=== conv2d_sched_flat ===
Fig. 1: conv2d_sched_flat, routed clock nets over the placement
(6 px per um)
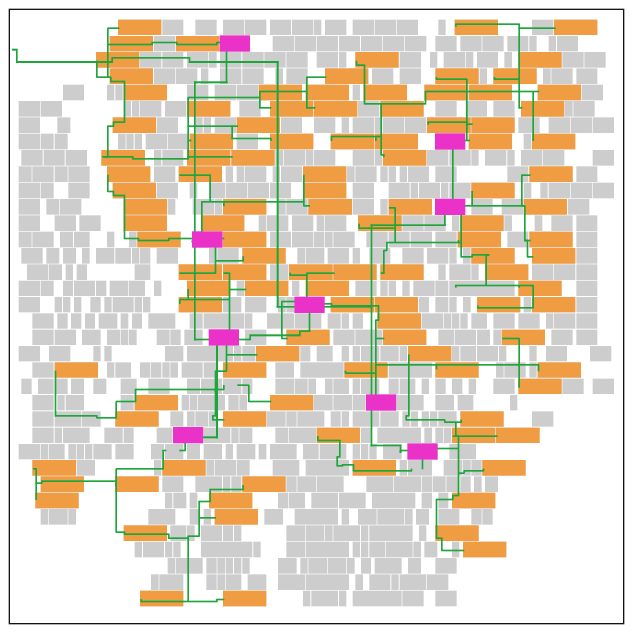

===== config.mk =====
export PLATFORM = sky130hd
export DESIGN_NAME = conv2d_sched_flat
export DESIGN_NICKNAME = d
export VERILOG_FILES = /design/src/rtl/conv2d_sched_if.sv /design/src/rtl/conv2d_sched.sv /design/src/flat_wrapper.sv
export SDC_FILE = /design/constraint.sdc
export NUM_CORES = 1
export LEC_CHECK = 0
export CORE_UTILIZATION = 55
export CTS_CLUSTER_DIAMETER = 80
export CTS_CLUSTER_SIZE = 16
export DETAILED_ROUTE_END_ITERATION = 12
export PLACE_DENSITY = 0.88
export SYNTH_ARGS = -nofsm -noshare
export SYNTH_HDL_FRONTEND = slang
export SYNTH_SLANG_ARGS = --single-unit

===== constraint.sdc =====
create_clock -name clk -period 10.95 [get_ports clk]
set_input_delay 2.19 -clock clk [delete_from_list [all_inputs] [get_ports clk]]
set_output_delay 2.19 -clock clk [all_outputs]
set_load 0.005 [all_outputs]

===== src/rtl/conv2d_sched_if.sv =====
// conv2d_sched_if
//   Bundles the memory read buses, the engine cfg write port, the window
//   handshake and the snooped engine result handshake used by conv2d_sched.
//
//   master : scheduler side (drives read strobes, cfg writes, window)
//   slave  : memory/engine side (returns read data, win_ready, result snoop)
//
//   coef_rd_en/addr/data : coef memory read, data one cycle after the strobe
//   pix_rd_en/addr/data  : pixel memory read, data one cycle after the strobe
//   cfg_write/addr/wdata : engine configuration write
//   window/win_valid/win_ready : KxK window handshake toward the engine
//   eng_out_valid/ready  : engine result handshake, observed only
interface conv2d_sched_if #(
  parameter int DATA_W = 8,
  parameter int K      = 3,
  parameter int PIX_AW = 5,
  parameter int CFG_AW = 4
) ();

  logic                  coef_rd_en;
  logic [CFG_AW-1:0]     coef_rd_addr;
  logic [DATA_W-1:0]     coef_rd_data;
  logic                  pix_rd_en;
  logic [PIX_AW-1:0]     pix_rd_addr;
  logic [DATA_W-1:0]     pix_rd_data;
  logic                  cfg_write;
  logic [CFG_AW-1:0]     cfg_addr;
  logic [DATA_W-1:0]     cfg_wdata;
  logic [K*K*DATA_W-1:0] window;
  logic                  win_valid;
  logic                  win_ready;
  logic                  eng_out_valid;
  logic                  eng_out_ready;

  modport master (
    output coef_rd_en, coef_rd_addr, input coef_rd_data,
    output pix_rd_en, pix_rd_addr, input pix_rd_data,
    output cfg_write, cfg_addr, cfg_wdata,
    output window, win_valid, input win_ready,
    input eng_out_valid, eng_out_ready
  );

  modport slave (
    input coef_rd_en, coef_rd_addr, output coef_rd_data,
    input pix_rd_en, pix_rd_addr, output pix_rd_data,
    input cfg_write, cfg_addr, cfg_wdata,
    input window, win_valid, output win_ready,
    output eng_out_valid, eng_out_ready
  );

endinterface


===== src/rtl/conv2d_sched.sv =====
// conv2d_sched
//   Sequences one conv2d_engine run: copies the K*K weights plus bias from
//   the coef memory into the engine cfg port, then walks every KxK window of
//   the stored image, fetching pixels into a window register and offering it
//   on the window handshake. Engine results are counted and done pulses once
//   all NUM_OUT results have been seen.
//
//   clk, rst : rising-edge clock, synchronous active-high reset
//   start    : begin a run (accepted only in IDLE)
//   busy     : run in progress (LOAD through DRAIN)
//   done     : one-cycle pulse at the end of a run
//   bus      : conv2d_sched_if.master (memories, cfg port, window, result snoop)
//
//   Optional build macro CONV2D_SCHED_REUSE_EN: when a window advances within
//   the same row the register shifts left one column and only the new
//   rightmost column is fetched.
module conv2d_sched #(
  parameter int DATA_W = 8,
  parameter int K      = 3,
  parameter int IMG_W  = 5,
  parameter int IMG_H  = 5,
  parameter int NPARAM = K*K+1,
  parameter int PIX_AW = $clog2(IMG_W*IMG_H),
  parameter int CFG_AW = $clog2(NPARAM+1)
) (
  input  logic clk,
  input  logic rst,
  input  logic start,
  output logic busy,
  output logic done,
  conv2d_sched_if.master bus
);

  localparam int WIN_N   = K*K;
  localparam int NUM_OUT = (IMG_H-K+1)*(IMG_W-K+1);
  localparam int OUT_W   = $clog2(NUM_OUT+1);
  localparam int RD_W    = $clog2(WIN_N+1);

  typedef enum logic [2:0] {S_IDLE, S_LOAD, S_FETCH, S_ISSUE, S_DRAIN, S_DONE} state_t;

  state_t                state_q, state_d;
  logic [CFG_AW-1:0]     ld_cnt_q, ld_cnt_d;
  logic [PIX_AW-1:0]     r0_q, r0_d, c0_q, c0_d;
  logic [PIX_AW-1:0]     kr_q, kr_d, kc_q, kc_d;
  logic [RD_W-1:0]       rd_cnt_q, rd_cnt_d;
  logic                  full_q, full_d;
  logic                  cap_en_q, cap_en_d;
  logic [RD_W-1:0]       cap_idx_q, cap_idx_d;
  logic [K*K*DATA_W-1:0] window_q, window_d;
  logic [OUT_W-1:0]      out_cnt_q, out_cnt_d;
  logic [RD_W-1:0]       fetch_len;
  logic                  res_fire;
  logic                  last_win;

  assign bus.window = window_q;
  assign busy       = (state_q != S_IDLE) && (state_q != S_DONE);
  assign done       = (state_q == S_DONE);
  assign res_fire   = bus.eng_out_valid && bus.eng_out_ready;
  assign fetch_len  = full_q ? RD_W'(WIN_N) : RD_W'(K);
  assign last_win   = (r0_q == PIX_AW'(IMG_H-K)) && (c0_q == PIX_AW'(IMG_W-K));

  always_comb begin
    state_d   = state_q;
    ld_cnt_d  = ld_cnt_q;
    r0_d      = r0_q;
    c0_d      = c0_q;
    kr_d      = kr_q;
    kc_d      = kc_q;
    rd_cnt_d  = rd_cnt_q;
    full_d    = full_q;
    cap_en_d  = 1'b0;
    cap_idx_d = cap_idx_q;
    window_d  = window_q;
    out_cnt_d = out_cnt_q;

    bus.coef_rd_en   = 1'b0;
    bus.coef_rd_addr = '0;
    bus.cfg_write    = 1'b0;
    bus.cfg_addr     = '0;
    bus.cfg_wdata    = '0;
    bus.pix_rd_en    = 1'b0;
    bus.pix_rd_addr  = '0;
    bus.win_valid    = 1'b0;

    // Results are only meaningful while windows are in flight.
    if (res_fire && (state_q == S_FETCH || state_q == S_ISSUE || state_q == S_DRAIN))
      out_cnt_d = out_cnt_q + OUT_W'(1);

    case (state_q)
      S_IDLE: begin
        if (start) begin
          state_d  = S_LOAD;
          ld_cnt_d = '0;
        end
      end

      // Read on cycle i, write the returned word on cycle i+1.
      S_LOAD: begin
        if (ld_cnt_q < CFG_AW'(NPARAM)) begin
          bus.coef_rd_en   = 1'b1;
          bus.coef_rd_addr = ld_cnt_q;
        end
        if (ld_cnt_q != '0) begin
          bus.cfg_write = 1'b1;
          bus.cfg_addr  = ld_cnt_q - CFG_AW'(1);
          bus.cfg_wdata = bus.coef_rd_data;
        end
        ld_cnt_d = ld_cnt_q + CFG_AW'(1);
        if (ld_cnt_q == CFG_AW'(NPARAM)) begin
          state_d  = S_FETCH;
          ld_cnt_d = '0;
          r0_d     = '0;
          c0_d     = '0;
          kr_d     = '0;
          kc_d     = '0;
          rd_cnt_d = '0;
          full_d   = 1'b1;
        end
      end

      // A column-only fetch keeps kc pinned to K-1 and walks kr.
      S_FETCH: begin
        if (rd_cnt_q < fetch_len) begin
          bus.pix_rd_en   = 1'b1;
          bus.pix_rd_addr = (r0_q + kr_q) * PIX_AW'(IMG_W) + c0_q + kc_q;
          cap_en_d        = 1'b1;
          cap_idx_d       = RD_W'(kr_q * PIX_AW'(K) + kc_q);
          rd_cnt_d        = rd_cnt_q + RD_W'(1);
          if (full_q && (kc_q != PIX_AW'(K-1))) begin
            kc_d = kc_q + PIX_AW'(1);
          end else begin
            kr_d = kr_q + PIX_AW'(1);
            if (full_q)
              kc_d = '0;
          end
        end else begin
          state_d = S_ISSUE;
        end
      end

      S_ISSUE: begin
        bus.win_valid = 1'b1;
        if (bus.win_ready) begin
          if (last_win) begin
            state_d = S_DRAIN;
          end else begin
            state_d  = S_FETCH;
            rd_cnt_d = '0;
            kr_d     = '0;
            if (c0_q == PIX_AW'(IMG_W-K)) begin
              c0_d   = '0;
              r0_d   = r0_q + PIX_AW'(1);
              full_d = 1'b1;
              kc_d   = '0;
            end else begin
              c0_d = c0_q + PIX_AW'(1);
`ifdef CONV2D_SCHED_REUSE_EN
              full_d = 1'b0;
              kc_d   = PIX_AW'(K-1);
              for (int i = 0; i < K; i++)
                for (int j = 0; j < K-1; j++)
                  window_d[(i*K+j)*DATA_W +: DATA_W] = window_q[(i*K+j+1)*DATA_W +: DATA_W];
`else
              full_d = 1'b1;
              kc_d   = '0;
`endif
            end
          end
        end
      end

      S_DRAIN: begin
        if (out_cnt_q == OUT_W'(NUM_OUT))
          state_d = S_DONE;
      end

      S_DONE: begin
        out_cnt_d = '0;
        state_d   = S_IDLE;
      end

      default: state_d = S_IDLE;
    endcase

    // Pixel data returns one cycle after its read; drop it into its slot.
    for (int e = 0; e < WIN_N; e++)
      if (cap_en_q && (cap_idx_q == RD_W'(e)))
        window_d[e*DATA_W +: DATA_W] = bus.pix_rd_data;
  end

  always_ff @(posedge clk) begin
    if (rst) begin
      state_q   <= S_IDLE;
      ld_cnt_q  <= '0;
      r0_q      <= '0;
      c0_q      <= '0;
      kr_q      <= '0;
      kc_q      <= '0;
      rd_cnt_q  <= '0;
      full_q    <= 1'b1;
      cap_en_q  <= 1'b0;
      cap_idx_q <= '0;
      window_q  <= '0;
      out_cnt_q <= '0;
    end else begin
      state_q   <= state_d;
      ld_cnt_q  <= ld_cnt_d;
      r0_q      <= r0_d;
      c0_q      <= c0_d;
      kr_q      <= kr_d;
      kc_q      <= kc_d;
      rd_cnt_q  <= rd_cnt_d;
      full_q    <= full_d;
      cap_en_q  <= cap_en_d;
      cap_idx_q <= cap_idx_d;
      window_q  <= window_d;
      out_cnt_q <= out_cnt_d;
    end
  end

endmodule


===== src/flat_wrapper.sv =====
// flat-port wrapper written by rule: the top's interface ports become plain ports
module conv2d_sched_flat 
#(
  parameter int DATA_W = 8,
  parameter int K      = 3,
  parameter int IMG_W  = 5,
  parameter int IMG_H  = 5,
  parameter int NPARAM = K*K+1,
  parameter int PIX_AW = $clog2(IMG_W*IMG_H),
  parameter int CFG_AW = $clog2(NPARAM+1)
)
  (clk, rst, start, busy, done, bus_coef_rd_en, bus_coef_rd_addr, bus_coef_rd_data, bus_pix_rd_en, bus_pix_rd_addr, bus_pix_rd_data, bus_cfg_write, bus_cfg_addr, bus_cfg_wdata, bus_window, bus_win_valid, bus_win_ready, bus_eng_out_valid, bus_eng_out_ready);
  conv2d_sched_if #(.DATA_W(DATA_W), .K(K), .PIX_AW(PIX_AW), .CFG_AW(CFG_AW)) bus_i ();
  input  logic clk;
  input  logic rst;
  input  logic start;
  output logic busy;
  output logic done;
  output wire logic [$bits(bus_i.coef_rd_en)-1:0] bus_coef_rd_en;
  output wire logic [$bits(bus_i.coef_rd_addr)-1:0] bus_coef_rd_addr;
  input wire logic [$bits(bus_i.coef_rd_data)-1:0] bus_coef_rd_data;
  output wire logic [$bits(bus_i.pix_rd_en)-1:0] bus_pix_rd_en;
  output wire logic [$bits(bus_i.pix_rd_addr)-1:0] bus_pix_rd_addr;
  input wire logic [$bits(bus_i.pix_rd_data)-1:0] bus_pix_rd_data;
  output wire logic [$bits(bus_i.cfg_write)-1:0] bus_cfg_write;
  output wire logic [$bits(bus_i.cfg_addr)-1:0] bus_cfg_addr;
  output wire logic [$bits(bus_i.cfg_wdata)-1:0] bus_cfg_wdata;
  output wire logic [$bits(bus_i.window)-1:0] bus_window;
  output wire logic [$bits(bus_i.win_valid)-1:0] bus_win_valid;
  input wire logic [$bits(bus_i.win_ready)-1:0] bus_win_ready;
  input wire logic [$bits(bus_i.eng_out_valid)-1:0] bus_eng_out_valid;
  input wire logic [$bits(bus_i.eng_out_ready)-1:0] bus_eng_out_ready;
  assign bus_coef_rd_en = bus_i.coef_rd_en;
  assign bus_coef_rd_addr = bus_i.coef_rd_addr;
  assign bus_i.coef_rd_data = bus_coef_rd_data;
  assign bus_pix_rd_en = bus_i.pix_rd_en;
  assign bus_pix_rd_addr = bus_i.pix_rd_addr;
  assign bus_i.pix_rd_data = bus_pix_rd_data;
  assign bus_cfg_write = bus_i.cfg_write;
  assign bus_cfg_addr = bus_i.cfg_addr;
  assign bus_cfg_wdata = bus_i.cfg_wdata;
  assign bus_window = bus_i.window;
  assign bus_win_valid = bus_i.win_valid;
  assign bus_i.win_ready = bus_win_ready;
  assign bus_i.eng_out_valid = bus_eng_out_valid;
  assign bus_i.eng_out_ready = bus_eng_out_ready;
  conv2d_sched #(.DATA_W(DATA_W), .K(K), .IMG_W(IMG_W), .IMG_H(IMG_H), .NPARAM(NPARAM), .PIX_AW(PIX_AW), .CFG_AW(CFG_AW)) u_core (.clk(clk), .rst(rst), .start(start), .busy(busy), .done(done), .bus(bus_i));
endmodule

=== chunked_adder ===
`src/rtl/chunked_adder.sv`:
```
// chunked_adder: multi-cycle two's-complement adder that adds WIDTH-bit
// operands CHUNK bits per clock, least significant chunk first. The carry
// between chunks is held in a register.
// Start/done handshake. Results (sum, carryout, overflow, zero) are registered
// and are loaded on the edge that enters DONE.
// Optional feature: define SUBTRACT_EN to add the `sub` port (a - b = a + ~b + 1).
// WIDTH must be a multiple of CHUNK.
module chunked_adder #(
  parameter int WIDTH = 32,
  parameter int CHUNK = 8
) (
  input  logic             clk,
  input  logic             reset,
  input  logic             start,
  input  logic [WIDTH-1:0] a,
  input  logic [WIDTH-1:0] b,
`ifdef SUBTRACT_EN
  input  logic             sub,
`endif
  output logic             busy,
  output logic             done,
  output logic [WIDTH-1:0] sum,
  output logic             carryout,
  output logic             overflow,
  output logic             zero
);

  localparam int NCHUNK = WIDTH / CHUNK;
  localparam int KW     = (NCHUNK > 1) ? $clog2(NCHUNK) : 1;

  typedef enum logic [1:0] {IDLE, RUN, DONE} state_t;

  state_t state_q, state_d;

  // Operand shift registers: the current chunk always sits in the low CHUNK bits
  logic [WIDTH-1:0] a_q;
  logic [WIDTH-1:0] b_q;
  logic [WIDTH-1:0] res_q;
  logic             carry_q;
  logic [KW-1:0]    k_q;

  logic [WIDTH-1:0] sum_q;
  logic             carryout_q;
  logic             overflow_q;
  logic             zero_q;

  logic             sub_en;
  logic             accept;
  logic             last_chunk;
  logic [CHUNK:0]   add_w;
  logic             cin_msb;
  logic [WIDTH-1:0] res_d;

`ifdef SUBTRACT_EN
  assign sub_en = sub;
`else
  assign sub_en = 1'b0;
`endif

  // A start is honoured only while no operation is in flight
  assign accept     = start && (state_q != RUN);
  assign last_chunk = (k_q == KW'(NCHUNK - 1));

  // One CHUNK-bit add per cycle; this is the whole combinational path
  assign add_w = {1'b0, a_q[CHUNK-1:0]} + {1'b0, b_q[CHUNK-1:0]} + {{CHUNK{1'b0}}, carry_q};

  // Carry into the top bit of the chunk, recovered from the sum bit
  assign cin_msb = add_w[CHUNK-1] ^ a_q[CHUNK-1] ^ b_q[CHUNK-1];

  // New chunk enters at the top, so after NCHUNK shifts the result is aligned
  assign res_d = (res_q >> CHUNK) | (WIDTH'(add_w[CHUNK-1:0]) << (WIDTH - CHUNK));

  // State register
  always_ff @(posedge clk) begin
    if (reset) state_q <= IDLE;
    else       state_q <= state_d;
  end

  // Next-state logic
  always_comb begin
    state_d = state_q;
    case (state_q)
      IDLE:    if (start) state_d = RUN;
      RUN:     if (last_chunk) state_d = DONE;
      DONE:    state_d = start ? RUN : IDLE;
      default: state_d = IDLE;
    endcase
  end

  // Handshake outputs decoded from the state
  always_comb begin
    busy = 1'b0;
    done = 1'b0;
    case (state_q)
      RUN:     busy = 1'b1;
      DONE:    done = 1'b1;
      default: ;
    endcase
  end

  // Datapath: capture on accept, then shift one chunk per RUN cycle
  always_ff @(posedge clk) begin
    if (accept) begin
      a_q     <= a;
      b_q     <= sub_en ? ~b : b;
      carry_q <= sub_en;
      k_q     <= '0;
    end else if (state_q == RUN) begin
      a_q     <= a_q >> CHUNK;
      b_q     <= b_q >> CHUNK;
      res_q   <= res_d;
      carry_q <= add_w[CHUNK];
      k_q     <= k_q + KW'(1);
    end
  end

  // Result registers: loaded on the edge into DONE, held until next completion
  always_ff @(posedge clk) begin
    if (reset) begin
      sum_q      <= '0;
      carryout_q <= 1'b0;
      overflow_q <= 1'b0;
      zero_q     <= 1'b0;
    end else if (state_q == RUN && last_chunk) begin
      sum_q      <= res_d;
      carryout_q <= add_w[CHUNK];
      overflow_q <= cin_msb ^ add_w[CHUNK];
      zero_q     <= (res_d == '0);
    end
  end

  assign sum      = sum_q;
  assign carryout = carryout_q;
  assign overflow = overflow_q;
  assign zero     = zero_q;

endmodule

```
`config.mk`:
```
export PLATFORM = sky130hd
export DESIGN_NAME = chunked_adder
export DESIGN_NICKNAME = d
export VERILOG_FILES = /design/src/rtl/chunked_adder.sv
export SDC_FILE = /design/constraint.sdc
export NUM_CORES = 1
export LEC_CHECK = 0
export ABC_AREA = 0
export CAP_MARGIN = 20
export CORE_MARGIN = 3
export CORE_UTILIZATION = 45
export DETAILED_ROUTE_END_ITERATION = 12
export PLACE_DENSITY = 0.71
export SLEW_MARGIN = 20
export SYNTH_ARGS = -nofsm -noshare
export SYNTH_HDL_FRONTEND = slang
export SYNTH_SLANG_ARGS = --single-unit
```
`constraint.sdc`:
```
create_clock -name clk -period 3.3 [get_ports clk]
set_input_delay 0.825 -clock clk [delete_from_list [all_inputs] [get_ports clk]]
set_output_delay 0.825 -clock clk [all_outputs]
set_load 0.02 [all_outputs]
```
=== microsequencer ===
==> src/rtl/ucode_pkg.sv <==
// ucode_pkg: control-word bit map, slot layout, sequencer states and the dispatch map.
package ucode_pkg;
  localparam int CB_ADD      = 0;
  localparam int CB_PC_OUT   = 1;
  localparam int CB_INC      = 2;
  localparam int CB_MAR_IN   = 3;
  localparam int CB_MBR_OUT  = 4;
  localparam int CB_IR_IN    = 5;
  localparam int CB_WMFC     = 8;
  localparam int CB_RNW      = 9;
  localparam int CB_REG_IN   = 10;
  localparam int CB_REG_OUT  = 15;
  localparam int CB_SEL_DEC  = 21;
  localparam int CB_END      = 22;
  localparam int SLOT        = 4;
  localparam int FETCH_ADDR  = 0;
  typedef enum logic [1:0] {IDLE, RUN, WAIT} state_t;
  // slot 0 holds the fetch routine, so opcode k starts at slot k+1
  function automatic int dispatch_addr(input int opc);
    return SLOT * (opc + 1);
  endfunction
endpackage

==> src/rtl/mfc_timeout_ctr.sv <==
// mfc_timeout_ctr: counts memory-wait cycles and flags when the wait limit is reached.
module mfc_timeout_ctr #(
  parameter int TMO = 255,
  parameter int W = (TMO > 0) ? $clog2(TMO + 1) : 1
) (
  input  logic clk,
  input  logic rst_n,
  input  logic load,
  input  logic inc,
  output logic expired
);
  logic [W-1:0] cnt;
  always_ff @(posedge clk or negedge rst_n)
    if (!rst_n) cnt <= '0;
    else if (load) cnt <= W'(1);
    else if (inc) cnt <= cnt + W'(1);
  assign expired = (TMO != 0) && (cnt == W'(TMO));
endmodule

==> src/rtl/microsequencer.sv <==
// microsequencer: owns the control address register and gates control words to the datapath.
module microsequencer
  import ucode_pkg::*;
#(
  parameter int N = 7,
  parameter int SZ = 23,
  parameter int OPW = 4,
  parameter int WMFC_BIT = CB_WMFC,
  parameter int SEL_DEC_BIT = CB_SEL_DEC,
  parameter int END_BIT = SZ - 1,
  parameter logic [SZ-1:0] HOLD_MASK = SZ'('h300),
  parameter int TMO = 255
) (
  input  logic          clk,
  input  logic          rst_n,
  input  logic [SZ-1:0] cbr,
  input  logic [OPW-1:0] opcode,
  input  logic          mfc,
  input  logic          hold,
  output logic [N-1:0]  car,
  output logic [SZ-1:0] ctrl_word,
  output logic          ctrl_en,
  output logic          waiting,
  output logic          instr_done,
  output logic          err_tmo,
  output logic          err_wrap
);
  if ((2**OPW + 1) * SLOT > 2**N) begin : g_chk
    $error("control store too small for opcode dispatch");
  end
  state_t state, state_n;
  logic [N-1:0] car_n, seq_car;
  logic wrap, set_wrap, set_tmo, load, inc, expired;
  mfc_timeout_ctr #(.TMO(TMO)) u_tmo (
    .clk(clk), .rst_n(rst_n), .load(load), .inc(inc), .expired(expired)
  );
  assign seq_car = cbr[END_BIT] ? N'(FETCH_ADDR)
                 : cbr[SEL_DEC_BIT] ? N'(dispatch_addr(int'(opcode)))
                 : car + N'(1);
  assign wrap = !cbr[END_BIT] && !cbr[SEL_DEC_BIT] && (&car);
  assign waiting = (state == WAIT);
  always_comb begin
    state_n = state;
    car_n = car;
    ctrl_word = '0;
    ctrl_en = 1'b0;
    instr_done = 1'b0;
    set_wrap = 1'b0;
    set_tmo = 1'b0;
    load = 1'b0;
    inc = 1'b0;
    case (state)
      IDLE: state_n = hold ? IDLE : RUN;
      RUN: if (!hold) begin
        ctrl_en = 1'b1;
        ctrl_word = cbr;
        if (cbr[WMFC_BIT] && !mfc) begin
          state_n = WAIT;
          load = 1'b1;
        end else begin
          car_n = seq_car;
          set_wrap = wrap;
          instr_done = cbr[END_BIT];
        end
      end
      WAIT: begin
        // only the bus-request bits stay asserted while memory finishes
        ctrl_word = cbr & HOLD_MASK;
        if (mfc) begin
          state_n = RUN;
          car_n = seq_car;
          set_wrap = wrap;
          instr_done = cbr[END_BIT];
        end else if (expired) begin
          state_n = RUN;
          car_n = N'(FETCH_ADDR);
          set_tmo = 1'b1;
        end else inc = 1'b1;
      end
      default: state_n = IDLE;
    endcase
  end
  always_ff @(posedge clk or negedge rst_n)
    if (!rst_n) begin
      state <= IDLE;
      car <= N'(FETCH_ADDR);
      err_tmo <= 1'b0;
      err_wrap <= 1'b0;
    end else begin
      state <= state_n;
      car <= car_n;
      err_tmo <= err_tmo | set_tmo;
      err_wrap <= err_wrap | set_wrap;
    end
endmodule

==> config.mk <==
export PLATFORM = sky130hd
export DESIGN_NAME = microsequencer
export DESIGN_NICKNAME = d
export VERILOG_FILES = /design/src/rtl/ucode_pkg.sv /design/src/rtl/mfc_timeout_ctr.sv /design/src/rtl/microsequencer.sv
export SDC_FILE = /design/constraint.sdc
export NUM_CORES = 1
export LEC_CHECK = 0
export CELL_PAD_IN_SITES_DETAIL_PLACEMENT = 2
export CELL_PAD_IN_SITES_GLOBAL_PLACEMENT = 2
export CORE_MARGIN = 10
export CORE_UTILIZATION = 22
export CTS_BUF_LIST = sky130_fd_sc_hd__clkbuf_16
export DETAILED_ROUTE_END_ITERATION = 8
export PLACE_DENSITY = 0.78
export SLEW_MARGIN = 20
export SYNTH_ARGS = -nofsm -noshare
export SYNTH_HDL_FRONTEND = slang
export SYNTH_SLANG_ARGS = --single-unit
==> constraint.sdc <==
create_clock -name clk -period 1.8 [get_ports clk]
set_input_delay 0.36 -clock clk [delete_from_list [all_inputs] [get_ports clk]]
set_output_delay 0.36 -clock clk [all_outputs]
set_load 0.02 [all_outputs]

==> screenshots <==
Cell classes on the final placement.
(4 px per um) Fill, decap, tap and diode cells in grey.
image #1
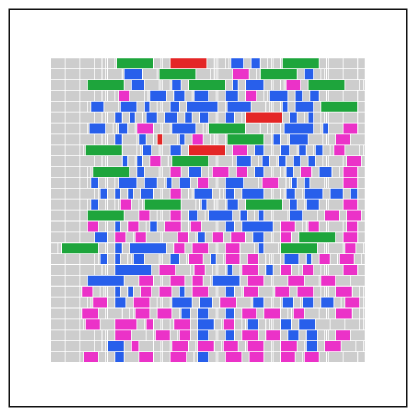
image #2
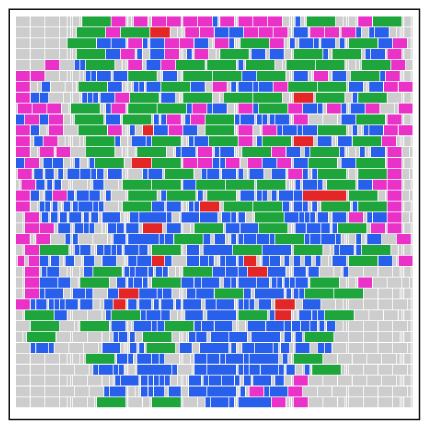
image #3
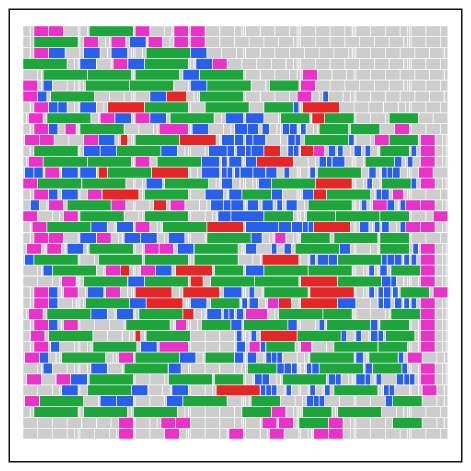
- microsequencer = image #1
- chunked_adder = image #3
- conv2d_sched_flat = image #2

Key to image #3:
- green: flip-flops (cells 128)
- magenta: other buffers and delay cells (cells 114)
- blue: all other logic (cells 233)
- red: clock drivers and dummy loads (cells 32)

Fig. 2: microsequencer, power grid
(4 px per um) Pins as bars on the die edge.
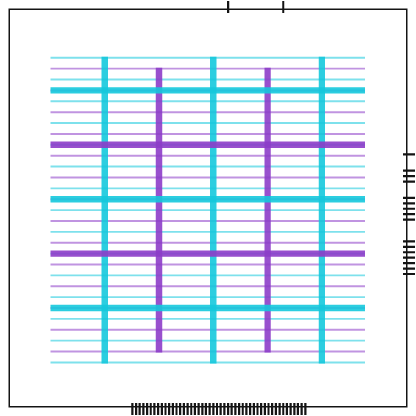
- purple: VDD
- cyan: VSS
- signal pins: 66
- rows: 28
- met5 straps: 5
worst IR drop on VDD: 0.422 mV
chip width: 99.0 um

Fig. 3: microsequencer, routed clock nets over the placement
(6 px per um)
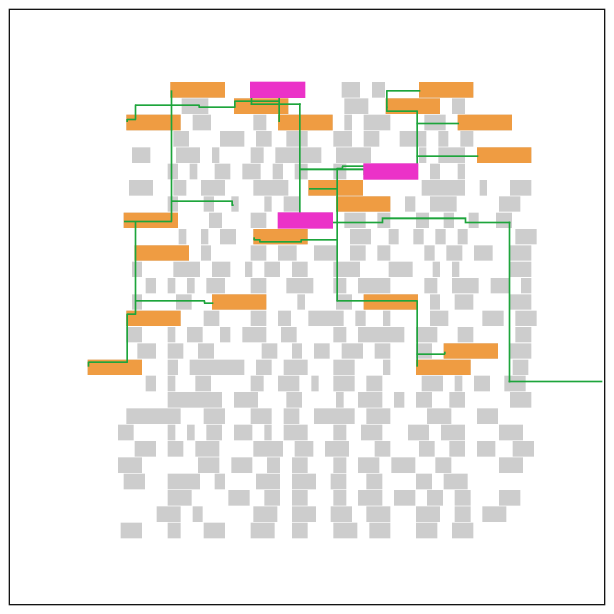
- magenta: cells driving clock nets (count 3)
- orange: flip-flops (count 19)
- green: clock wires (length 372 um)
- routed clock nets: 4

==> results.toml, microsequencer <==
# implementation run metrics
[finish]
comb_share_pct = 38.6
logic_area_sq_mm = 0.00105
n_all_buffers = 106
nClkBuffers = 3
bufAreaShareNonClock_pct = 36.7
fillCellCount = 650

[final_timing]
setup_slack_ns = -0.135
setup_viol = 24

[yosys]
top_logic_kind = "simple AND/OR/NAND/NOR gates"
yosys-stat-area_sq_mm = 0.00137

[run]
warnings = 30

[run_status]
status = "complete, but fails checks"
violations = "setup timing"

[power]
p_comb_uw = 1500

[placement]
io_buffers = 65
[microsequencer: cells in the mapped netlist (2+ instances only)]
cell,number,area (sq um)
ha_1,6,75.1
nor3_1,5,25.0
clkbuf_1,5,18.8
nor2b_1,3,18.8
or3_1,2,12.5
and3_1,24,150
buf_2,3,15.0
o21ai_1,7,35.0
nor4_1,2,12.5
o31ai_1,6,45.0
a21oi_1,10,50.1
xnor2_1,2,17.5
or4_1,3,22.5
xor2_1,2,17.5
nor2_1,8,30.0
a41o_1,2,20.0
nand3_1,6,30.0
nand2b_1,3,18.8
nand2_1,12,45.0
a211oi_1,2,15.0
dfrtp_1,19,475
inv_1,7,26.3
and2_1,2,12.5
o21ai_0,3,15.0
o22ai_1,2,12.5
[microsequencer: timing repair]
action | in CTS | in global routing
resized | 174 | 24
setup endpoints to repair | 35 | 37
pin swaps | 10 | 4
gates cloned | 1 | 0
buffers inserted | 6 | 3
[microsequencer: sequential cells by signal (all words and copies together), names as in the netlist]
| name | count |
|---|---|
| err_wrap | 1 |
| u_tmo.cnt | 8 |
| err_tmo | 1 |
| car | 7 |
| state | 2 |
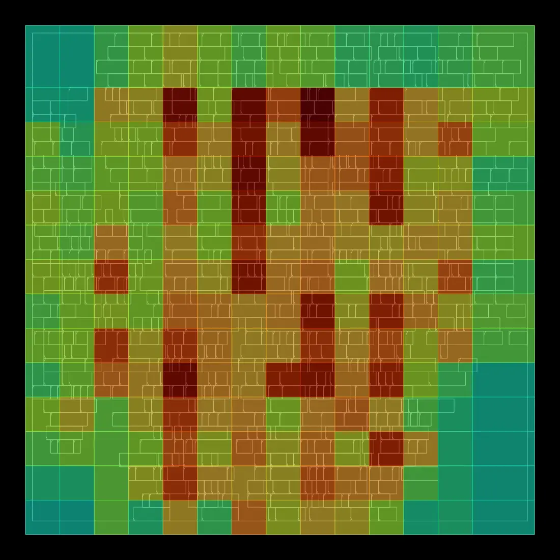
Fig. 4. Routing congestion (conv2d_sched_flat).
busiest layer in global routing: met2
final core utilization: 71.6%
All-Layer GR Usage: 26.3%

## Picture notes: Fig. 1
- green: clock wires (length 1160 um)
- magenta: cells driving clock nets (count 9)
- orange: flip-flops (count 112)
- flops lie: all over the die
- routed clock nets: 10
Final Skew: 0.00786 ns
clk pwr: 252 uW

==> results.toml, conv2d_sched_flat <==
# implementation run metrics
[clock_tree]
htree_levels = 3
post_cts_resized = 0

[setup_path]
critPathBufInv = 3
path_cells = "ha_1 -> a21o_1 -> a21oi_1 -> xnor2_1 -> ha_1 -> fa_1 -> inv_1 -> fa_1 -> inv_1 -> ha_1 -> a21oi_1 -> xnor3_1 -> xnor2_1 -> nor2_1 -> clkdlybuf4s50_1"
crit_path_end_kind = "output port"

[yosys]
synth.mux.area_fraction_pct = 13.8

[final_timing]
maxSlewViolCount = 0
rsz0062_at_grt = "no"
setup_slack_ns = 4.05

[global_routing]
gr-usage-met1_pct = 32.0

[finish]
bufAreaShareNonClock_pct = 17.3
seq_share_pct = 32.2

[worst_hold_path]
worst_hold_path.endpoint = "u_core.bus.window[53]"

[power]
pwr-share-clk_pct = 36.3

[run_status]
status = "completed"
-- conv2d_sched_flat: cell usage after synthesis, types with 3 or more instances --
cell | number | area share (%)
dfxtp_1 | 112 | 41
nor2_1 | 111 | 7.6
mux2i_1 | 75 | 14
nand2_1 | 36 | 2.4
inv_1 | 31 | 2.1
ha_1 | 28 | 6.3
a21oi_1 | 20 | 1.8
xnor2_1 | 18 | 2.9
clkbuf_1 | 17 | 1.2
buf_1 | 10 | 0.68
o21ai_0 | 10 | 0.91
and2_1 | 9 | 1.0
and3_1 | 9 | 1.0
fa_1 | 9 | 3.3
nand2b_1 | 7 | 0.79
nand3_1 | 6 | 0.54
a211oi_1 | 5 | 0.68
or2_2 | 5 | 0.57
or3_1 | 5 | 0.57
xor2_1 | 5 | 0.79
a311oi_1 | 4 | 0.63
nor3_1 | 4 | 0.36
o211ai_1 | 4 | 0.54
a21o_1 | 3 | 0.41
a21oi_2 | 3 | 0.48
a32o_1 | 3 | 0.54
buf_2 | 3 | 0.27
nand4_1 | 3 | 0.34
Fig. 5: chunked_adder, routed clock nets over the placement
(4 px per um)
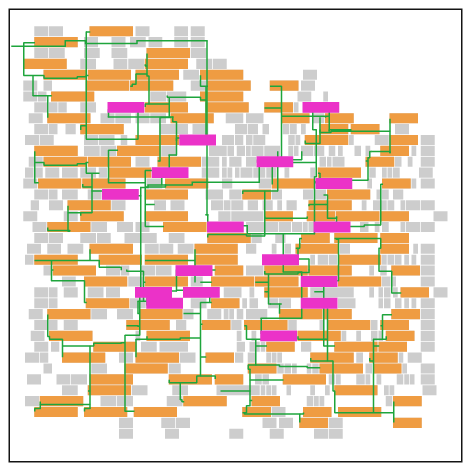
- magenta: cells driving clock nets (count 17)
- green: clock wires (length 1430 um)
- orange: flip-flops (count 128)
- flops lie: all over the die

Fig. 6: chunked_adder, power grid
(3 px per um) Pins as bars on the die edge.
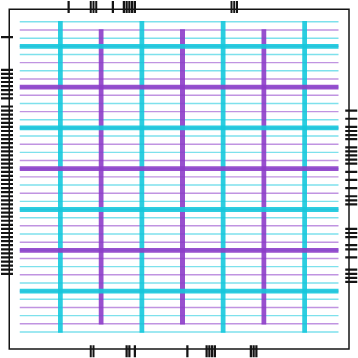
- cyan: VSS
- purple: VDD
- met1 rails: 39
- rows: 38
- met5 straps: 7
CORE AREA: 0.0110 sq mm
worst IR drop on VDD: 0.390 mV

==> results.toml, chunked_adder <==
# implementation run metrics
[clock_tree]
cts_sinks = 128

[run_status]
status = "completed"

[yosys]
yosysTopAreaCell = "edfxtp_1"
common_cells = "88 x edfxtp_1, 67 x nand2_1, 48 x mux2_2"
synth.mux.area_fraction_pct = 10.7
synthArstFlopShare_pct = 0
synthXorXnorAreaFrac_pct = 1.54

[power]
clock_power_uw = 1840
pwr-share-clk_pct = 41.7
swShare_pct = 23.6
maxPowerGroup = "registers"
seq_power_share_pct = 45.2

[finish]
ff_count = 128
nNonClkInverters = 4

[setup_path]
critical_path.top_delay_family = "simple AND/OR/NAND/NOR gates"
start_kind = "register"
crit_type = "reg -> reg"

[drt]
first_iter_violations = 147
route.detailed.drc = 0

[placement]
place.gp.congestion = 0.822

[final_timing]
relSlewSlack_pct = 60.2
clock.fmax_mhz = 320
hold_viol_final = 0

[worst_hold_path]
worst_hold_path.endpoint = "sum[4]"
chunked_adder: metal layers:
layer / vias to the layer above / share of wire [%] / wire (um)
met3: 9 / 8.2 / 844
met1: 1590 / 39 / 4040
li1: 1615 / - / -
met2: 111 / 51 / 5280
met5: - / 0 / 0
met4: 0 / 1.1 / 114
chunked_adder: per-stage QoR:
step           utilization [%]  cells  area [sq um]  hold WS, ns
2_1_floorplan                -    380          5130        0.441
3_3_place_gp              57.7    614          6340        0.443
3_5_place_dp              57.7    614          6340        0.447
4_1_cts                   63.2    646          6940        0.455
5_1_grt                   63.4    647          6960        0.470
6_report                  63.4    647          6960        0.453
chunked_adder: sequential cells by signal, summed over array words and instances (netlist names):
| register | cells |
|---|---|
| a_q | 32 |
| res_q | 24 |
| carryout | 1 |
| zero | 1 |
| b_q | 32 |
| sum | 32 |
| carry_q | 1 |
| state_q | 2 |
| overflow | 1 |
| k_q | 2 |
chunked_adder: worst reg2reg max path, cell delays in order, from the launching register on:
cell and delay (ns):
edfxtp_1 0.40, fa_2 0.42, fa_2 0.46, nor4_2 0.17
nand4_1 0.11, or4_1 0.50, or4_1 0.40, or4_1 0.44
a21oi_2 0.16

=== uart_tx_rr_arbiter ===
Fig. 7: uart_tx_rr_arbiter, routed clock nets over the placement
(12 px per um)
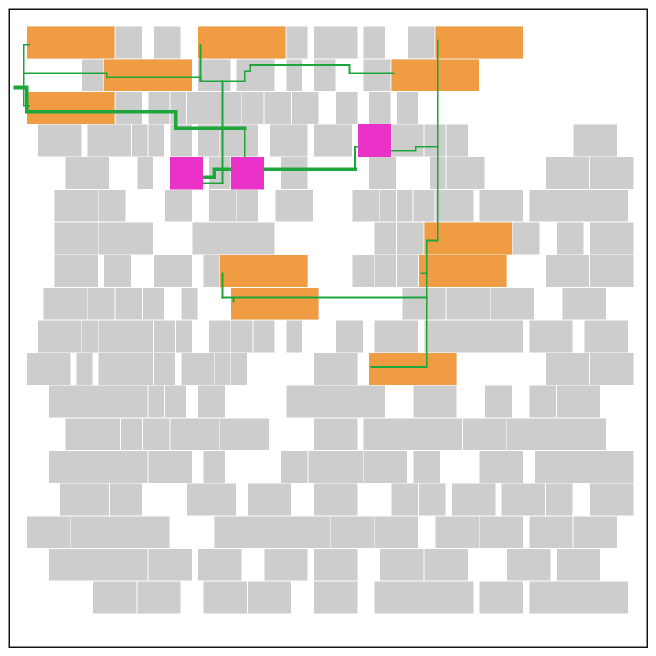

--- src/rtl/uart_tx_rr_arbiter.sv ---
// Round-robin arbiter sharing one UART TX byte stream among NUM_SRC AXI-Stream sources.
// Define ARB_TIMEOUT_EN to revoke a grant whose source stalls for TIMEOUT_CYCLES cycles.
module uart_tx_rr_arbiter #(
  parameter int unsigned NUM_SRC        = 4,
  parameter int unsigned MAX_BURST      = 16,
  parameter int unsigned TIMEOUT_CYCLES = 1024,
  localparam int unsigned IDW           = (NUM_SRC > 1) ? $clog2(NUM_SRC) : 1
) (
  input  logic                 aclk,
  input  logic                 aresetn,
  input  logic [NUM_SRC*8-1:0] s_tdata,
  input  logic [NUM_SRC-1:0]   s_tvalid,
  input  logic [NUM_SRC-1:0]   s_tlast,
  output logic [NUM_SRC-1:0]   s_tready,
  output logic [7:0]           m_tdata,
  output logic                 m_tvalid,
  output logic                 m_tlast,
  input  logic                 m_tready,
  output logic [IDW-1:0]       m_tid,
`ifdef ARB_TIMEOUT_EN
  output logic                 timeout_pulse,
`endif
  output logic                 busy
);

  typedef enum logic {StIdle, StXfer} state_e;

  state_e         state_q;
  // Holds the current grant in XFER and serves as the last-grant pointer in IDLE.
  logic [IDW-1:0] gnt_q;
  logic [7:0]     beat_q, beat_d;
  logic [IDW-1:0] pick, cand;
  logic           found;
  logic           accept;
  logic           burst_end;
  logic           timeout;

  always_comb begin
    pick  = gnt_q;
    cand  = '0;
    found = 1'b0;
    for (int unsigned k = 1; k <= NUM_SRC; k++) begin
      cand = IDW'((32'(gnt_q) + k) % NUM_SRC);
      if (!found && s_tvalid[cand]) begin
        found = 1'b1;
        pick  = cand;
      end
    end
  end

  assign accept    = (state_q == StXfer) && s_tvalid[gnt_q] && m_tready;
  assign beat_d    = beat_q + 8'd1;
  assign burst_end = s_tlast[gnt_q] || (beat_d == 8'(MAX_BURST));

`ifdef ARB_TIMEOUT_EN
  localparam int unsigned TW = $clog2(TIMEOUT_CYCLES + 1);
  logic [TW-1:0] idle_q;

  assign timeout = (state_q == StXfer) && !s_tvalid[gnt_q] &&
                   (idle_q == TW'(TIMEOUT_CYCLES - 1));
  assign timeout_pulse = timeout;

  always_ff @(posedge aclk) begin
    if (!aresetn || (state_q != StXfer) || s_tvalid[gnt_q] || timeout) begin
      idle_q <= '0;
    end else begin
      idle_q <= idle_q + 1'b1;
    end
  end
`else
  logic unused_timeout_cfg;
  assign unused_timeout_cfg = ^TIMEOUT_CYCLES;
  assign timeout = 1'b0;
`endif

  always_ff @(posedge aclk) begin
    if (!aresetn) begin
      state_q <= StIdle;
      gnt_q   <= IDW'(NUM_SRC - 1);
      beat_q  <= '0;
    end else begin
      unique case (state_q)
        StIdle: begin
          if (found) begin
            gnt_q   <= pick;
            beat_q  <= '0;
            state_q <= StXfer;
          end
        end
        StXfer: begin
          if (accept) beat_q <= beat_d;
          if ((accept && burst_end) || timeout) state_q <= StIdle;
        end
        default: state_q <= StIdle;
      endcase
    end
  end

  always_comb begin
    s_tready = '0;
    m_tdata  = '0;
    m_tvalid = 1'b0;
    m_tlast  = 1'b0;
    m_tid    = '0;
    busy     = 1'b0;
    if (state_q == StXfer) begin
      s_tready[gnt_q] = m_tready;
      m_tdata         = s_tdata[{gnt_q, 3'b000} +: 8];
      m_tvalid        = s_tvalid[gnt_q];
      m_tlast         = s_tlast[gnt_q];
      m_tid           = gnt_q;
      busy            = 1'b1;
    end
  end

endmodule

--- config.mk ---
export PLATFORM = sky130hd
export DESIGN_NAME = uart_tx_rr_arbiter
export DESIGN_NICKNAME = d
export VERILOG_FILES = /design/src/rtl/uart_tx_rr_arbiter.sv
export SDC_FILE = /design/constraint.sdc
export NUM_CORES = 1
export LEC_CHECK = 0
export ABC_CLOCK_PERIOD_IN_PS = 3800
export CAP_MARGIN = 10
export CORE_UTILIZATION = 44
export CTS_BUF_LIST = sky130_fd_sc_hd__clkbuf_4
export DETAILED_ROUTE_END_ITERATION = 10
export GPL_TIMING_DRIVEN = 0
export MAX_ROUTING_LAYER = met4
export PLACE_DENSITY_LB_ADDON = 0.1
export SLEW_MARGIN = 20
export SYNTH_ARGS = -nofsm -noshare
export SYNTH_HDL_FRONTEND = slang
export SYNTH_SLANG_ARGS = --single-unit
--- constraint.sdc ---
create_clock -name aclk -period 3.8 [get_ports aclk]
set_input_delay 0.76 -clock aclk [delete_from_list [all_inputs] [get_ports aclk]]
set_output_delay 0.76 -clock aclk [all_outputs]
set_load 0.1 [all_outputs]
=== seq_detect_prog ===
## config.mk

```make
export PLATFORM = sky130hd
export DESIGN_NAME = seq_detect_prog
export DESIGN_NICKNAME = d
export VERILOG_FILES = /design/src/rtl/seq_detect_prog.sv
export SDC_FILE = /design/constraint.sdc
export NUM_CORES = 1
export LEC_CHECK = 0
export ABC_AREA = 1
export ABC_CLOCK_PERIOD_IN_PS = 2070
export CORE_MARGIN = 2
export CORE_UTILIZATION = 40
export DETAILED_ROUTE_END_ITERATION = 8
export HOLD_SLACK_MARGIN = 0.03
export MAX_ROUTING_LAYER = met4
export PLACE_DENSITY = 0.73
export SLEW_MARGIN = 20
export SYNTH_ARGS = -nofsm -noshare
export SYNTH_HDL_FRONTEND = slang
export SYNTH_SLANG_ARGS = --single-unit
```

## constraint.sdc

```tcl
create_clock -name CLK -period 2.07 [get_ports CLK]
set_input_delay 0.3105 -clock CLK [delete_from_list [all_inputs] [get_ports CLK]]
set_output_delay 0.3105 -clock CLK [all_outputs]
set_load 0.02 [all_outputs]
```

## src/rtl/seq_detect_prog.sv

```systemverilog
// Programmable serial bit-pattern detector: loadable pattern, length and overlap mode,
// with a registered match pulse and a saturating match counter.
module seq_detect_prog #(
    parameter int LEN   = 8,
    parameter int CNT_W = 8,
    parameter int LW    = $clog2(LEN + 1)
) (
    input  logic             CLK,
    input  logic             RST,
    input  logic             IN,
    input  logic             EN,
    input  logic             PAT_LD,
    input  logic [LEN-1:0]   PAT,
    input  logic [LW-1:0]    PAT_LEN,
    input  logic             OVL_IN,
    input  logic             CNT_CLR,
    output logic             OUT,
    output logic [CNT_W-1:0] MATCH_CNT,
    output logic             LD_ERR
);

    localparam logic [LW-1:0]    LEN_L    = LW'(LEN);
    localparam logic [LW-1:0]    PLEN_RST = LW'(4);
    localparam logic [LEN-1:0]   PAT_RST  = LEN'(4'b1011);
    localparam logic [CNT_W-1:0] CNT_MAX  = {CNT_W{1'b1}};

    logic [LEN-1:0]   pat_q,  pat_d;
    logic [LW-1:0]    plen_q, plen_d;
    logic             ovl_q,  ovl_d;
    logic [LEN-1:0]   hist_q, hist_d;
    logic [LW-1:0]    fill_q, fill_d;
    logic             out_q,  out_d;
    logic [CNT_W-1:0] cnt_q,  cnt_d;
    logic             err_q,  err_d;

    logic             ld_valid;
    logic             ld_bad;
    logic             sample;
    logic [LEN-1:0]   hist_nx;
    logic [LW-1:0]    fill_nx;
    logic [LEN-1:0]   len_mask;
    logic             match;

    // A valid load takes priority over the serial bit in the same cycle.
    assign ld_valid = PAT_LD && (PAT_LEN != '0) && (PAT_LEN <= LEN_L);
    assign ld_bad   = PAT_LD && !ld_valid;
    assign sample   = EN && !ld_valid;

    assign hist_nx  = {hist_q[LEN-2:0], IN};
    assign fill_nx  = (fill_q == LEN_L) ? fill_q : fill_q + LW'(1);
    assign len_mask = ~({LEN{1'b1}} << plen_q);
    assign match    = sample && (fill_nx >= plen_q)
                      && (((hist_nx ^ pat_q) & len_mask) == '0);

    always_ff @(posedge CLK or posedge RST) begin
        if (RST) begin
            pat_q  <= PAT_RST;
            plen_q <= PLEN_RST;
            ovl_q  <= 1'b1;
            hist_q <= '0;
            fill_q <= '0;
            out_q  <= 1'b0;
            cnt_q  <= '0;
            err_q  <= 1'b0;
        end else begin
            pat_q  <= pat_d;
            plen_q <= plen_d;
            ovl_q  <= ovl_d;
            hist_q <= hist_d;
            fill_q <= fill_d;
            out_q  <= out_d;
            cnt_q  <= cnt_d;
            err_q  <= err_d;
        end
    end

    always_comb begin
        pat_d  = pat_q;
        plen_d = plen_q;
        ovl_d  = ovl_q;
        hist_d = hist_q;
        fill_d = fill_q;
        if (ld_valid) begin
            pat_d  = PAT;
            plen_d = PAT_LEN;
            ovl_d  = OVL_IN;
            hist_d = '0;
            fill_d = '0;
        end else if (sample) begin
            hist_d = hist_nx;
            // Non-overlapping mode discards history once it has been consumed by a match.
            fill_d = (match && !ovl_q) ? '0 : fill_nx;
        end
    end

    always_comb begin
        out_d = match;
        err_d = ld_bad;
        cnt_d = cnt_q;
        if (CNT_CLR)
            cnt_d = '0;
        else if (match && (cnt_q != CNT_MAX))
            cnt_d = cnt_q + CNT_W'(1);
    end

    assign OUT       = out_q;
    assign MATCH_CNT = cnt_q;
    assign LD_ERR    = err_q;

endmodule
```

=== seq_mult_16 ===
[src/rtl/seq_mult_16_pkg.sv]
`default_nettype none
// +------------------------------------------------------------------+
// | seq_mult_16_pkg -- shared FSM states and sizing for seq_mult_16    |
// | Rev 1.0                                                            |
// +------------------------------------------------------------------+
package seq_mult_16_pkg;

  localparam int OPW  = 16;
  localparam int ITER = 16;
  localparam int CNTW = $clog2(ITER);

  typedef enum logic [1:0] {
    IDLE = 2'd0,
    CALC = 2'd1,
    DONE = 2'd2
  } state_t;

endpackage
`default_nettype wire

[src/rtl/seq_mult_16_cla.sv]
`default_nettype none
// +------------------------------------------------------------------+
// | Sixteen_bit_CLA -- 16-bit two-level carry-lookahead adder          |
// | Rev 1.0                                                            |
// +------------------------------------------------------------------+
module Sixteen_bit_CLA (
  input  logic [15:0] A,
  input  logic [15:0] B,
  input  logic        Cin,
  output logic [15:0] Sum,
  output logic        Cout,
  output logic        Cin_MSB
);

  logic [15:0] w_p;
  logic [15:0] w_g;
  logic [15:0] w_c;
  logic [3:0]  w_gp;
  logic [3:0]  w_gg;
  logic [4:0]  w_cg;

  assign w_p = A ^ B;
  assign w_g = A & B;

  genvar gi;
  generate
    for (gi = 0; gi < 4; gi++) begin : g_grp
      localparam int B0 = 4 * gi;
      assign w_gp[gi] = &w_p[B0+3:B0];
      assign w_gg[gi] = w_g[B0+3]
                      | (w_p[B0+3] & w_g[B0+2])
                      | (w_p[B0+3] & w_p[B0+2] & w_g[B0+1])
                      | (w_p[B0+3] & w_p[B0+2] & w_p[B0+1] & w_g[B0]);
      assign w_c[B0]   = w_cg[gi];
      assign w_c[B0+1] = w_g[B0] | (w_p[B0] & w_cg[gi]);
      assign w_c[B0+2] = w_g[B0+1] | (w_p[B0+1] & w_g[B0])
                       | (w_p[B0+1] & w_p[B0] & w_cg[gi]);
      assign w_c[B0+3] = w_g[B0+2] | (w_p[B0+2] & w_g[B0+1])
                       | (w_p[B0+2] & w_p[B0+1] & w_g[B0])
                       | (w_p[B0+2] & w_p[B0+1] & w_p[B0] & w_cg[gi]);
    end
  endgenerate

  // Second-level lookahead across the four 4-bit groups
  assign w_cg[0] = Cin;
  assign w_cg[1] = w_gg[0] | (w_gp[0] & Cin);
  assign w_cg[2] = w_gg[1] | (w_gp[1] & w_gg[0]) | (w_gp[1] & w_gp[0] & Cin);
  assign w_cg[3] = w_gg[2] | (w_gp[2] & w_gg[1]) | (w_gp[2] & w_gp[1] & w_gg[0])
                 | (w_gp[2] & w_gp[1] & w_gp[0] & Cin);
  assign w_cg[4] = w_gg[3] | (w_gp[3] & w_gg[2]) | (w_gp[3] & w_gp[2] & w_gg[1])
                 | (w_gp[3] & w_gp[2] & w_gp[1] & w_gg[0])
                 | (w_gp[3] & w_gp[2] & w_gp[1] & w_gp[0] & Cin);

  assign Sum     = w_p ^ w_c;
  assign Cout    = w_cg[4];
  assign Cin_MSB = w_c[15];

endmodule
`default_nettype wire

[src/rtl/seq_mult_16.sv]
`default_nettype none
// +------------------------------------------------------------------+
// | seq_mult_16 -- 16x16 unsigned shift-add multiplier, 16 iterations  |
// | Rev 1.0                                                            |
// +------------------------------------------------------------------+
module seq_mult_16 #(
  parameter int OPW = 16
) (
  input  logic               clk,
  input  logic               rst_n,
  input  logic               start,
  input  logic [OPW-1:0]     a,
  input  logic [OPW-1:0]     b,
  output logic               ready,
  output logic               busy,
  output logic               done,
  output logic [2*OPW-1:0]   product
);
  import seq_mult_16_pkg::*;

  generate
    if (OPW != 16) begin : g_opw_check
      $error("seq_mult_16: only OPW=16 is supported");
    end
  endgenerate

  localparam logic [CNTW-1:0] LAST_ITER = CNTW'(ITER - 1);

  state_t             state_q, state_d;
  logic [OPW-1:0]     m_q, m_d;
  logic [OPW-1:0]     q_q, q_d;
  logic [OPW-1:0]     acc_q, acc_d;
  logic [CNTW-1:0]    cnt_q, cnt_d;
  logic [2*OPW-1:0]   product_q, product_d;

  logic [OPW-1:0]     cla_sum;
  logic               cla_cout;
  logic [OPW:0]       sum17;

  Sixteen_bit_CLA u_cla (
    .A       (acc_q),
    .B       (m_q),
    .Cin     (1'b0),
    .Sum     (cla_sum),
    .Cout    (cla_cout),
    .Cin_MSB ()
  );

  assign sum17 = q_q[0] ? {cla_cout, cla_sum} : {1'b0, acc_q};

  always_comb begin
    state_d   = state_q;
    m_d       = m_q;
    q_d       = q_q;
    acc_d     = acc_q;
    cnt_d     = cnt_q;
    product_d = product_q;
    case (state_q)
      IDLE: begin
        if (start) begin
          state_d = CALC;
          m_d     = a;
          q_d     = b;
          acc_d   = '0;
          cnt_d   = '0;
        end
      end
      CALC: begin
        // Shift {SUM,Q} right by one: SUM's LSB becomes Q's MSB
        acc_d = sum17[OPW:1];
        q_d   = {sum17[0], q_q[OPW-1:1]};
        cnt_d = cnt_q + 1'b1;
        if (cnt_q == LAST_ITER) begin
          state_d   = DONE;
          product_d = {sum17, q_q[OPW-1:1]};
        end
      end
      DONE:    state_d = IDLE;
      default: state_d = IDLE;
    endcase
  end

  always_ff @(posedge clk or negedge rst_n) begin
    if (!rst_n) begin
      state_q   <= IDLE;
      m_q       <= '0;
      q_q       <= '0;
      acc_q     <= '0;
      cnt_q     <= '0;
      product_q <= '0;
    end else begin
      state_q   <= state_d;
      m_q       <= m_d;
      q_q       <= q_d;
      acc_q     <= acc_d;
      cnt_q     <= cnt_d;
      product_q <= product_d;
    end
  end

  assign ready   = (state_q == IDLE);
  assign busy    = (state_q == CALC);
  assign done    = (state_q == DONE);
  assign product = product_q;

endmodule
`default_nettype wire
[config.mk]
export PLATFORM = sky130hd
export DESIGN_NAME = seq_mult_16
export DESIGN_NICKNAME = d
export VERILOG_FILES = /design/src/rtl/seq_mult_16_pkg.sv /design/src/rtl/seq_mult_16_cla.sv /design/src/rtl/seq_mult_16.sv
export SDC_FILE = /design/constraint.sdc
export NUM_CORES = 1
export LEC_CHECK = 0
export CELL_PAD_IN_SITES_DETAIL_PLACEMENT = 1
export CELL_PAD_IN_SITES_GLOBAL_PLACEMENT = 1
export CORE_MARGIN = 4
export CORE_UTILIZATION = 35
export DETAILED_ROUTE_END_ITERATION = 10
export GPL_ROUTABILITY_DRIVEN = 0
export PLACE_DENSITY_LB_ADDON = 0.1
export SYNTH_ARGS = -nofsm -noshare
export SYNTH_HDL_FRONTEND = slang
export SYNTH_HIERARCHICAL = 1
export SYNTH_SLANG_ARGS = --single-unit
[constraint.sdc]
create_clock -name clk -period 2.6 [get_ports clk]
set_input_delay 0.52 -clock clk [delete_from_list [all_inputs] [get_ports clk]]
set_output_delay 0.52 -clock clk [all_outputs]
set_load 0.005 [all_outputs]

==> notes/layouts.md <==
Pictures saved along the way, in no particular order.

Sequential cells grouped by signal name.
picture 1
(6 px per um) Other sequential cells in the stronger grey, the rest of the logic in the fainter grey.
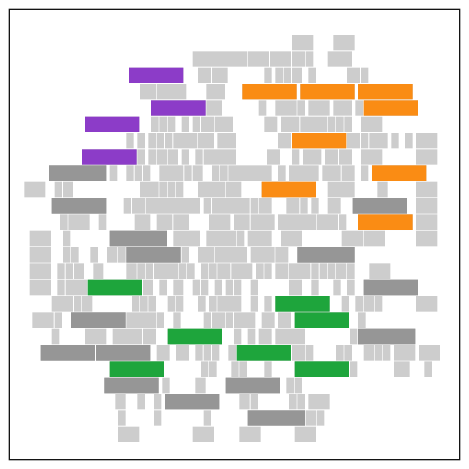
picture 2
(4 px per um) Other sequential cells in the stronger grey, the rest of the logic in the fainter grey.
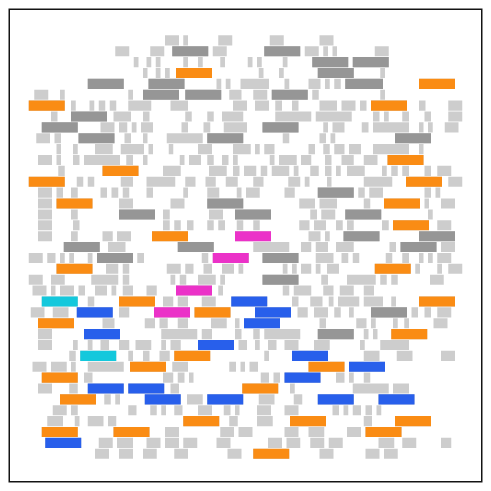
picture 3
(10 px per um) Other sequential cells in the stronger grey, the rest of the logic in the fainter grey.
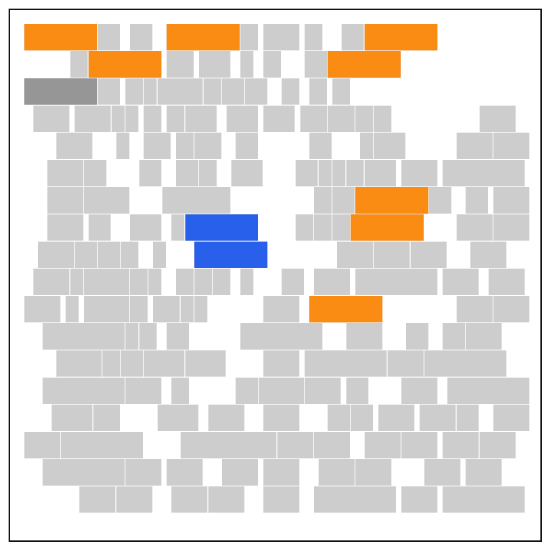
picture 3 -> uart_tx_rr_arbiter
picture 2 -> seq_mult_16
picture 1 -> seq_detect_prog
Of these, fewest sequential cells: picture 3

Fig. 8: uart_tx_rr_arbiter, cell classes on the final placement
(10 px per um) Fill, decap, tap and diode cells in grey.
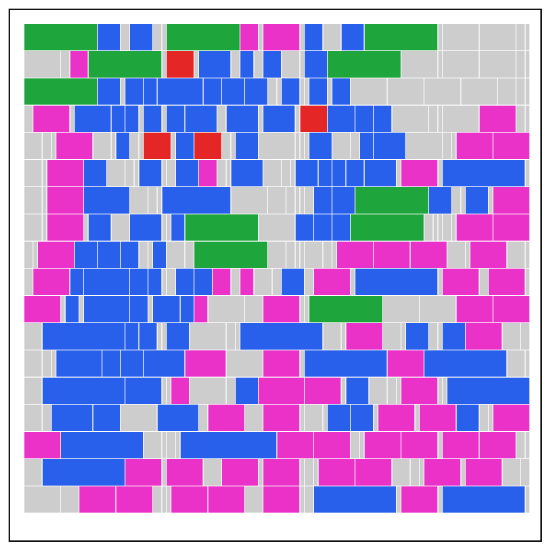
- green: flip-flops (cells 11)
- red: clock drivers and dummy loads (cells 4)
- magenta: other buffers and delay cells (cells 67)
- blue: all other logic (cells 103)
flop share of the area: 12.2%
# rows: 18
CORE AREA: 0.00248 sq mm
final instance area: 0.00181 sq mm

About Fig. 7:
- magenta: cells driving clock nets (count 3)
- green: clock wires (length 158 um)
- orange: flip-flops (count 11)
- routed clock nets: 4

==> results.toml, uart_tx_rr_arbiter <==
# implementation run metrics
[drt]
first_iter_violations = 33
firstDrtPassIters = 4
wl_met3_um = 255

[final_timing]
hold_viol_final = 0
hold-worst-slack_ns = 0.502
rsz0062_at_grt = "no"

[clock_tree]
cts_made_buffers = 3

[yosys]
edf_count = 0
flop_cell = "dfxtp_1"
synth-simple-area-share_pct = 25.5
yosys-stat-area_sq_mm = 0.00115
synth_seq_share_pct = 19.2

[setup_path]
worst-endpoint-required_ns = 3.04
path_cells = "buf_2 -> buf_1 -> mux4_2 -> and2_1 -> clkdlybuf4s50_1"
critPathBufInv = 3

[run_status]
status = "completed"

[power]
pwr-share-clk_pct = 7.4
power_frac_comb_pct = 80.2

[die]
ios = 60
die_h_um = 53.0
fp_util_pct = 46.3

[finish]
final-seq-area_sq_um = 220

[global_routing]
grt_max_degree = 11
use_met3_pct = 4.31

[placement]
place.gp.congestion = 0.858
dp_hpwl_um = 2740
io_buffers = 59
[uart_tx_rr_arbiter: synthesized netlist by cell type, types with 2 or more instances]
| library cell | instances | area (sq um) |
|---|---|---|
| a21oi_1 | 3 | 15.0 |
| a31oi_1 | 3 | 18.8 |
| and2_1 | 12 | 75.1 |
| and3_1 | 7 | 43.8 |
| buf_2 | 5 | 25.0 |
| dfxtp_1 | 11 | 220 |
| ha_1 | 5 | 62.6 |
| inv_1 | 4 | 15.0 |
| mux2_2 | 2 | 22.5 |
| mux4_2 | 12 | 270 |
| nand2_1 | 7 | 26.3 |
| nand2b_1 | 2 | 12.5 |
| nand3_1 | 5 | 25.0 |
| nand4_1 | 3 | 18.8 |
| nor2_1 | 4 | 15.0 |
| o21ai_0 | 15 | 75.1 |
[uart_tx_rr_arbiter: area by class of cell]
cell class / instances / area share (%)
flip-flops and latches: 11 / 12.2
inverters: 4 / 0.831
plain buffers: 8 / 2.42
repair buffers: 59 / 32.8
well taps: 30 / 2.08
clock buffers: 4 / 1.66
multi-input cells: 99 / 48.0
[uart_tx_rr_arbiter: state kept, by name, summed over array words and instances, names as in the netlist]
signal,cells
beat_q,8
gnt_q,2
state_q,1
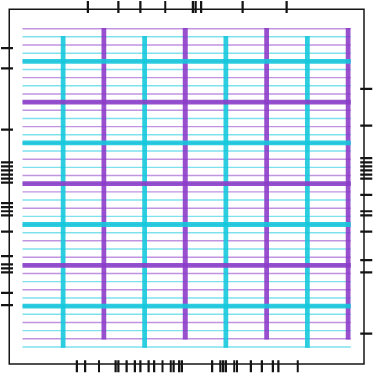
Fig. 9. Power grid (seq_mult_16).
(3 px per um) Pins as bars on the die edge.
- cyan: VSS
- purple: VDD
- met1 rails: 40
- met5 straps: 7
worst IR drop on VDD: 0.526 mV
CORE AREA: 0.0116 sq mm

Fig. 10: seq_mult_16, cell classes on the final placement
(4 px per um) Fill, decap, tap and diode cells in grey.
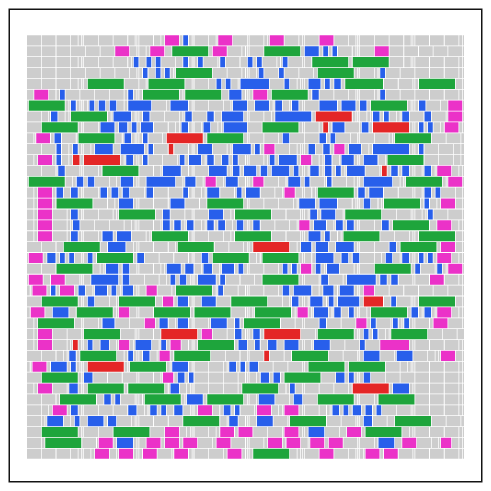
- magenta: other buffers and delay cells (cells 90)
- blue: all other logic (cells 305)
- green: flip-flops (cells 86)
- red: clock drivers and dummy loads (cells 16)
final core utilization: 47.2%
final instance area: 0.00548 sq mm
# rows: 39
flop share of the area: 39.3%

==> results.toml, seq_mult_16 <==
# implementation run metrics
[drt]
wire_per_inst_um = 17.9

[setup_path]
critical_path.top_delay_family = "AND-OR/OR-AND gates"
endpoint = "acc_q[12]"
rr_startpoint = "acc_q[1]"
critPathLaunch = "acc_q[1]"

[final_timing]
finalCritPeriodShare_pct = 91.8
hold_viol_final = 0

[finish]
area_delta_synth_final_pct = 30.0
layout_top_cell = "dfrtp_1"
antenna_cells = 0

[die]
ios = 70

[yosys]
topCellsByArea = "dfrtp_1 51%, nand2_1 5.1%, ha_1 5.0%"
ys_warn_count = 6
yosysTopAreaCell = "dfrtp_1"
synth-compound-area-share_pct = 13.2
synth.avg_cell_area_sq_um = 10.2
adder_share_pct = 6.95

[clock_tree]
tritoncts = "built"
cts_made_buffers = 9

[global_routing]
grt_pass1_wl_um = 19400
grt_max_degree = 44

[run_status]
status = "completed"
## seq_mult_16: metal layers
metal	GRT usage [%]	share of wire [%]
met5	0	0
met4	4.18	0.96
met3	4.90	3.3
met2	29.8	50
met1	21.8	46
## seq_mult_16: cell type report
type                            count  area [sq um]  share of cell area, %
Sequential cell                    86          2150                   39.3
Multi-Input combinational cell    292          1980                   36.1
Timing Repair Buffer               90           858                   15.7
Clock buffer                       15           258                   4.70
Tap cell                          143           179                   3.26
Inverter                           13          48.8                  0.890
Clock inverter                      1          5.00                 0.0913
## seq_mult_16: where the power goes
part	switching, uW	total (uW)	leakage (uW)	internal (uW)
Sequential	521	2520	0.00103	2000
Clock	511	1190	0.000128	675
Combinational	2030	3940	0.00131	1910
## seq_mult_16: metrics by stage
step	total power (uW)	std cells	worst slack (ns)	TNS, ns	utilization [%]
3_5_place_dp	6360	621	-0.00812	-0.00812	44.2
5_1_grt	8330	640	0.0137	0	47.2
3_3_place_gp	6180	621	0.0557	0	44.2
2_1_floorplan	4840	416	0.137	0	-
4_1_cts	7610	637	0.0325	0	46.5
6_report	7640	640	0.213	0	47.2
Fig. 11: seq_detect_prog, routed clock nets over the placement
(8 px per um)
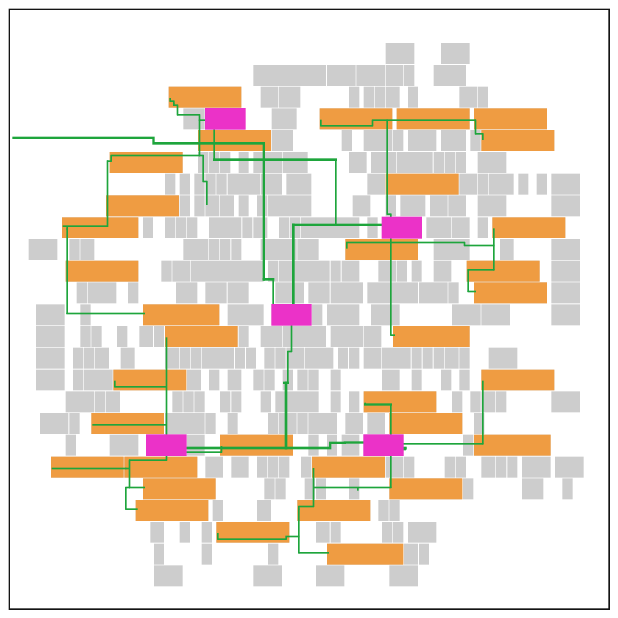
- green: clock wires (length 454 um)
- magenta: cells driving clock nets (count 5)
- orange: flip-flops (count 34)
- routed clock nets: 6
- flops lie: all over the die

Fig. 12: seq_detect_prog, power grid
(4 px per um) Pins as bars on the die edge.
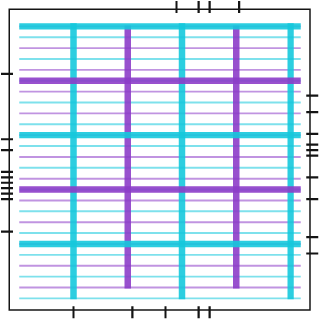
- purple: VDD
- cyan: VSS
- met1 rails: 26
- signal pins: 29
- met5 straps: 5
- rows: 25
chip width: 74.8 um
CORE AREA: 0.00479 sq mm
worst IR drop on VDD: 0.490 mV
Die Y: 74.8 um

==> results.toml, seq_detect_prog <==
# implementation run metrics
[die]
ios = 29
tap_cells = 67

[setup_path]
path_cells = "inv_2 -> ha_4 -> nand2_2 -> o21ai_2 -> inv_1 -> ha_1 -> nand2_1 -> inv_2 -> nand3_2 -> nand3_2 -> nand3_4 -> nor2_8 -> nand2_4 -> nand2_1 -> nand2_1"
crit_type = "reg -> reg"
max_stage_delay_ns = 0.43

[global_routing]
grt_pass1_vias = 1588
use_met2_pct = 26.6

[power]
p_comb_uw = 664
p_leak_uw = 0.00137
seq_power_share_pct = 40.7

[run_status]
violations = "setup timing"
status = "complete, but fails checks"

[final_timing]
skew_ns = 0.00606
setup_slack_ns = -0.0251
hold_viol_final = 0
tightest_slew_ns = 0.618
rsz0062_at_grt = "yes"
hold-worst-slack_ns = 0.418
clock.fmax_mhz = 477
setup_viol = 9

[yosys]
synth_top_area_share_pct = 36.2
synth_seq_share_pct = 42.7
yosysTopAreaCell = "dfrtp_1"
yosys-stat-area_sq_mm = 0.00201

[drt]
ant_nets = 0
routed_wl_um = 4160

[placement]
dp.cells = 353
place.gp.congestion = 0.827
io_buffers = 28
postPlaceCellArea_sq_mm = 0.00239

[finish]
comb_share_pct = 40.7
area_delta_synth_final_pct = 31.8
fin_area_sq_mm = 0.00264

[run]
maxCapViolCount = 0

[clock_tree]
cts_made_buffers = 5
clk_latency_ns = 0.29
[seq_detect_prog: kinds of logic (layout without fill, tap and decap cells)]
| kind of cell | after synthesis | after routing |
|---|---|---|
| AND-OR/OR-AND | 22 | 22 |
| XOR/XNOR | 8 | 8 |
| adder cells (fa/ha/maj) | 7 | 7 |
| buffers and inverters | 49 | 92 |
| flip-flops | 34 | 34 |
| AND/OR/NAND/NOR | 137 | 138 |
[seq_detect_prog: final timing paths]
check | end | slack (ns) | cells past startpoint
setup / recovery | fill_q[2] | -0.03 | 15
hold / removal | MATCH_CNT[1] | 0.42 | 3
setup reg to reg | fill_q[2] | -0.03 | 15
hold reg to reg | pat_q[1] | 0.50 | 2
max in group asynchronous | ovl_q | 1.31 | 3
min in group CLK | pat_q[1] | 0.50 | 2
[seq_detect_prog: flip-flops by register name, summed over array words and instances, names as in the netlist]
signal,count
ovl_q,1
plen_q,4
LD_ERR,1
hist_q,7
fill_q,4
pat_q,8
OUT,1
MATCH_CNT,8
[seq_detect_prog: worst min-delay path, cell delays in order]
cell and delay (ns):
clkdlybuf4s50_1 0.40, inv_1 0.05, buf_4 0.37

=== stopwatch_timer ===
**config.mk**
```make
export PLATFORM = sky130hd
export DESIGN_NAME = stopwatch_timer
export DESIGN_NICKNAME = d
export VERILOG_FILES = /design/src/rtl/stopwatch_timer.sv
export SDC_FILE = /design/constraint.sdc
export NUM_CORES = 1
export LEC_CHECK = 0
export CELL_PAD_IN_SITES_DETAIL_PLACEMENT = 1
export CELL_PAD_IN_SITES_GLOBAL_PLACEMENT = 2
export CORE_ASPECT_RATIO = 1.4
export CORE_MARGIN = 2
export CORE_UTILIZATION = 28
export CTS_CLUSTER_DIAMETER = 100
export DETAILED_ROUTE_END_ITERATION = 10
export GPL_TIMING_DRIVEN = 0
export PLACE_DENSITY_LB_ADDON = 0.05
export SETUP_SLACK_MARGIN = 0.15
export SLEW_MARGIN = 30
export SYNTH_ARGS = -nofsm -noshare
export SYNTH_HDL_FRONTEND = slang
export SYNTH_SLANG_ARGS = --single-unit
```
**constraint.sdc**
```tcl
create_clock -name i_clk -period 2.35 [get_ports i_clk]
set_clock_uncertainty 0.2 [all_clocks]
set_input_delay 0.3525 -clock i_clk [delete_from_list [all_inputs] [get_ports i_clk]]
set_output_delay 0.3525 -clock i_clk [all_outputs]
set_load 0.03 [all_outputs]
```
**src/rtl/stopwatch_timer.sv**
```systemverilog
// Seconds stopwatch / countdown timer with programmable wrap modulus, preset load,
// lap capture and a sticky expiry flag. Commands are taken from an active-low button
// bus and fire on release.
// Optional feature: define STOPWATCH_LAP_EN to build the lap register and LAP command;
// without it lap_value is tied to 0 and the LAP button bit is ignored.
module stopwatch_timer #(
  parameter int unsigned CLK_HZ = 12000000,
  parameter int unsigned MOD    = 3600,
  parameter int unsigned W      = 14,
  parameter int unsigned BTN_W  = 8
) (
  input  logic             i_clk,
  input  logic             i_rst,
  input  logic             i_en,
  input  logic [BTN_W-1:0] i_btn,
  input  logic             i_dir,
  input  logic [W-1:0]     i_preset,
  output logic [W-1:0]     o_time_value,
  output logic [W-1:0]     o_lap_value,
  output logic             o_running,
  output logic             o_expired
);

  localparam int unsigned TW = (CLK_HZ > 1) ? $clog2(CLK_HZ) : 1;
  localparam logic [TW-1:0] TICK_LAST = TW'(CLK_HZ - 1);
  localparam logic [W-1:0]  TIME_LAST = W'(MOD - 1);

`ifdef STOPWATCH_LAP_EN
  localparam int unsigned NCMD = 4;
`else
  localparam int unsigned NCMD = 3;
`endif

  typedef enum logic [0:0] {StPause, StRun} state_e;

  state_e          r_state;
  logic [TW-1:0]   r_tick;
  logic [W-1:0]    r_time;
  logic            r_expired;
  // Only the command bits are remembered; higher button bits only matter for release.
  logic [NCMD-1:0] r_btn_q;

  logic [NCMD-1:0] w_low;
  logic            w_one_low;
  logic            w_fire;
  logic            w_start;
  logic            w_pause;
  logic            w_clear;
  logic [W-1:0]    w_preset_sat;

  assign w_low        = ~r_btn_q;
  assign w_one_low    = (w_low != '0) && ((w_low & (w_low - NCMD'(1))) == '0);
  assign w_fire       = (&i_btn) && w_one_low;
  assign w_start      = w_fire && w_low[0];
  assign w_pause      = w_fire && w_low[1];
  assign w_clear      = w_fire && w_low[2];
  assign w_preset_sat = (i_preset > TIME_LAST) ? TIME_LAST : i_preset;

  // Run/pause FSM, tick prescaler and seconds counter; commands take priority over a tick.
  always_ff @(posedge i_clk or posedge i_rst) begin
    if (i_rst) begin
      r_state   <= StPause;
      r_tick    <= '0;
      r_time    <= '0;
      r_expired <= 1'b0;
      r_btn_q   <= '1;
    end else if (i_en) begin
      r_btn_q <= i_btn[NCMD-1:0];
      if (w_clear) begin
        r_state   <= StPause;
        r_tick    <= '0;
        r_expired <= 1'b0;
        r_time    <= i_dir ? w_preset_sat : '0;
      end else if (w_start && (r_state == StPause) && !(i_dir && (r_time == '0))) begin
        r_state   <= StRun;
        r_expired <= 1'b0;
      end else if (w_pause && (r_state == StRun)) begin
        // Prescaler holds so the partial second survives the pause.
        r_state <= StPause;
      end else if (r_state == StRun) begin
        if (r_tick == TICK_LAST) begin
          r_tick <= '0;
          if (!i_dir) begin
            r_time <= (r_time == TIME_LAST) ? '0 : r_time + W'(1);
          end else if (r_time <= W'(1)) begin
            // Reaching zero stops the countdown; never wraps below zero.
            r_time    <= '0;
            r_state   <= StPause;
            r_expired <= 1'b1;
          end else begin
            r_time <= r_time - W'(1);
          end
        end else begin
          r_tick <= r_tick + TW'(1);
        end
      end
    end
  end

`ifdef STOPWATCH_LAP_EN
  logic [W-1:0] r_lap;
  logic         w_lap;

  assign w_lap = w_fire && w_low[3];

  // Lap capture takes the pre-tick value when LAP and a tick share an edge.
  always_ff @(posedge i_clk or posedge i_rst) begin
    if (i_rst) begin
      r_lap <= '0;
    end else if (i_en && w_lap) begin
      r_lap <= r_time;
    end
  end

  assign o_lap_value = r_lap;
`else
  assign o_lap_value = '0;
`endif

  assign o_time_value = r_time;
  assign o_running    = (r_state == StRun);
  assign o_expired    = r_expired;

endmodule

```
=== uart_receiver ===
**src/rtl/uart_receiver.sv**
```systemverilog
// 8N1 UART receiver with a valid/ready output holding register, framing-error and overrun pulses.
// Optional build macro UART_RX_MAJORITY_EN: 2-of-3 majority vote at each bit centre.
module uart_receiver #(
    parameter int unsigned TICKS_PER_BIT = 1250,
    parameter int unsigned HALF_BIT      = TICKS_PER_BIT / 2
) (
    input  logic       clock_12MHz,
    input  logic       reset_n,
    input  logic       uart_rx,
    input  logic       ready,
    output logic [7:0] data,
    output logic       data_valid,
    output logic       framing_error,
    output logic       overrun
);
    localparam logic [10:0] BIT_RELOAD  = 11'(TICKS_PER_BIT - 1);
    localparam logic [10:0] HALF_RELOAD = 11'(HALF_BIT - 1);

    typedef enum logic [2:0] {IDLE, START, DATA, STOP, WAIT_IDLE} state_t;

    state_t      state_q, state_d;
    logic        rx_meta_q, rx_s_q;
    logic [10:0] cnt_q, cnt_d;
    logic [2:0]  idx_q, idx_d;
    logic [7:0]  shift_q, shift_d;
    logic        deliver_q, deliver_d;
    logic [7:0]  data_q, data_d;
    logic        data_valid_q, data_valid_d;
    logic        framing_error_q, framing_error_d;
    logic        overrun_q, overrun_d;
    logic        sample_bit;
    logic        cnt_zero;

    assign cnt_zero = (cnt_q == '0);

`ifdef UART_RX_MAJORITY_EN
    // rx_s captured at counter 2 and 1; combined with the live sample at counter 0
    logic maj2_q, maj2_d, maj1_q, maj1_d;

    always_comb begin
        maj2_d = maj2_q;
        maj1_d = maj1_q;
        if (cnt_q == 11'd2) maj2_d = rx_s_q;
        if (cnt_q == 11'd1) maj1_d = rx_s_q;
    end

    assign sample_bit = (maj2_q & maj1_q) | (maj2_q & rx_s_q) | (maj1_q & rx_s_q);
`else
    assign sample_bit = rx_s_q;
`endif

    always_comb begin
        state_d         = state_q;
        cnt_d           = cnt_q;
        idx_d           = idx_q;
        shift_d         = shift_q;
        deliver_d       = 1'b0;
        framing_error_d = 1'b0;
        overrun_d       = 1'b0;
        data_d          = data_q;
        data_valid_d    = data_valid_q;

        if (ready) data_valid_d = 1'b0;
        // A delivery on the consuming edge replaces the byte; otherwise a full register drops it
        if (deliver_q) begin
            if (data_valid_q && !ready) begin
                overrun_d = 1'b1;
            end else begin
                data_d       = shift_q;
                data_valid_d = 1'b1;
            end
        end

        case (state_q)
            IDLE: begin
                if (!rx_s_q) begin
                    state_d = START;
                    cnt_d   = HALF_RELOAD;
                end
            end
            START: begin
                if (!cnt_zero) begin
                    cnt_d = cnt_q - 11'd1;
                end else if (sample_bit) begin
                    state_d = IDLE;
                end else begin
                    state_d = DATA;
                    idx_d   = 3'd0;
                    cnt_d   = BIT_RELOAD;
                end
            end
            DATA: begin
                if (!cnt_zero) begin
                    cnt_d = cnt_q - 11'd1;
                end else begin
                    shift_d[idx_q] = sample_bit;
                    cnt_d          = BIT_RELOAD;
                    if (idx_q == 3'd7) state_d = STOP;
                    else               idx_d   = idx_q + 3'd1;
                end
            end
            STOP: begin
                if (!cnt_zero) begin
                    cnt_d = cnt_q - 11'd1;
                end else begin
                    if (sample_bit) deliver_d       = 1'b1;
                    else            framing_error_d = 1'b1;
                    state_d = WAIT_IDLE;
                end
            end
            WAIT_IDLE: begin
                if (rx_s_q) state_d = IDLE;
            end
            default: state_d = IDLE;
        endcase
    end

    always_ff @(posedge clock_12MHz or negedge reset_n) begin
        if (!reset_n) begin
            rx_meta_q       <= 1'b1;
            rx_s_q          <= 1'b1;
            state_q         <= IDLE;
            cnt_q           <= '0;
            idx_q           <= '0;
            shift_q         <= '0;
            deliver_q       <= 1'b0;
            data_q          <= '0;
            data_valid_q    <= 1'b0;
            framing_error_q <= 1'b0;
            overrun_q       <= 1'b0;
`ifdef UART_RX_MAJORITY_EN
            maj2_q          <= 1'b1;
            maj1_q          <= 1'b1;
`endif
        end else begin
            rx_meta_q       <= uart_rx;
            rx_s_q          <= rx_meta_q;
            state_q         <= state_d;
            cnt_q           <= cnt_d;
            idx_q           <= idx_d;
            shift_q         <= shift_d;
            deliver_q       <= deliver_d;
            data_q          <= data_d;
            data_valid_q    <= data_valid_d;
            framing_error_q <= framing_error_d;
            overrun_q       <= overrun_d;
`ifdef UART_RX_MAJORITY_EN
            maj2_q          <= maj2_d;
            maj1_q          <= maj1_d;
`endif
        end
    end

    assign data          = data_q;
    assign data_valid    = data_valid_q;
    assign framing_error = framing_error_q;
    assign overrun       = overrun_q;

endmodule

```
**config.mk**
```make
export PLATFORM = sky130hd
export DESIGN_NAME = uart_receiver
export DESIGN_NICKNAME = d
export VERILOG_FILES = /design/src/rtl/uart_receiver.sv
export SDC_FILE = /design/constraint.sdc
export NUM_CORES = 1
export LEC_CHECK = 0
export CAP_MARGIN = 20
export CORE_MARGIN = 2
export CORE_UTILIZATION = 50
export CTS_BUF_LIST = sky130_fd_sc_hd__clkbuf_4 sky130_fd_sc_hd__clkbuf_8
export DETAILED_ROUTE_END_ITERATION = 12
export GPL_TIMING_DRIVEN = 0
export PLACE_DENSITY = 0.72
export SKIP_CTS_REPAIR_TIMING = 1
export SYNTH_ARGS = -nofsm -noshare
export SYNTH_HDL_FRONTEND = slang
export SYNTH_SLANG_ARGS = --single-unit
```
**constraint.sdc**
```tcl
create_clock -name clock_12MHz -period 2.5 [get_ports clock_12MHz]
set_input_delay 0.25 -clock clock_12MHz [delete_from_list [all_inputs] [get_ports clock_12MHz]]
set_output_delay 0.25 -clock clock_12MHz [all_outputs]
set_load 0.005 [all_outputs]
```
=== motor_ctrl ===
**config.mk**
```make
export PLATFORM = sky130hd
export DESIGN_NAME = motor_ctrl
export DESIGN_NICKNAME = d
export VERILOG_FILES = /design/src/rtl/motor_ctrl.sv
export SDC_FILE = /design/constraint.sdc
export NUM_CORES = 1
export LEC_CHECK = 0
export CORE_ASPECT_RATIO = 0.7
export CORE_MARGIN = 2
export CORE_UTILIZATION = 55
export CTS_CLUSTER_SIZE = 28
export DETAILED_ROUTE_END_ITERATION = 7
export PLACE_DENSITY_LB_ADDON = 0.08
export SLEW_MARGIN = 10
export SYNTH_ARGS = -nofsm -noshare
export SYNTH_HDL_FRONTEND = slang
export SYNTH_SLANG_ARGS = --single-unit
```
**constraint.sdc**
```tcl
create_clock -name CLK_100MHz -period 9.5 [get_ports CLK_100MHz]
set_input_delay 1.425 -clock CLK_100MHz [delete_from_list [all_inputs] [get_ports CLK_100MHz]]
set_output_delay 1.425 -clock CLK_100MHz [all_outputs]
set_load 0.03 [all_outputs]
```
**src/rtl/motor_ctrl.sv**
```systemverilog
// Multi-channel H-bridge PWM controller: shared prescaler/period counter,
// per-channel slew-limited duty FSM with dead period on reversal and latched overcurrent fault.

module motor_ch #(
    parameter int DUTY_W  = 7,
    parameter int OC_HOLD = 4
) (
    input  logic              clk,
    input  logic              rst_n,
    input  logic              wrap_i,
    input  logic [DUTY_W-1:0] pwm_cnt_i,
    input  logic [DUTY_W-1:0] duty_cmd_i,
    input  logic              dir_cmd_i,
    input  logic              enable_i,
    input  logic              oc_set_i,
    input  logic              oc_clr_i,
    output logic [1:0]        leg_o,
    output logic              fault_o
);
    localparam int HOLD_W = $clog2(OC_HOLD + 1);

    localparam logic [2:0] S_IDLE  = 3'd0;
    localparam logic [2:0] S_RAMP  = 3'd1;
    localparam logic [2:0] S_RUN   = 3'd2;
    localparam logic [2:0] S_RDN   = 3'd3;
    localparam logic [2:0] S_DEAD  = 3'd4;
    localparam logic [2:0] S_FAULT = 3'd5;

    logic [2:0]        st_q, st_d;
    logic [DUTY_W-1:0] duty_q, duty_d;
    logic              dir_q, dir_d;
    logic [HOLD_W-1:0] hold_q, hold_d;
    logic [1:0]        leg_q, leg_d;
    logic [DUTY_W-1:0] slew;
    logic              abort;
    logic              level;

    always_comb begin
        slew = duty_q;
        if (duty_q < duty_cmd_i)
            slew = duty_q + DUTY_W'(1);
        else if (duty_q > duty_cmd_i)
            slew = duty_q - DUTY_W'(1);
    end

    assign abort = !enable_i || (dir_cmd_i != dir_q);

    // Everything except the overcurrent trip waits for the period boundary.
    always_comb begin
        st_d   = st_q;
        duty_d = duty_q;
        dir_d  = dir_q;
        hold_d = hold_q;
        if (oc_set_i) begin
            st_d   = S_FAULT;
            duty_d = '0;
            hold_d = '0;
        end else if (wrap_i) begin
            case (st_q)
                S_IDLE: begin
                    duty_d = '0;
                    if (enable_i) begin
                        dir_d = dir_cmd_i;
                        st_d  = S_RAMP;
                    end
                end
                S_RAMP, S_RUN: begin
                    if (abort) begin
                        if (duty_q <= DUTY_W'(1)) begin
                            duty_d = '0;
                            st_d   = S_DEAD;
                        end else begin
                            duty_d = duty_q - DUTY_W'(1);
                            st_d   = S_RDN;
                        end
                    end else begin
                        duty_d = slew;
                        if (st_q == S_RAMP && slew == duty_cmd_i)
                            st_d = S_RUN;
                    end
                end
                S_RDN: begin
                    if (duty_q <= DUTY_W'(1)) begin
                        duty_d = '0;
                        st_d   = S_DEAD;
                    end else begin
                        duty_d = duty_q - DUTY_W'(1);
                    end
                end
                S_DEAD: st_d = S_IDLE;
                S_FAULT: begin
                    if (oc_clr_i) begin
                        if (hold_q == HOLD_W'(OC_HOLD - 1)) begin
                            st_d   = S_IDLE;
                            hold_d = '0;
                        end else begin
                            hold_d = hold_q + HOLD_W'(1);
                        end
                    end else begin
                        hold_d = '0;
                    end
                end
                default: begin
                    st_d   = S_IDLE;
                    duty_d = '0;
                end
            endcase
        end
    end

    // dir_q only moves while duty is zero, so the legs can never overlap.
    assign level = pwm_cnt_i < duty_q;
    assign leg_d = {level & dir_q, level & ~dir_q} & {2{~oc_set_i}};

    always_ff @(posedge clk or negedge rst_n) begin
        if (!rst_n) begin
            st_q   <= S_IDLE;
            duty_q <= '0;
            dir_q  <= 1'b0;
            hold_q <= '0;
            leg_q  <= 2'b00;
        end else begin
            st_q   <= st_d;
            duty_q <= duty_d;
            dir_q  <= dir_d;
            hold_q <= hold_d;
            leg_q  <= leg_d;
        end
    end

    assign leg_o   = leg_q;
    assign fault_o = (st_q == S_FAULT);
endmodule

module motor_ctrl #(
    parameter int N_CH     = 2,
    parameter int DUTY_W   = 7,
    parameter int PRESCALE = 1000,
    parameter int OC_HOLD  = 4
) (
    input  logic                     CLK_100MHz,
    input  logic                     RST_N,
    input  logic [N_CH*DUTY_W-1:0]   duty_cmd,
    input  logic [N_CH-1:0]          dir_cmd,
    input  logic [N_CH-1:0]          enable,
    input  logic [N_CH-1:0]          oc_set,
    input  logic [N_CH-1:0]          oc_clr,
    output logic [2*N_CH-1:0]        motor_out,
    output logic [N_CH-1:0]          fault,
    output logic                     period_start
);
    localparam int MAX   = (1 << DUTY_W) - 1;
    localparam int PSC_W = (PRESCALE > 1) ? $clog2(PRESCALE) : 1;

    logic [PSC_W-1:0]  psc_q, psc_d;
    logic [DUTY_W-1:0] cnt_q, cnt_d;
    logic              ps_q;
    logic              step;
    logic              wrap;

    assign step  = (psc_q == PSC_W'(PRESCALE - 1));
    assign wrap  = step && (cnt_q == DUTY_W'(MAX - 1));
    assign psc_d = step ? '0 : psc_q + PSC_W'(1);

    always_comb begin
        cnt_d = cnt_q;
        if (wrap)
            cnt_d = '0;
        else if (step)
            cnt_d = cnt_q + DUTY_W'(1);
    end

    always_ff @(posedge CLK_100MHz or negedge RST_N) begin
        if (!RST_N) begin
            psc_q <= '0;
            cnt_q <= '0;
            ps_q  <= 1'b0;
        end else begin
            psc_q <= psc_d;
            cnt_q <= cnt_d;
            ps_q  <= wrap;
        end
    end

    assign period_start = ps_q;

    for (genvar i = 0; i < N_CH; i++) begin : g_ch
        motor_ch #(
            .DUTY_W (DUTY_W),
            .OC_HOLD(OC_HOLD)
        ) u_ch (
            .clk       (CLK_100MHz),
            .rst_n     (RST_N),
            .wrap_i    (wrap),
            .pwm_cnt_i (cnt_q),
            .duty_cmd_i(duty_cmd[i*DUTY_W +: DUTY_W]),
            .dir_cmd_i (dir_cmd[i]),
            .enable_i  (enable[i]),
            .oc_set_i  (oc_set[i]),
            .oc_clr_i  (oc_clr[i]),
            .leg_o     (motor_out[2*i +: 2]),
            .fault_o   (fault[i])
        );
    end
endmodule

```
=== dram_sample_pacer ===
[config.mk]
export PLATFORM = sky130hd
export DESIGN_NAME = dram_sample_pacer
export DESIGN_NICKNAME = d
export VERILOG_FILES = /design/src/rtl/audio_pkg.sv /design/src/rtl/sync_fifo.sv /design/src/rtl/dram_sample_pacer.sv
export SDC_FILE = /design/constraint.sdc
export NUM_CORES = 1
export LEC_CHECK = 0
export ABC_AREA = 1
export CORE_MARGIN = 2
export CORE_UTILIZATION = 25
export CTS_CLUSTER_SIZE = 8
export DETAILED_ROUTE_END_ITERATION = 8
export PLACE_DENSITY_LB_ADDON = 0.15
export SLEW_MARGIN = 20
export SYNTH_ARGS = -nofsm -noshare
export SYNTH_HDL_FRONTEND = slang
export SYNTH_SLANG_ARGS = --single-unit
[constraint.sdc]
create_clock -name clk -period 7.5 [get_ports clk]
set_input_delay 1.875 -clock clk [delete_from_list [all_inputs] [get_ports clk]]
set_output_delay 1.875 -clock clk [all_outputs]
set_load 0.02 [all_outputs]
[src/rtl/audio_pkg.sv]
// ============================================================================
// Module      : audio_pkg
// Description : Shared sample type, pacer state encoding and constants.
// Revision    : 1.0 - initial release
// ============================================================================
`default_nettype none

package audio_pkg;

  typedef logic signed [15:0] sample_t;

  typedef enum logic [1:0] {
    IDLE  = 2'd0,
    PRIME = 2'd1,
    PLAY  = 2'd2
  } pacer_state_t;

  localparam int MIN_SAMPLE_PERIOD = 4;

endpackage

`default_nettype wire

[src/rtl/sync_fifo.sv]
// ============================================================================
// Module      : sync_fifo
// Description : Show-ahead synchronous FIFO with occupancy count and flush.
// Revision    : 1.0 - initial release
// ============================================================================
`default_nettype none

module sync_fifo #(
  parameter int WIDTH = 17,
  parameter int DEPTH = 16
) (
  input  logic                   clk,
  input  logic                   rst,
  input  logic                   flush,
  input  logic                   push,
  input  logic                   pop,
  input  logic [WIDTH-1:0]       wdata,
  output logic [WIDTH-1:0]       rdata,
  output logic [$clog2(DEPTH):0] count,
  output logic                   empty
);

  localparam int AW = $clog2(DEPTH);
  localparam logic [AW:0] FULL_COUNT = (AW+1)'(DEPTH);

  logic [WIDTH-1:0] r_mem [DEPTH];
  logic [AW-1:0]    r_wr_ptr;
  logic [AW-1:0]    r_rd_ptr;
  logic             w_push;
  logic             w_pop;

  assign empty  = (count == '0);
  assign w_push = push & (count != FULL_COUNT) & ~flush;
  assign w_pop  = pop & ~empty & ~flush;
  assign rdata  = r_mem[r_rd_ptr];

  always_ff @(posedge clk) begin
    if (w_push) r_mem[r_wr_ptr] <= wdata;
  end

  // Pointers wrap naturally since DEPTH is a power of two.
  always_ff @(posedge clk or negedge rst) begin
    if (!rst) begin
      r_wr_ptr <= '0;
      r_rd_ptr <= '0;
      count    <= '0;
    end else if (flush) begin
      r_wr_ptr <= '0;
      r_rd_ptr <= '0;
      count    <= '0;
    end else begin
      if (w_push) r_wr_ptr <= r_wr_ptr + AW'(1);
      if (w_pop)  r_rd_ptr <= r_rd_ptr + AW'(1);
      if (w_push && !w_pop)      count <= count + (AW+1)'(1);
      else if (w_pop && !w_push) count <= count - (AW+1)'(1);
    end
  end

endmodule

`default_nettype wire

[src/rtl/dram_sample_pacer.sv]
// ============================================================================
// Module      : dram_sample_pacer
// Description : Buffers DRAM sample words and emits one paced pulse per period.
//               Define DRAM_SAMPLE_PACER_HOLD_EN to repeat the last sample on
//               underrun instead of emitting zero.
// Revision    : 1.0 - initial release
// ============================================================================
`default_nettype none

module dram_sample_pacer
  import audio_pkg::*;
#(
  parameter int DEPTH       = 16,
  parameter int PERIOD_W    = 14,
  parameter int PRIME_LEVEL = 8
) (
  input  logic                clk,
  input  logic                rst,
  input  logic                start,
  input  logic [PERIOD_W-1:0] sample_period_in,
  input  logic [15:0]         stream_data,
  input  logic                stream_last,
  input  logic                stream_valid,
  output logic                stream_ready,
  output sample_t             sample_out,
  output logic                sample_out_valid,
  output logic [PERIOD_W-1:0] sample_period_out,
  output logic                busy,
  output logic [15:0]         underrun_count
);

  localparam int AW = $clog2(DEPTH);
  localparam logic [AW:0]         FULL_COUNT  = (AW+1)'(DEPTH);
  localparam logic [AW:0]         PRIME_COUNT = (AW+1)'(PRIME_LEVEL);
  localparam logic [PERIOD_W-1:0] MIN_PERIOD  = PERIOD_W'(MIN_SAMPLE_PERIOD);

  pacer_state_t        r_state;
  logic [PERIOD_W-1:0] r_counter;

  logic [16:0]         w_fifo_rdata;
  logic [AW:0]         w_fifo_count;
  logic                w_fifo_empty;
  logic [AW:0]         w_cnt_next;
  logic                w_push;
  logic                w_tick;
  logic                w_pop;
  logic                w_prime_done;
  logic [PERIOD_W-1:0] w_period_clamped;
  sample_t             w_underrun_value;

  assign stream_ready     = (r_state != IDLE) && (w_fifo_count != FULL_COUNT) && !start;
  assign w_push           = stream_valid & stream_ready;
  assign w_tick           = (r_state == PLAY) && (r_counter == sample_period_out - PERIOD_W'(1));
  assign w_pop            = w_tick & ~w_fifo_empty & ~start;
  assign w_cnt_next       = w_fifo_count + (AW+1)'(w_push);
  assign w_prime_done     = (w_cnt_next >= PRIME_COUNT) || (w_push && stream_last);
  assign w_period_clamped = (sample_period_in < MIN_PERIOD) ? MIN_PERIOD : sample_period_in;

  sync_fifo #(
    .WIDTH (17),
    .DEPTH (DEPTH)
  ) u_fifo (
    .clk   (clk),
    .rst   (rst),
    .flush (start),
    .push  (w_push),
    .pop   (w_pop),
    .wdata ({stream_last, stream_data}),
    .rdata (w_fifo_rdata),
    .count (w_fifo_count),
    .empty (w_fifo_empty)
  );

`ifdef DRAM_SAMPLE_PACER_HOLD_EN
  // Last really-popped sample; restarts at zero on every start.
  sample_t r_held;

  always_ff @(posedge clk or negedge rst) begin
    if (!rst)       r_held <= '0;
    else if (start) r_held <= '0;
    else if (w_pop) r_held <= w_fifo_rdata[15:0];
  end

  assign w_underrun_value = r_held;
`else
  assign w_underrun_value = '0;
`endif

  always_ff @(posedge clk or negedge rst) begin
    if (!rst) begin
      r_state           <= IDLE;
      r_counter         <= '0;
      busy              <= 1'b0;
      sample_out        <= '0;
      sample_out_valid  <= 1'b0;
      sample_period_out <= '0;
      underrun_count    <= '0;
    end else begin
      sample_out_valid <= 1'b0;
      if (start) begin
        // Retrigger wins over any tick landing in the same cycle.
        sample_period_out <= w_period_clamped;
        r_counter         <= '0;
        r_state           <= PRIME;
        busy              <= 1'b1;
      end else begin
        case (r_state)
          IDLE: begin
            r_counter <= '0;
          end
          PRIME: begin
            if (w_prime_done) begin
              r_state   <= PLAY;
              r_counter <= '0;
            end
          end
          PLAY: begin
            r_counter <= w_tick ? '0 : r_counter + PERIOD_W'(1);
            if (w_tick) begin
              sample_out_valid <= 1'b1;
              if (!w_fifo_empty) begin
                sample_out <= w_fifo_rdata[15:0];
                if (w_fifo_rdata[16]) begin
                  r_state <= IDLE;
                  busy    <= 1'b0;
                end
              end else begin
                sample_out <= w_underrun_value;
                if (underrun_count != 16'hFFFF) underrun_count <= underrun_count + 16'd1;
              end
            end
          end
          default: begin
            r_state <= IDLE;
            busy    <= 1'b0;
          end
        endcase
      end
    end
  end

endmodule

`default_nettype wire
Fig. 13: stopwatch_timer, routing congestion
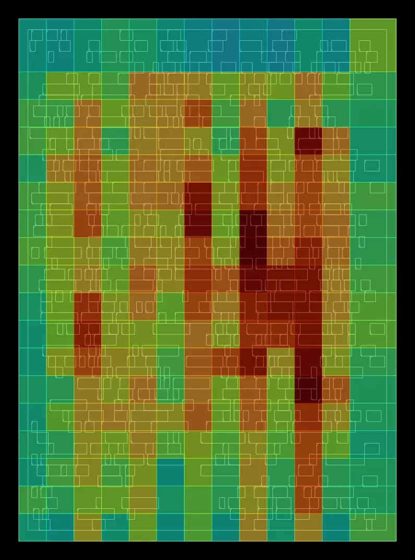
M1 GR Usage: 21.8%
All-Layer GR Usage: 21.0%

==> results.toml, stopwatch_timer <==
# implementation run metrics
[clock_tree]
htree_levels = 2
postCtsSetupBuffers = 48
worst_setup_hold_path_clk_slew_ns = 0.07
post_cts_resized = 107
clock_path_buffers = 2

[setup_path]
crit_path_end_kind = "register"
r2r_setup_slack_ns = -0.01
reg2regPathDepth = 7

[final_timing]
setup_slack_ns = -0.0126
setup_viol = 1

[yosys]
top_cell = "nor2_1"
synth_area_sq_mm = 0.00320

[finish]
ff_count = 43

[run_status]
violations = "setup timing"
status = "complete, but fails checks"

[drt]
route.detailed.drc = 0

[die]
core.rowCount = 46
die_w_um = 94.4

[power]
irDropWorstVdd_mv = 0.332
p_leak_uw = 0.00223
stopwatch_timer: cells in the final DEF, fill, tap and decap left out, types with 3 or more instances in the layout:
master           count
nor3_1               9
o31ai_1              7
conb_1              14
nor3_2               3
a41oi_1              4
nand3_1             13
buf_8                7
buf_4               69
xnor2_1             12
o21ai_2              3
nor4_4               7
a31oi_1              9
clkbuf_16            9
buf_6               15
clkdlybuf4s50_1     31
clkbuf_1             4
dfrtp_1             26
nor2_1              46
nor4_2               4
inv_1                7
buf_12               3
nor2_4               5
nand4_1             13
o211ai_1             7
dfstp_2              3
and3_1               3
dfrtp_2             14
nand2_1             31
dlygate4sd2_1        7
o21ai_0             23
xor2_1               5
a21oi_1             18
o21ai_1              6
or4_4                4
nor3_4               4
stopwatch_timer: registers in the layout, summed over array words and instances (netlist names):
name,flops
o_expired,1
o_running,1
o_time_value,14
r_btn_q,3
r_tick,24
stopwatch_timer: final timing paths:
kind	to
max	o_time_value[3]
min	r_btn_q[2]
max reg2reg	o_time_value[3]
min reg2reg	r_tick[23]
max in group asynchronous	r_tick[2]
min in group asynchronous	o_time_value[1]
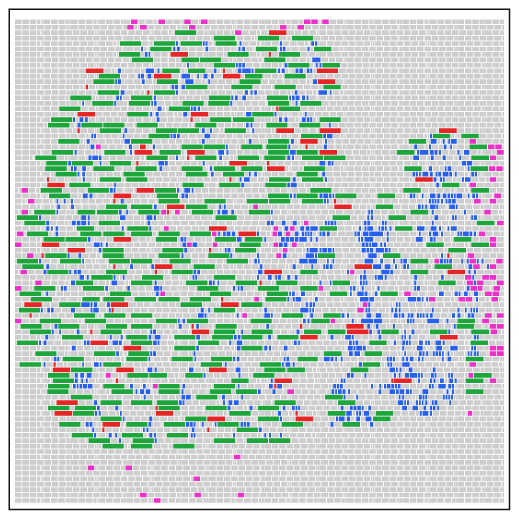
Fig. 14. Cell classes on the final placement (dram_sample_pacer).
(2 px per um) Fill, decap, tap and diode cells in grey.
- magenta: other buffers and delay cells (cells 112)
- blue: all other logic (cells 929)
- red: clock drivers and dummy loads (cells 91)
- green: flip-flops (cells 349)

==> results.toml, dram_sample_pacer <==
# implementation run metrics
[clock_tree]
cts_made_buffers = 50
postCtsSetupBuffers = 0
clk_latency_ns = 0.61
clock_path_buffers = 3

[setup_path]
start_kind = "primary input"
r2r_setup_slack_ns = 3.91
reg2regPathDepth = 21
r2r-end = "u_fifo.count[4]"
crit_path_end_kind = "output port"
cp.arrival_ns = 3.16
worst-endpoint-required_ns = 5.62

[power]
total_power_uw = 4700
maxPowerGroup = "registers"
p_per_area_mw_per_mm2 = 256
swShare_pct = 23.9
irDropWorstVdd_mv = 0.164
p_leak_uw = 0.00653
seq_power_share_pct = 46.4

[global_routing]
use_met3_pct = 2.58
antenna_found_initial = 1
gr-usage-met1_pct = 20.0

[run]
warnings = 32

[drt]
topRoutingLayerUsed = "met4"
ant_nets = 0
routed_wl_um = 43900
wire_per_inst_um = 19.5

[die]
fp.coreArea_sq_mm = 0.0592
chipArea_sq_mm = 0.0622

[yosys]
synth_top_area_share_pct = 54.3
common_cells = "272 x edfxtp_1, 217 x nand2_1, 159 x nor2_1"
synth_area_sq_mm = 0.0150
ys_types = 45
yosysTopAreaCell = "edfxtp_1"
edf_count = 272

[run_status]
status = "completed"

[worst_hold_path]
worst_hold_path.endpoint = "underrun_count[6]"

[placement]
dp_hpwl_um = 25800
place.gp.congestion = 0.790
postPlaceCellArea_sq_mm = 0.0169

[final_timing]
period_minus_slack_ns = 5.03
hold-worst-slack_ns = 0.487

[finish]
fillCellCount = 6072
utilization_pct = 31.0
==> dram_sample_pacer: critical path: stages <==
cell and delay, ns:
clkdlybuf4s50_1 0.43, nor2_1 0.12, nand2_1 0.08, inv_1 0.05, clkdlybuf4s50_1 0.59
==> dram_sample_pacer: state kept, by name (all words and copies together) (netlist names) <==
signal / count
sample_period_out: 14
r_state: 2
busy: 1
underrun_count: 16
sample_out_valid: 1
u_fifo.r_mem: 272
u_fifo.count: 5
u_fifo.r_wr_ptr: 4
sample_out: 16
r_counter: 14
u_fifo.r_rd_ptr: 4
==> dram_sample_pacer: final cells by class <==
class	count	area, sq um	share of cell area, %
Clock inverter	5	129	0.701
Sequential cell	349	10100	55.0
Inverter	96	362	1.97
Multi-Input combinational cell	833	4380	23.8
Clock buffer	86	1390	7.55
Timing Repair Buffer	112	1050	5.69
Tap cell	773	967	5.26
Antenna cell	1	2.50	0.0136
==> dram_sample_pacer: cell families after synthesis <==
| logic type | Yosys count | share of synthesized area [%] |
|---|---|---|
| compound gates | 287 | 11.2 |
| buf+inv | 160 | 4.15 |
| xor+xnor | 39 | 2.27 |
| simple gates | 492 | 14.0 |
| fa+ha+maj | 15 | 1.30 |
| flops | 349 | 67.1 |
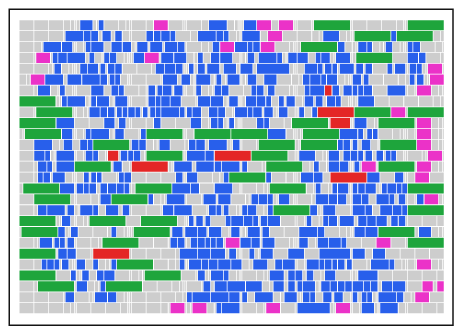
Fig. 15. Cell classes on the final placement (motor_ctrl).
(4 px per um) Fill, decap, tap and diode cells in grey.
- blue: all other logic (cells 465)
- green: flip-flops (cells 50)
- magenta: other buffers and delay cells (cells 31)
- red: clock drivers and dummy loads (cells 8)

==> results.toml, motor_ctrl <==
# implementation run metrics
[drt]
firstDrtPassIters = 5

[final_timing]
setup_slack_ns = 4.77

[yosys]
syn_inst = 536
yosysTopAreaCell = "dfrtp_1"
synth.avg_cell_area_sq_um = 8.16
syn-num-nets = 597
top_logic_kind = "simple AND/OR/NAND/NOR gates"
synth-simple-area-share_pct = 23.0

[setup_path]
start_kind = "primary input"
crit_cells = 12
crit_type = "in -> reg"

[finish]
dominant-cell-class = "logic gates"
fillCellCount = 702
seq_share_pct = 25.8
area_delta_synth_final_pct = 10.8
n_all_buffers = 31
comb_share_pct = 59.3

[placement]
dp.cells = 647
place.gp.congestion = 0.935
postPlaceCellArea_sq_mm = 0.00469

[clock_tree]
postCtsHoldBufs = 0
worst_setup_hold_path_clk_slew_ns = 0.06

[global_routing]
grt_busiest_layer = "met1"
grt_use_total_pct = 26.5
grt_pass1_wl_um = 18900
gr-usage-met1_pct = 42.0

[die]
ios = 31
die_h_um = 78.6
tap_cells = 101

[run_status]
status = "completed"

[worst_hold_path]
hold_class = "reg -> reg"

[power]
p_leak_uw = 0.00203
[motor_ctrl: synth_stat cells (3+ instances only)]
master and instances:
dfrtp_1 50, nand2_1 48, nor2_1 44, o21ai_0 38, ha_1 37, inv_1 36, a21oi_1 34, xnor2_1 29
nor3_1 21, nand3_1 17, clkbuf_1 11, o22ai_1 10, and3_1 9, and2_1 8, or3_1 8, xor2_1 8
a21o_1 7, a31oi_1 7, nand2b_1 7, nor2b_1 7, o31ai_1 7, a22oi_1 6, mux2i_1 6, nand4_1 5
a22o_1 4, a32oi_1 4, buf_2 4, nand3b_1 4, nor3b_1 4, o211ai_1 4, a211oi_1 3, buf_4 3
maj3_1 3
[motor_ctrl: routing by layer]
| layer | vias up | share of wire [%] |
|---|---|---|
| met5 | - | 0 |
| met4 | 0 | 0.64 |
| met3 | 8 | 7.9 |
| met2 | 167 | 40 |
| met1 | 1878 | 51 |
| li1 | 1958 | - |
[motor_ctrl: power by group]
group          leakage (uW)  total, uW  switching [uW]  internal [uW]
logic               0.00129       52.5            29.6           22.9
clock network     0.0000729        182            77.2            104
registers          0.000668        218            3.57            214
total               0.00203        452             110            342
Fig. 16: uart_receiver, power grid
(6 px per um) Pins as bars on the die edge.
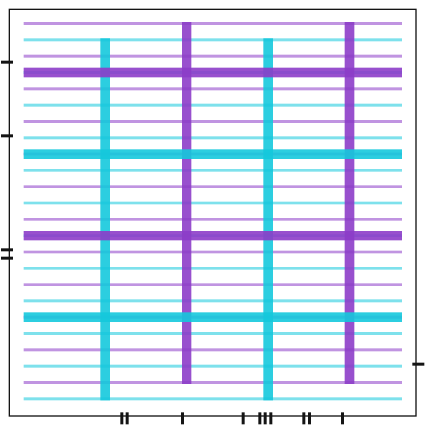
- cyan: VSS
- purple: VDD
- met1 rails: 24
- met4 straps: 4
- met5 straps: 4
- rows: 23

Fig. 17: uart_receiver, routing congestion
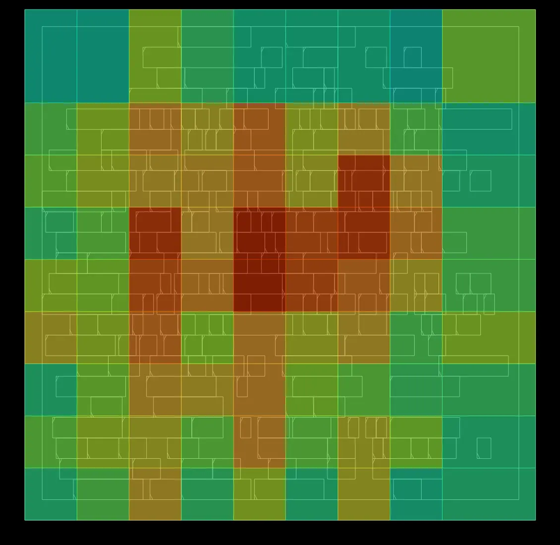
GR Util met2: 38.0%
All-Layer GR Usage: 22.1%
final core utilization: 60.7%
M1 GR Usage: 26.7%

==> results.toml, uart_receiver <==
# implementation run metrics
[finish]
top_register = "cnt_q"
ff_count = 39
nClkBuffers = 6
nNonClkInverters = 10
fillCellCount = 331
layout-drive-gt1-share_pct = 26.2
final-seq-area_sq_um = 982
dominant-cell-class = "logic gates"

[power]
seq_power_share_pct = 58.2

[yosys]
synth_seq_share_pct = 48.5
synth_flop_count = 39
top_logic_kind = "simple AND/OR/NAND/NOR gates"
synth.avg_cell_area_sq_um = 10.7
top_cell = "dfrtp_1"
topCellsByArea = "dfrtp_1 46%, mux2_2 9.5%, dfstp_2 2.6%"

[clock_tree]
tritoncts = "built"
worst_setup_hold_path_clk_slew_ns = 0.08
clock_path_buffers = 2
cts_sinks = 39

[worst_hold_path]
hold_class = "in -> async"

[global_routing]
use_met3_pct = 4.83
grt_pass1_vias = 1612
grt_pass1_wl_um = 7450

[setup_path]
reg2regPathDepth = 6
worst-endpoint-required_ns = 2.68
r2r-end = "idx_q[0]"
crit_cells = 6
critPathSlowestCell = "or4_4"
max_stage_delay_ns = 0.60
rr_startpoint = "cnt_q[1]"
endpoint = "idx_q[0]"

[drt]
wl_met3_um = 190
routed_wl_um = 4380
dr_total_vias = 1633

[final_timing]
setup_viol = 0
maxSlewViolCount = 0
rsz0062_at_grt = "yes"
hold_viol_final = 0

[die]
fp.coreArea_sq_mm = 0.00394
die_h_um = 67.5

[run_status]
status = "completed"

[placement]
dp_hpwl_um = 3130
## uart_receiver: cells in the final DEF (no fill, tap or decap), types with 2 or more instances in the layout
master / count
nor2_1: 12
nor4_4: 2
o211ai_1: 2
nor2b_1: 3
clkbuf_8: 5
or4_1: 4
nand2_1: 9
o211a_1: 2
nand3_1: 3
nand4_1: 8
dfrtp_1: 34
o221ai_1: 3
or2_2: 5
clkdlybuf4s50_1: 13
mux2_2: 17
buf_4: 3
o32a_1: 2
inv_1: 9
nor3_1: 5
buf_2: 3
dfstp_2: 2
ha_1: 4
o21ai_0: 6
a41oi_1: 2
a211o_1: 2
o21a_1: 2
nand2b_1: 3
dfrtp_2: 3
a21oi_1: 2
clkbuf_1: 7
or3_1: 4
## uart_receiver: power groups by stage
| stage | Combinational (uW) | Sequential (uW) | Clock, uW |
|---|---|---|---|
| floorplan | 5.83 | 646 | 0 |
| global placement | 24.2 | 647 | 0 |
| detailed placement | 24.5 | 647 | 0 |
| CTS | 24.5 | 634 | 439 |
| global route | 27.5 | 634 | 472 |
| finish | 23.7 | 634 | 432 |

==> notes/layouts.md <==
Pictures saved along the way, in no particular order.

Sequential cells grouped by signal name.
(a)
(4 px per um) Other sequential cells in the stronger grey, the rest of the logic in the fainter grey.
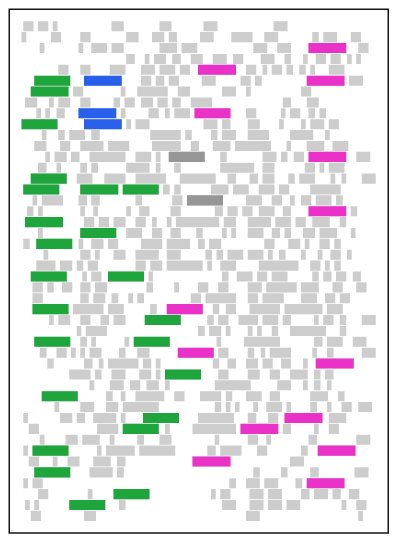
(b)
(4 px per um) Other sequential cells in the stronger grey, the rest of the logic in the fainter grey.
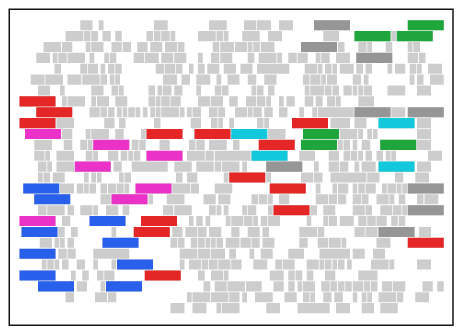
(c)
(6 px per um) Other sequential cells in the stronger grey, the rest of the logic in the fainter grey.
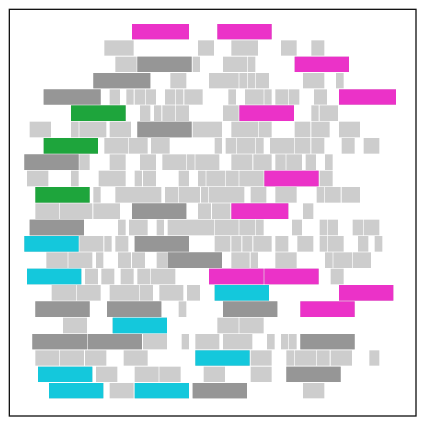
(d)
(2 px per um) Other sequential cells in the stronger grey, the rest of the logic in the fainter grey.
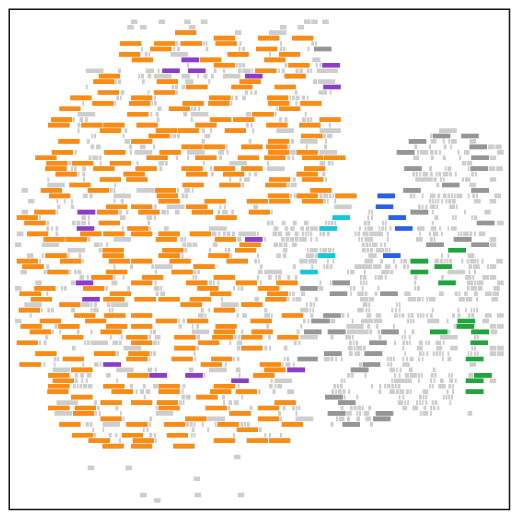
(b) is motor_ctrl.
(a) is stopwatch_timer.
(d) is dram_sample_pacer.
(c) is uart_receiver.



==> notes/layouts.md <==
Pictures saved along the way, in no particular order.

Sequential cells grouped by signal name.
(4 px per um) Other sequential cells in the stronger grey, the rest of the logic in the fainter grey.
shot_01.png
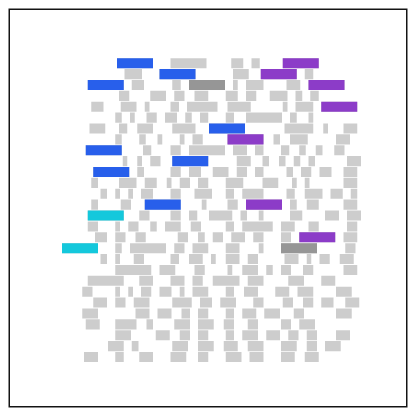
shot_02.png
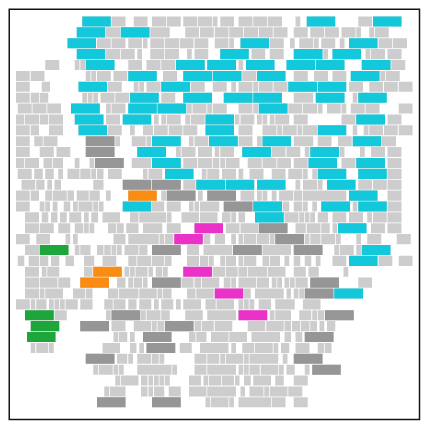
shot_03.png
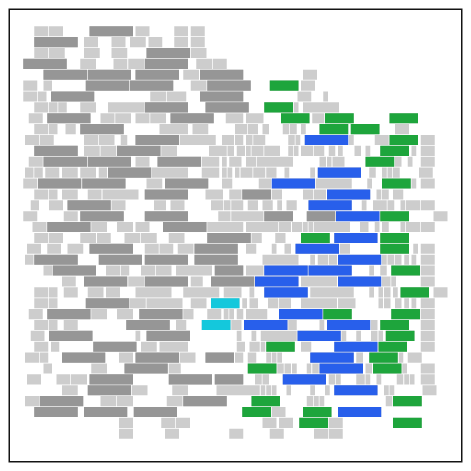
shot_02.png comes from conv2d_sched_flat.
shot_03.png comes from chunked_adder.
shot_01.png comes from microsequencer.
Of these, fewest cells: shot_01.png
Of these, largest die: shot_03.png

Key to shot_01.png:
- cyan: state (flops 2)
- blue: u_tmo.cnt (flops 8)
- purple: car (flops 7)


==> gallery <==
Cell classes on the final placement.
panel A
(4 px per um) Fill, decap, tap and diode cells in grey.
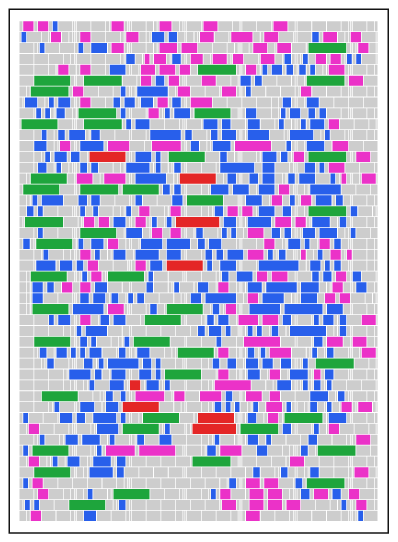
panel B
(6 px per um) Fill, decap, tap and diode cells in grey.
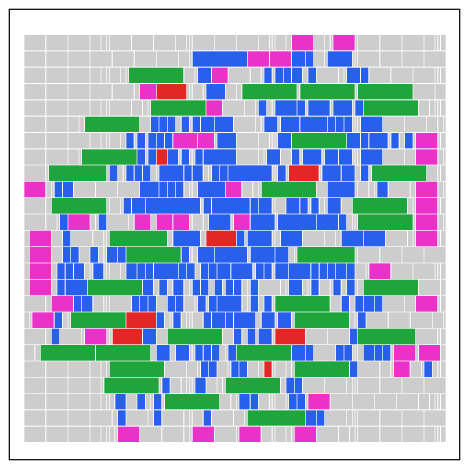
panel C
(6 px per um) Fill, decap, tap and diode cells in grey.
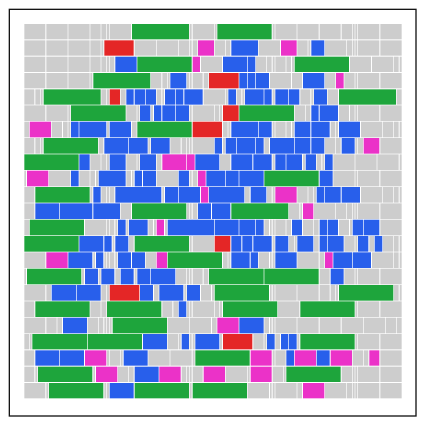
panel B: seq_detect_prog
panel A: stopwatch_timer
panel C: uart_receiver

No activity file was given, so power comes from the tool's default toggle rates.
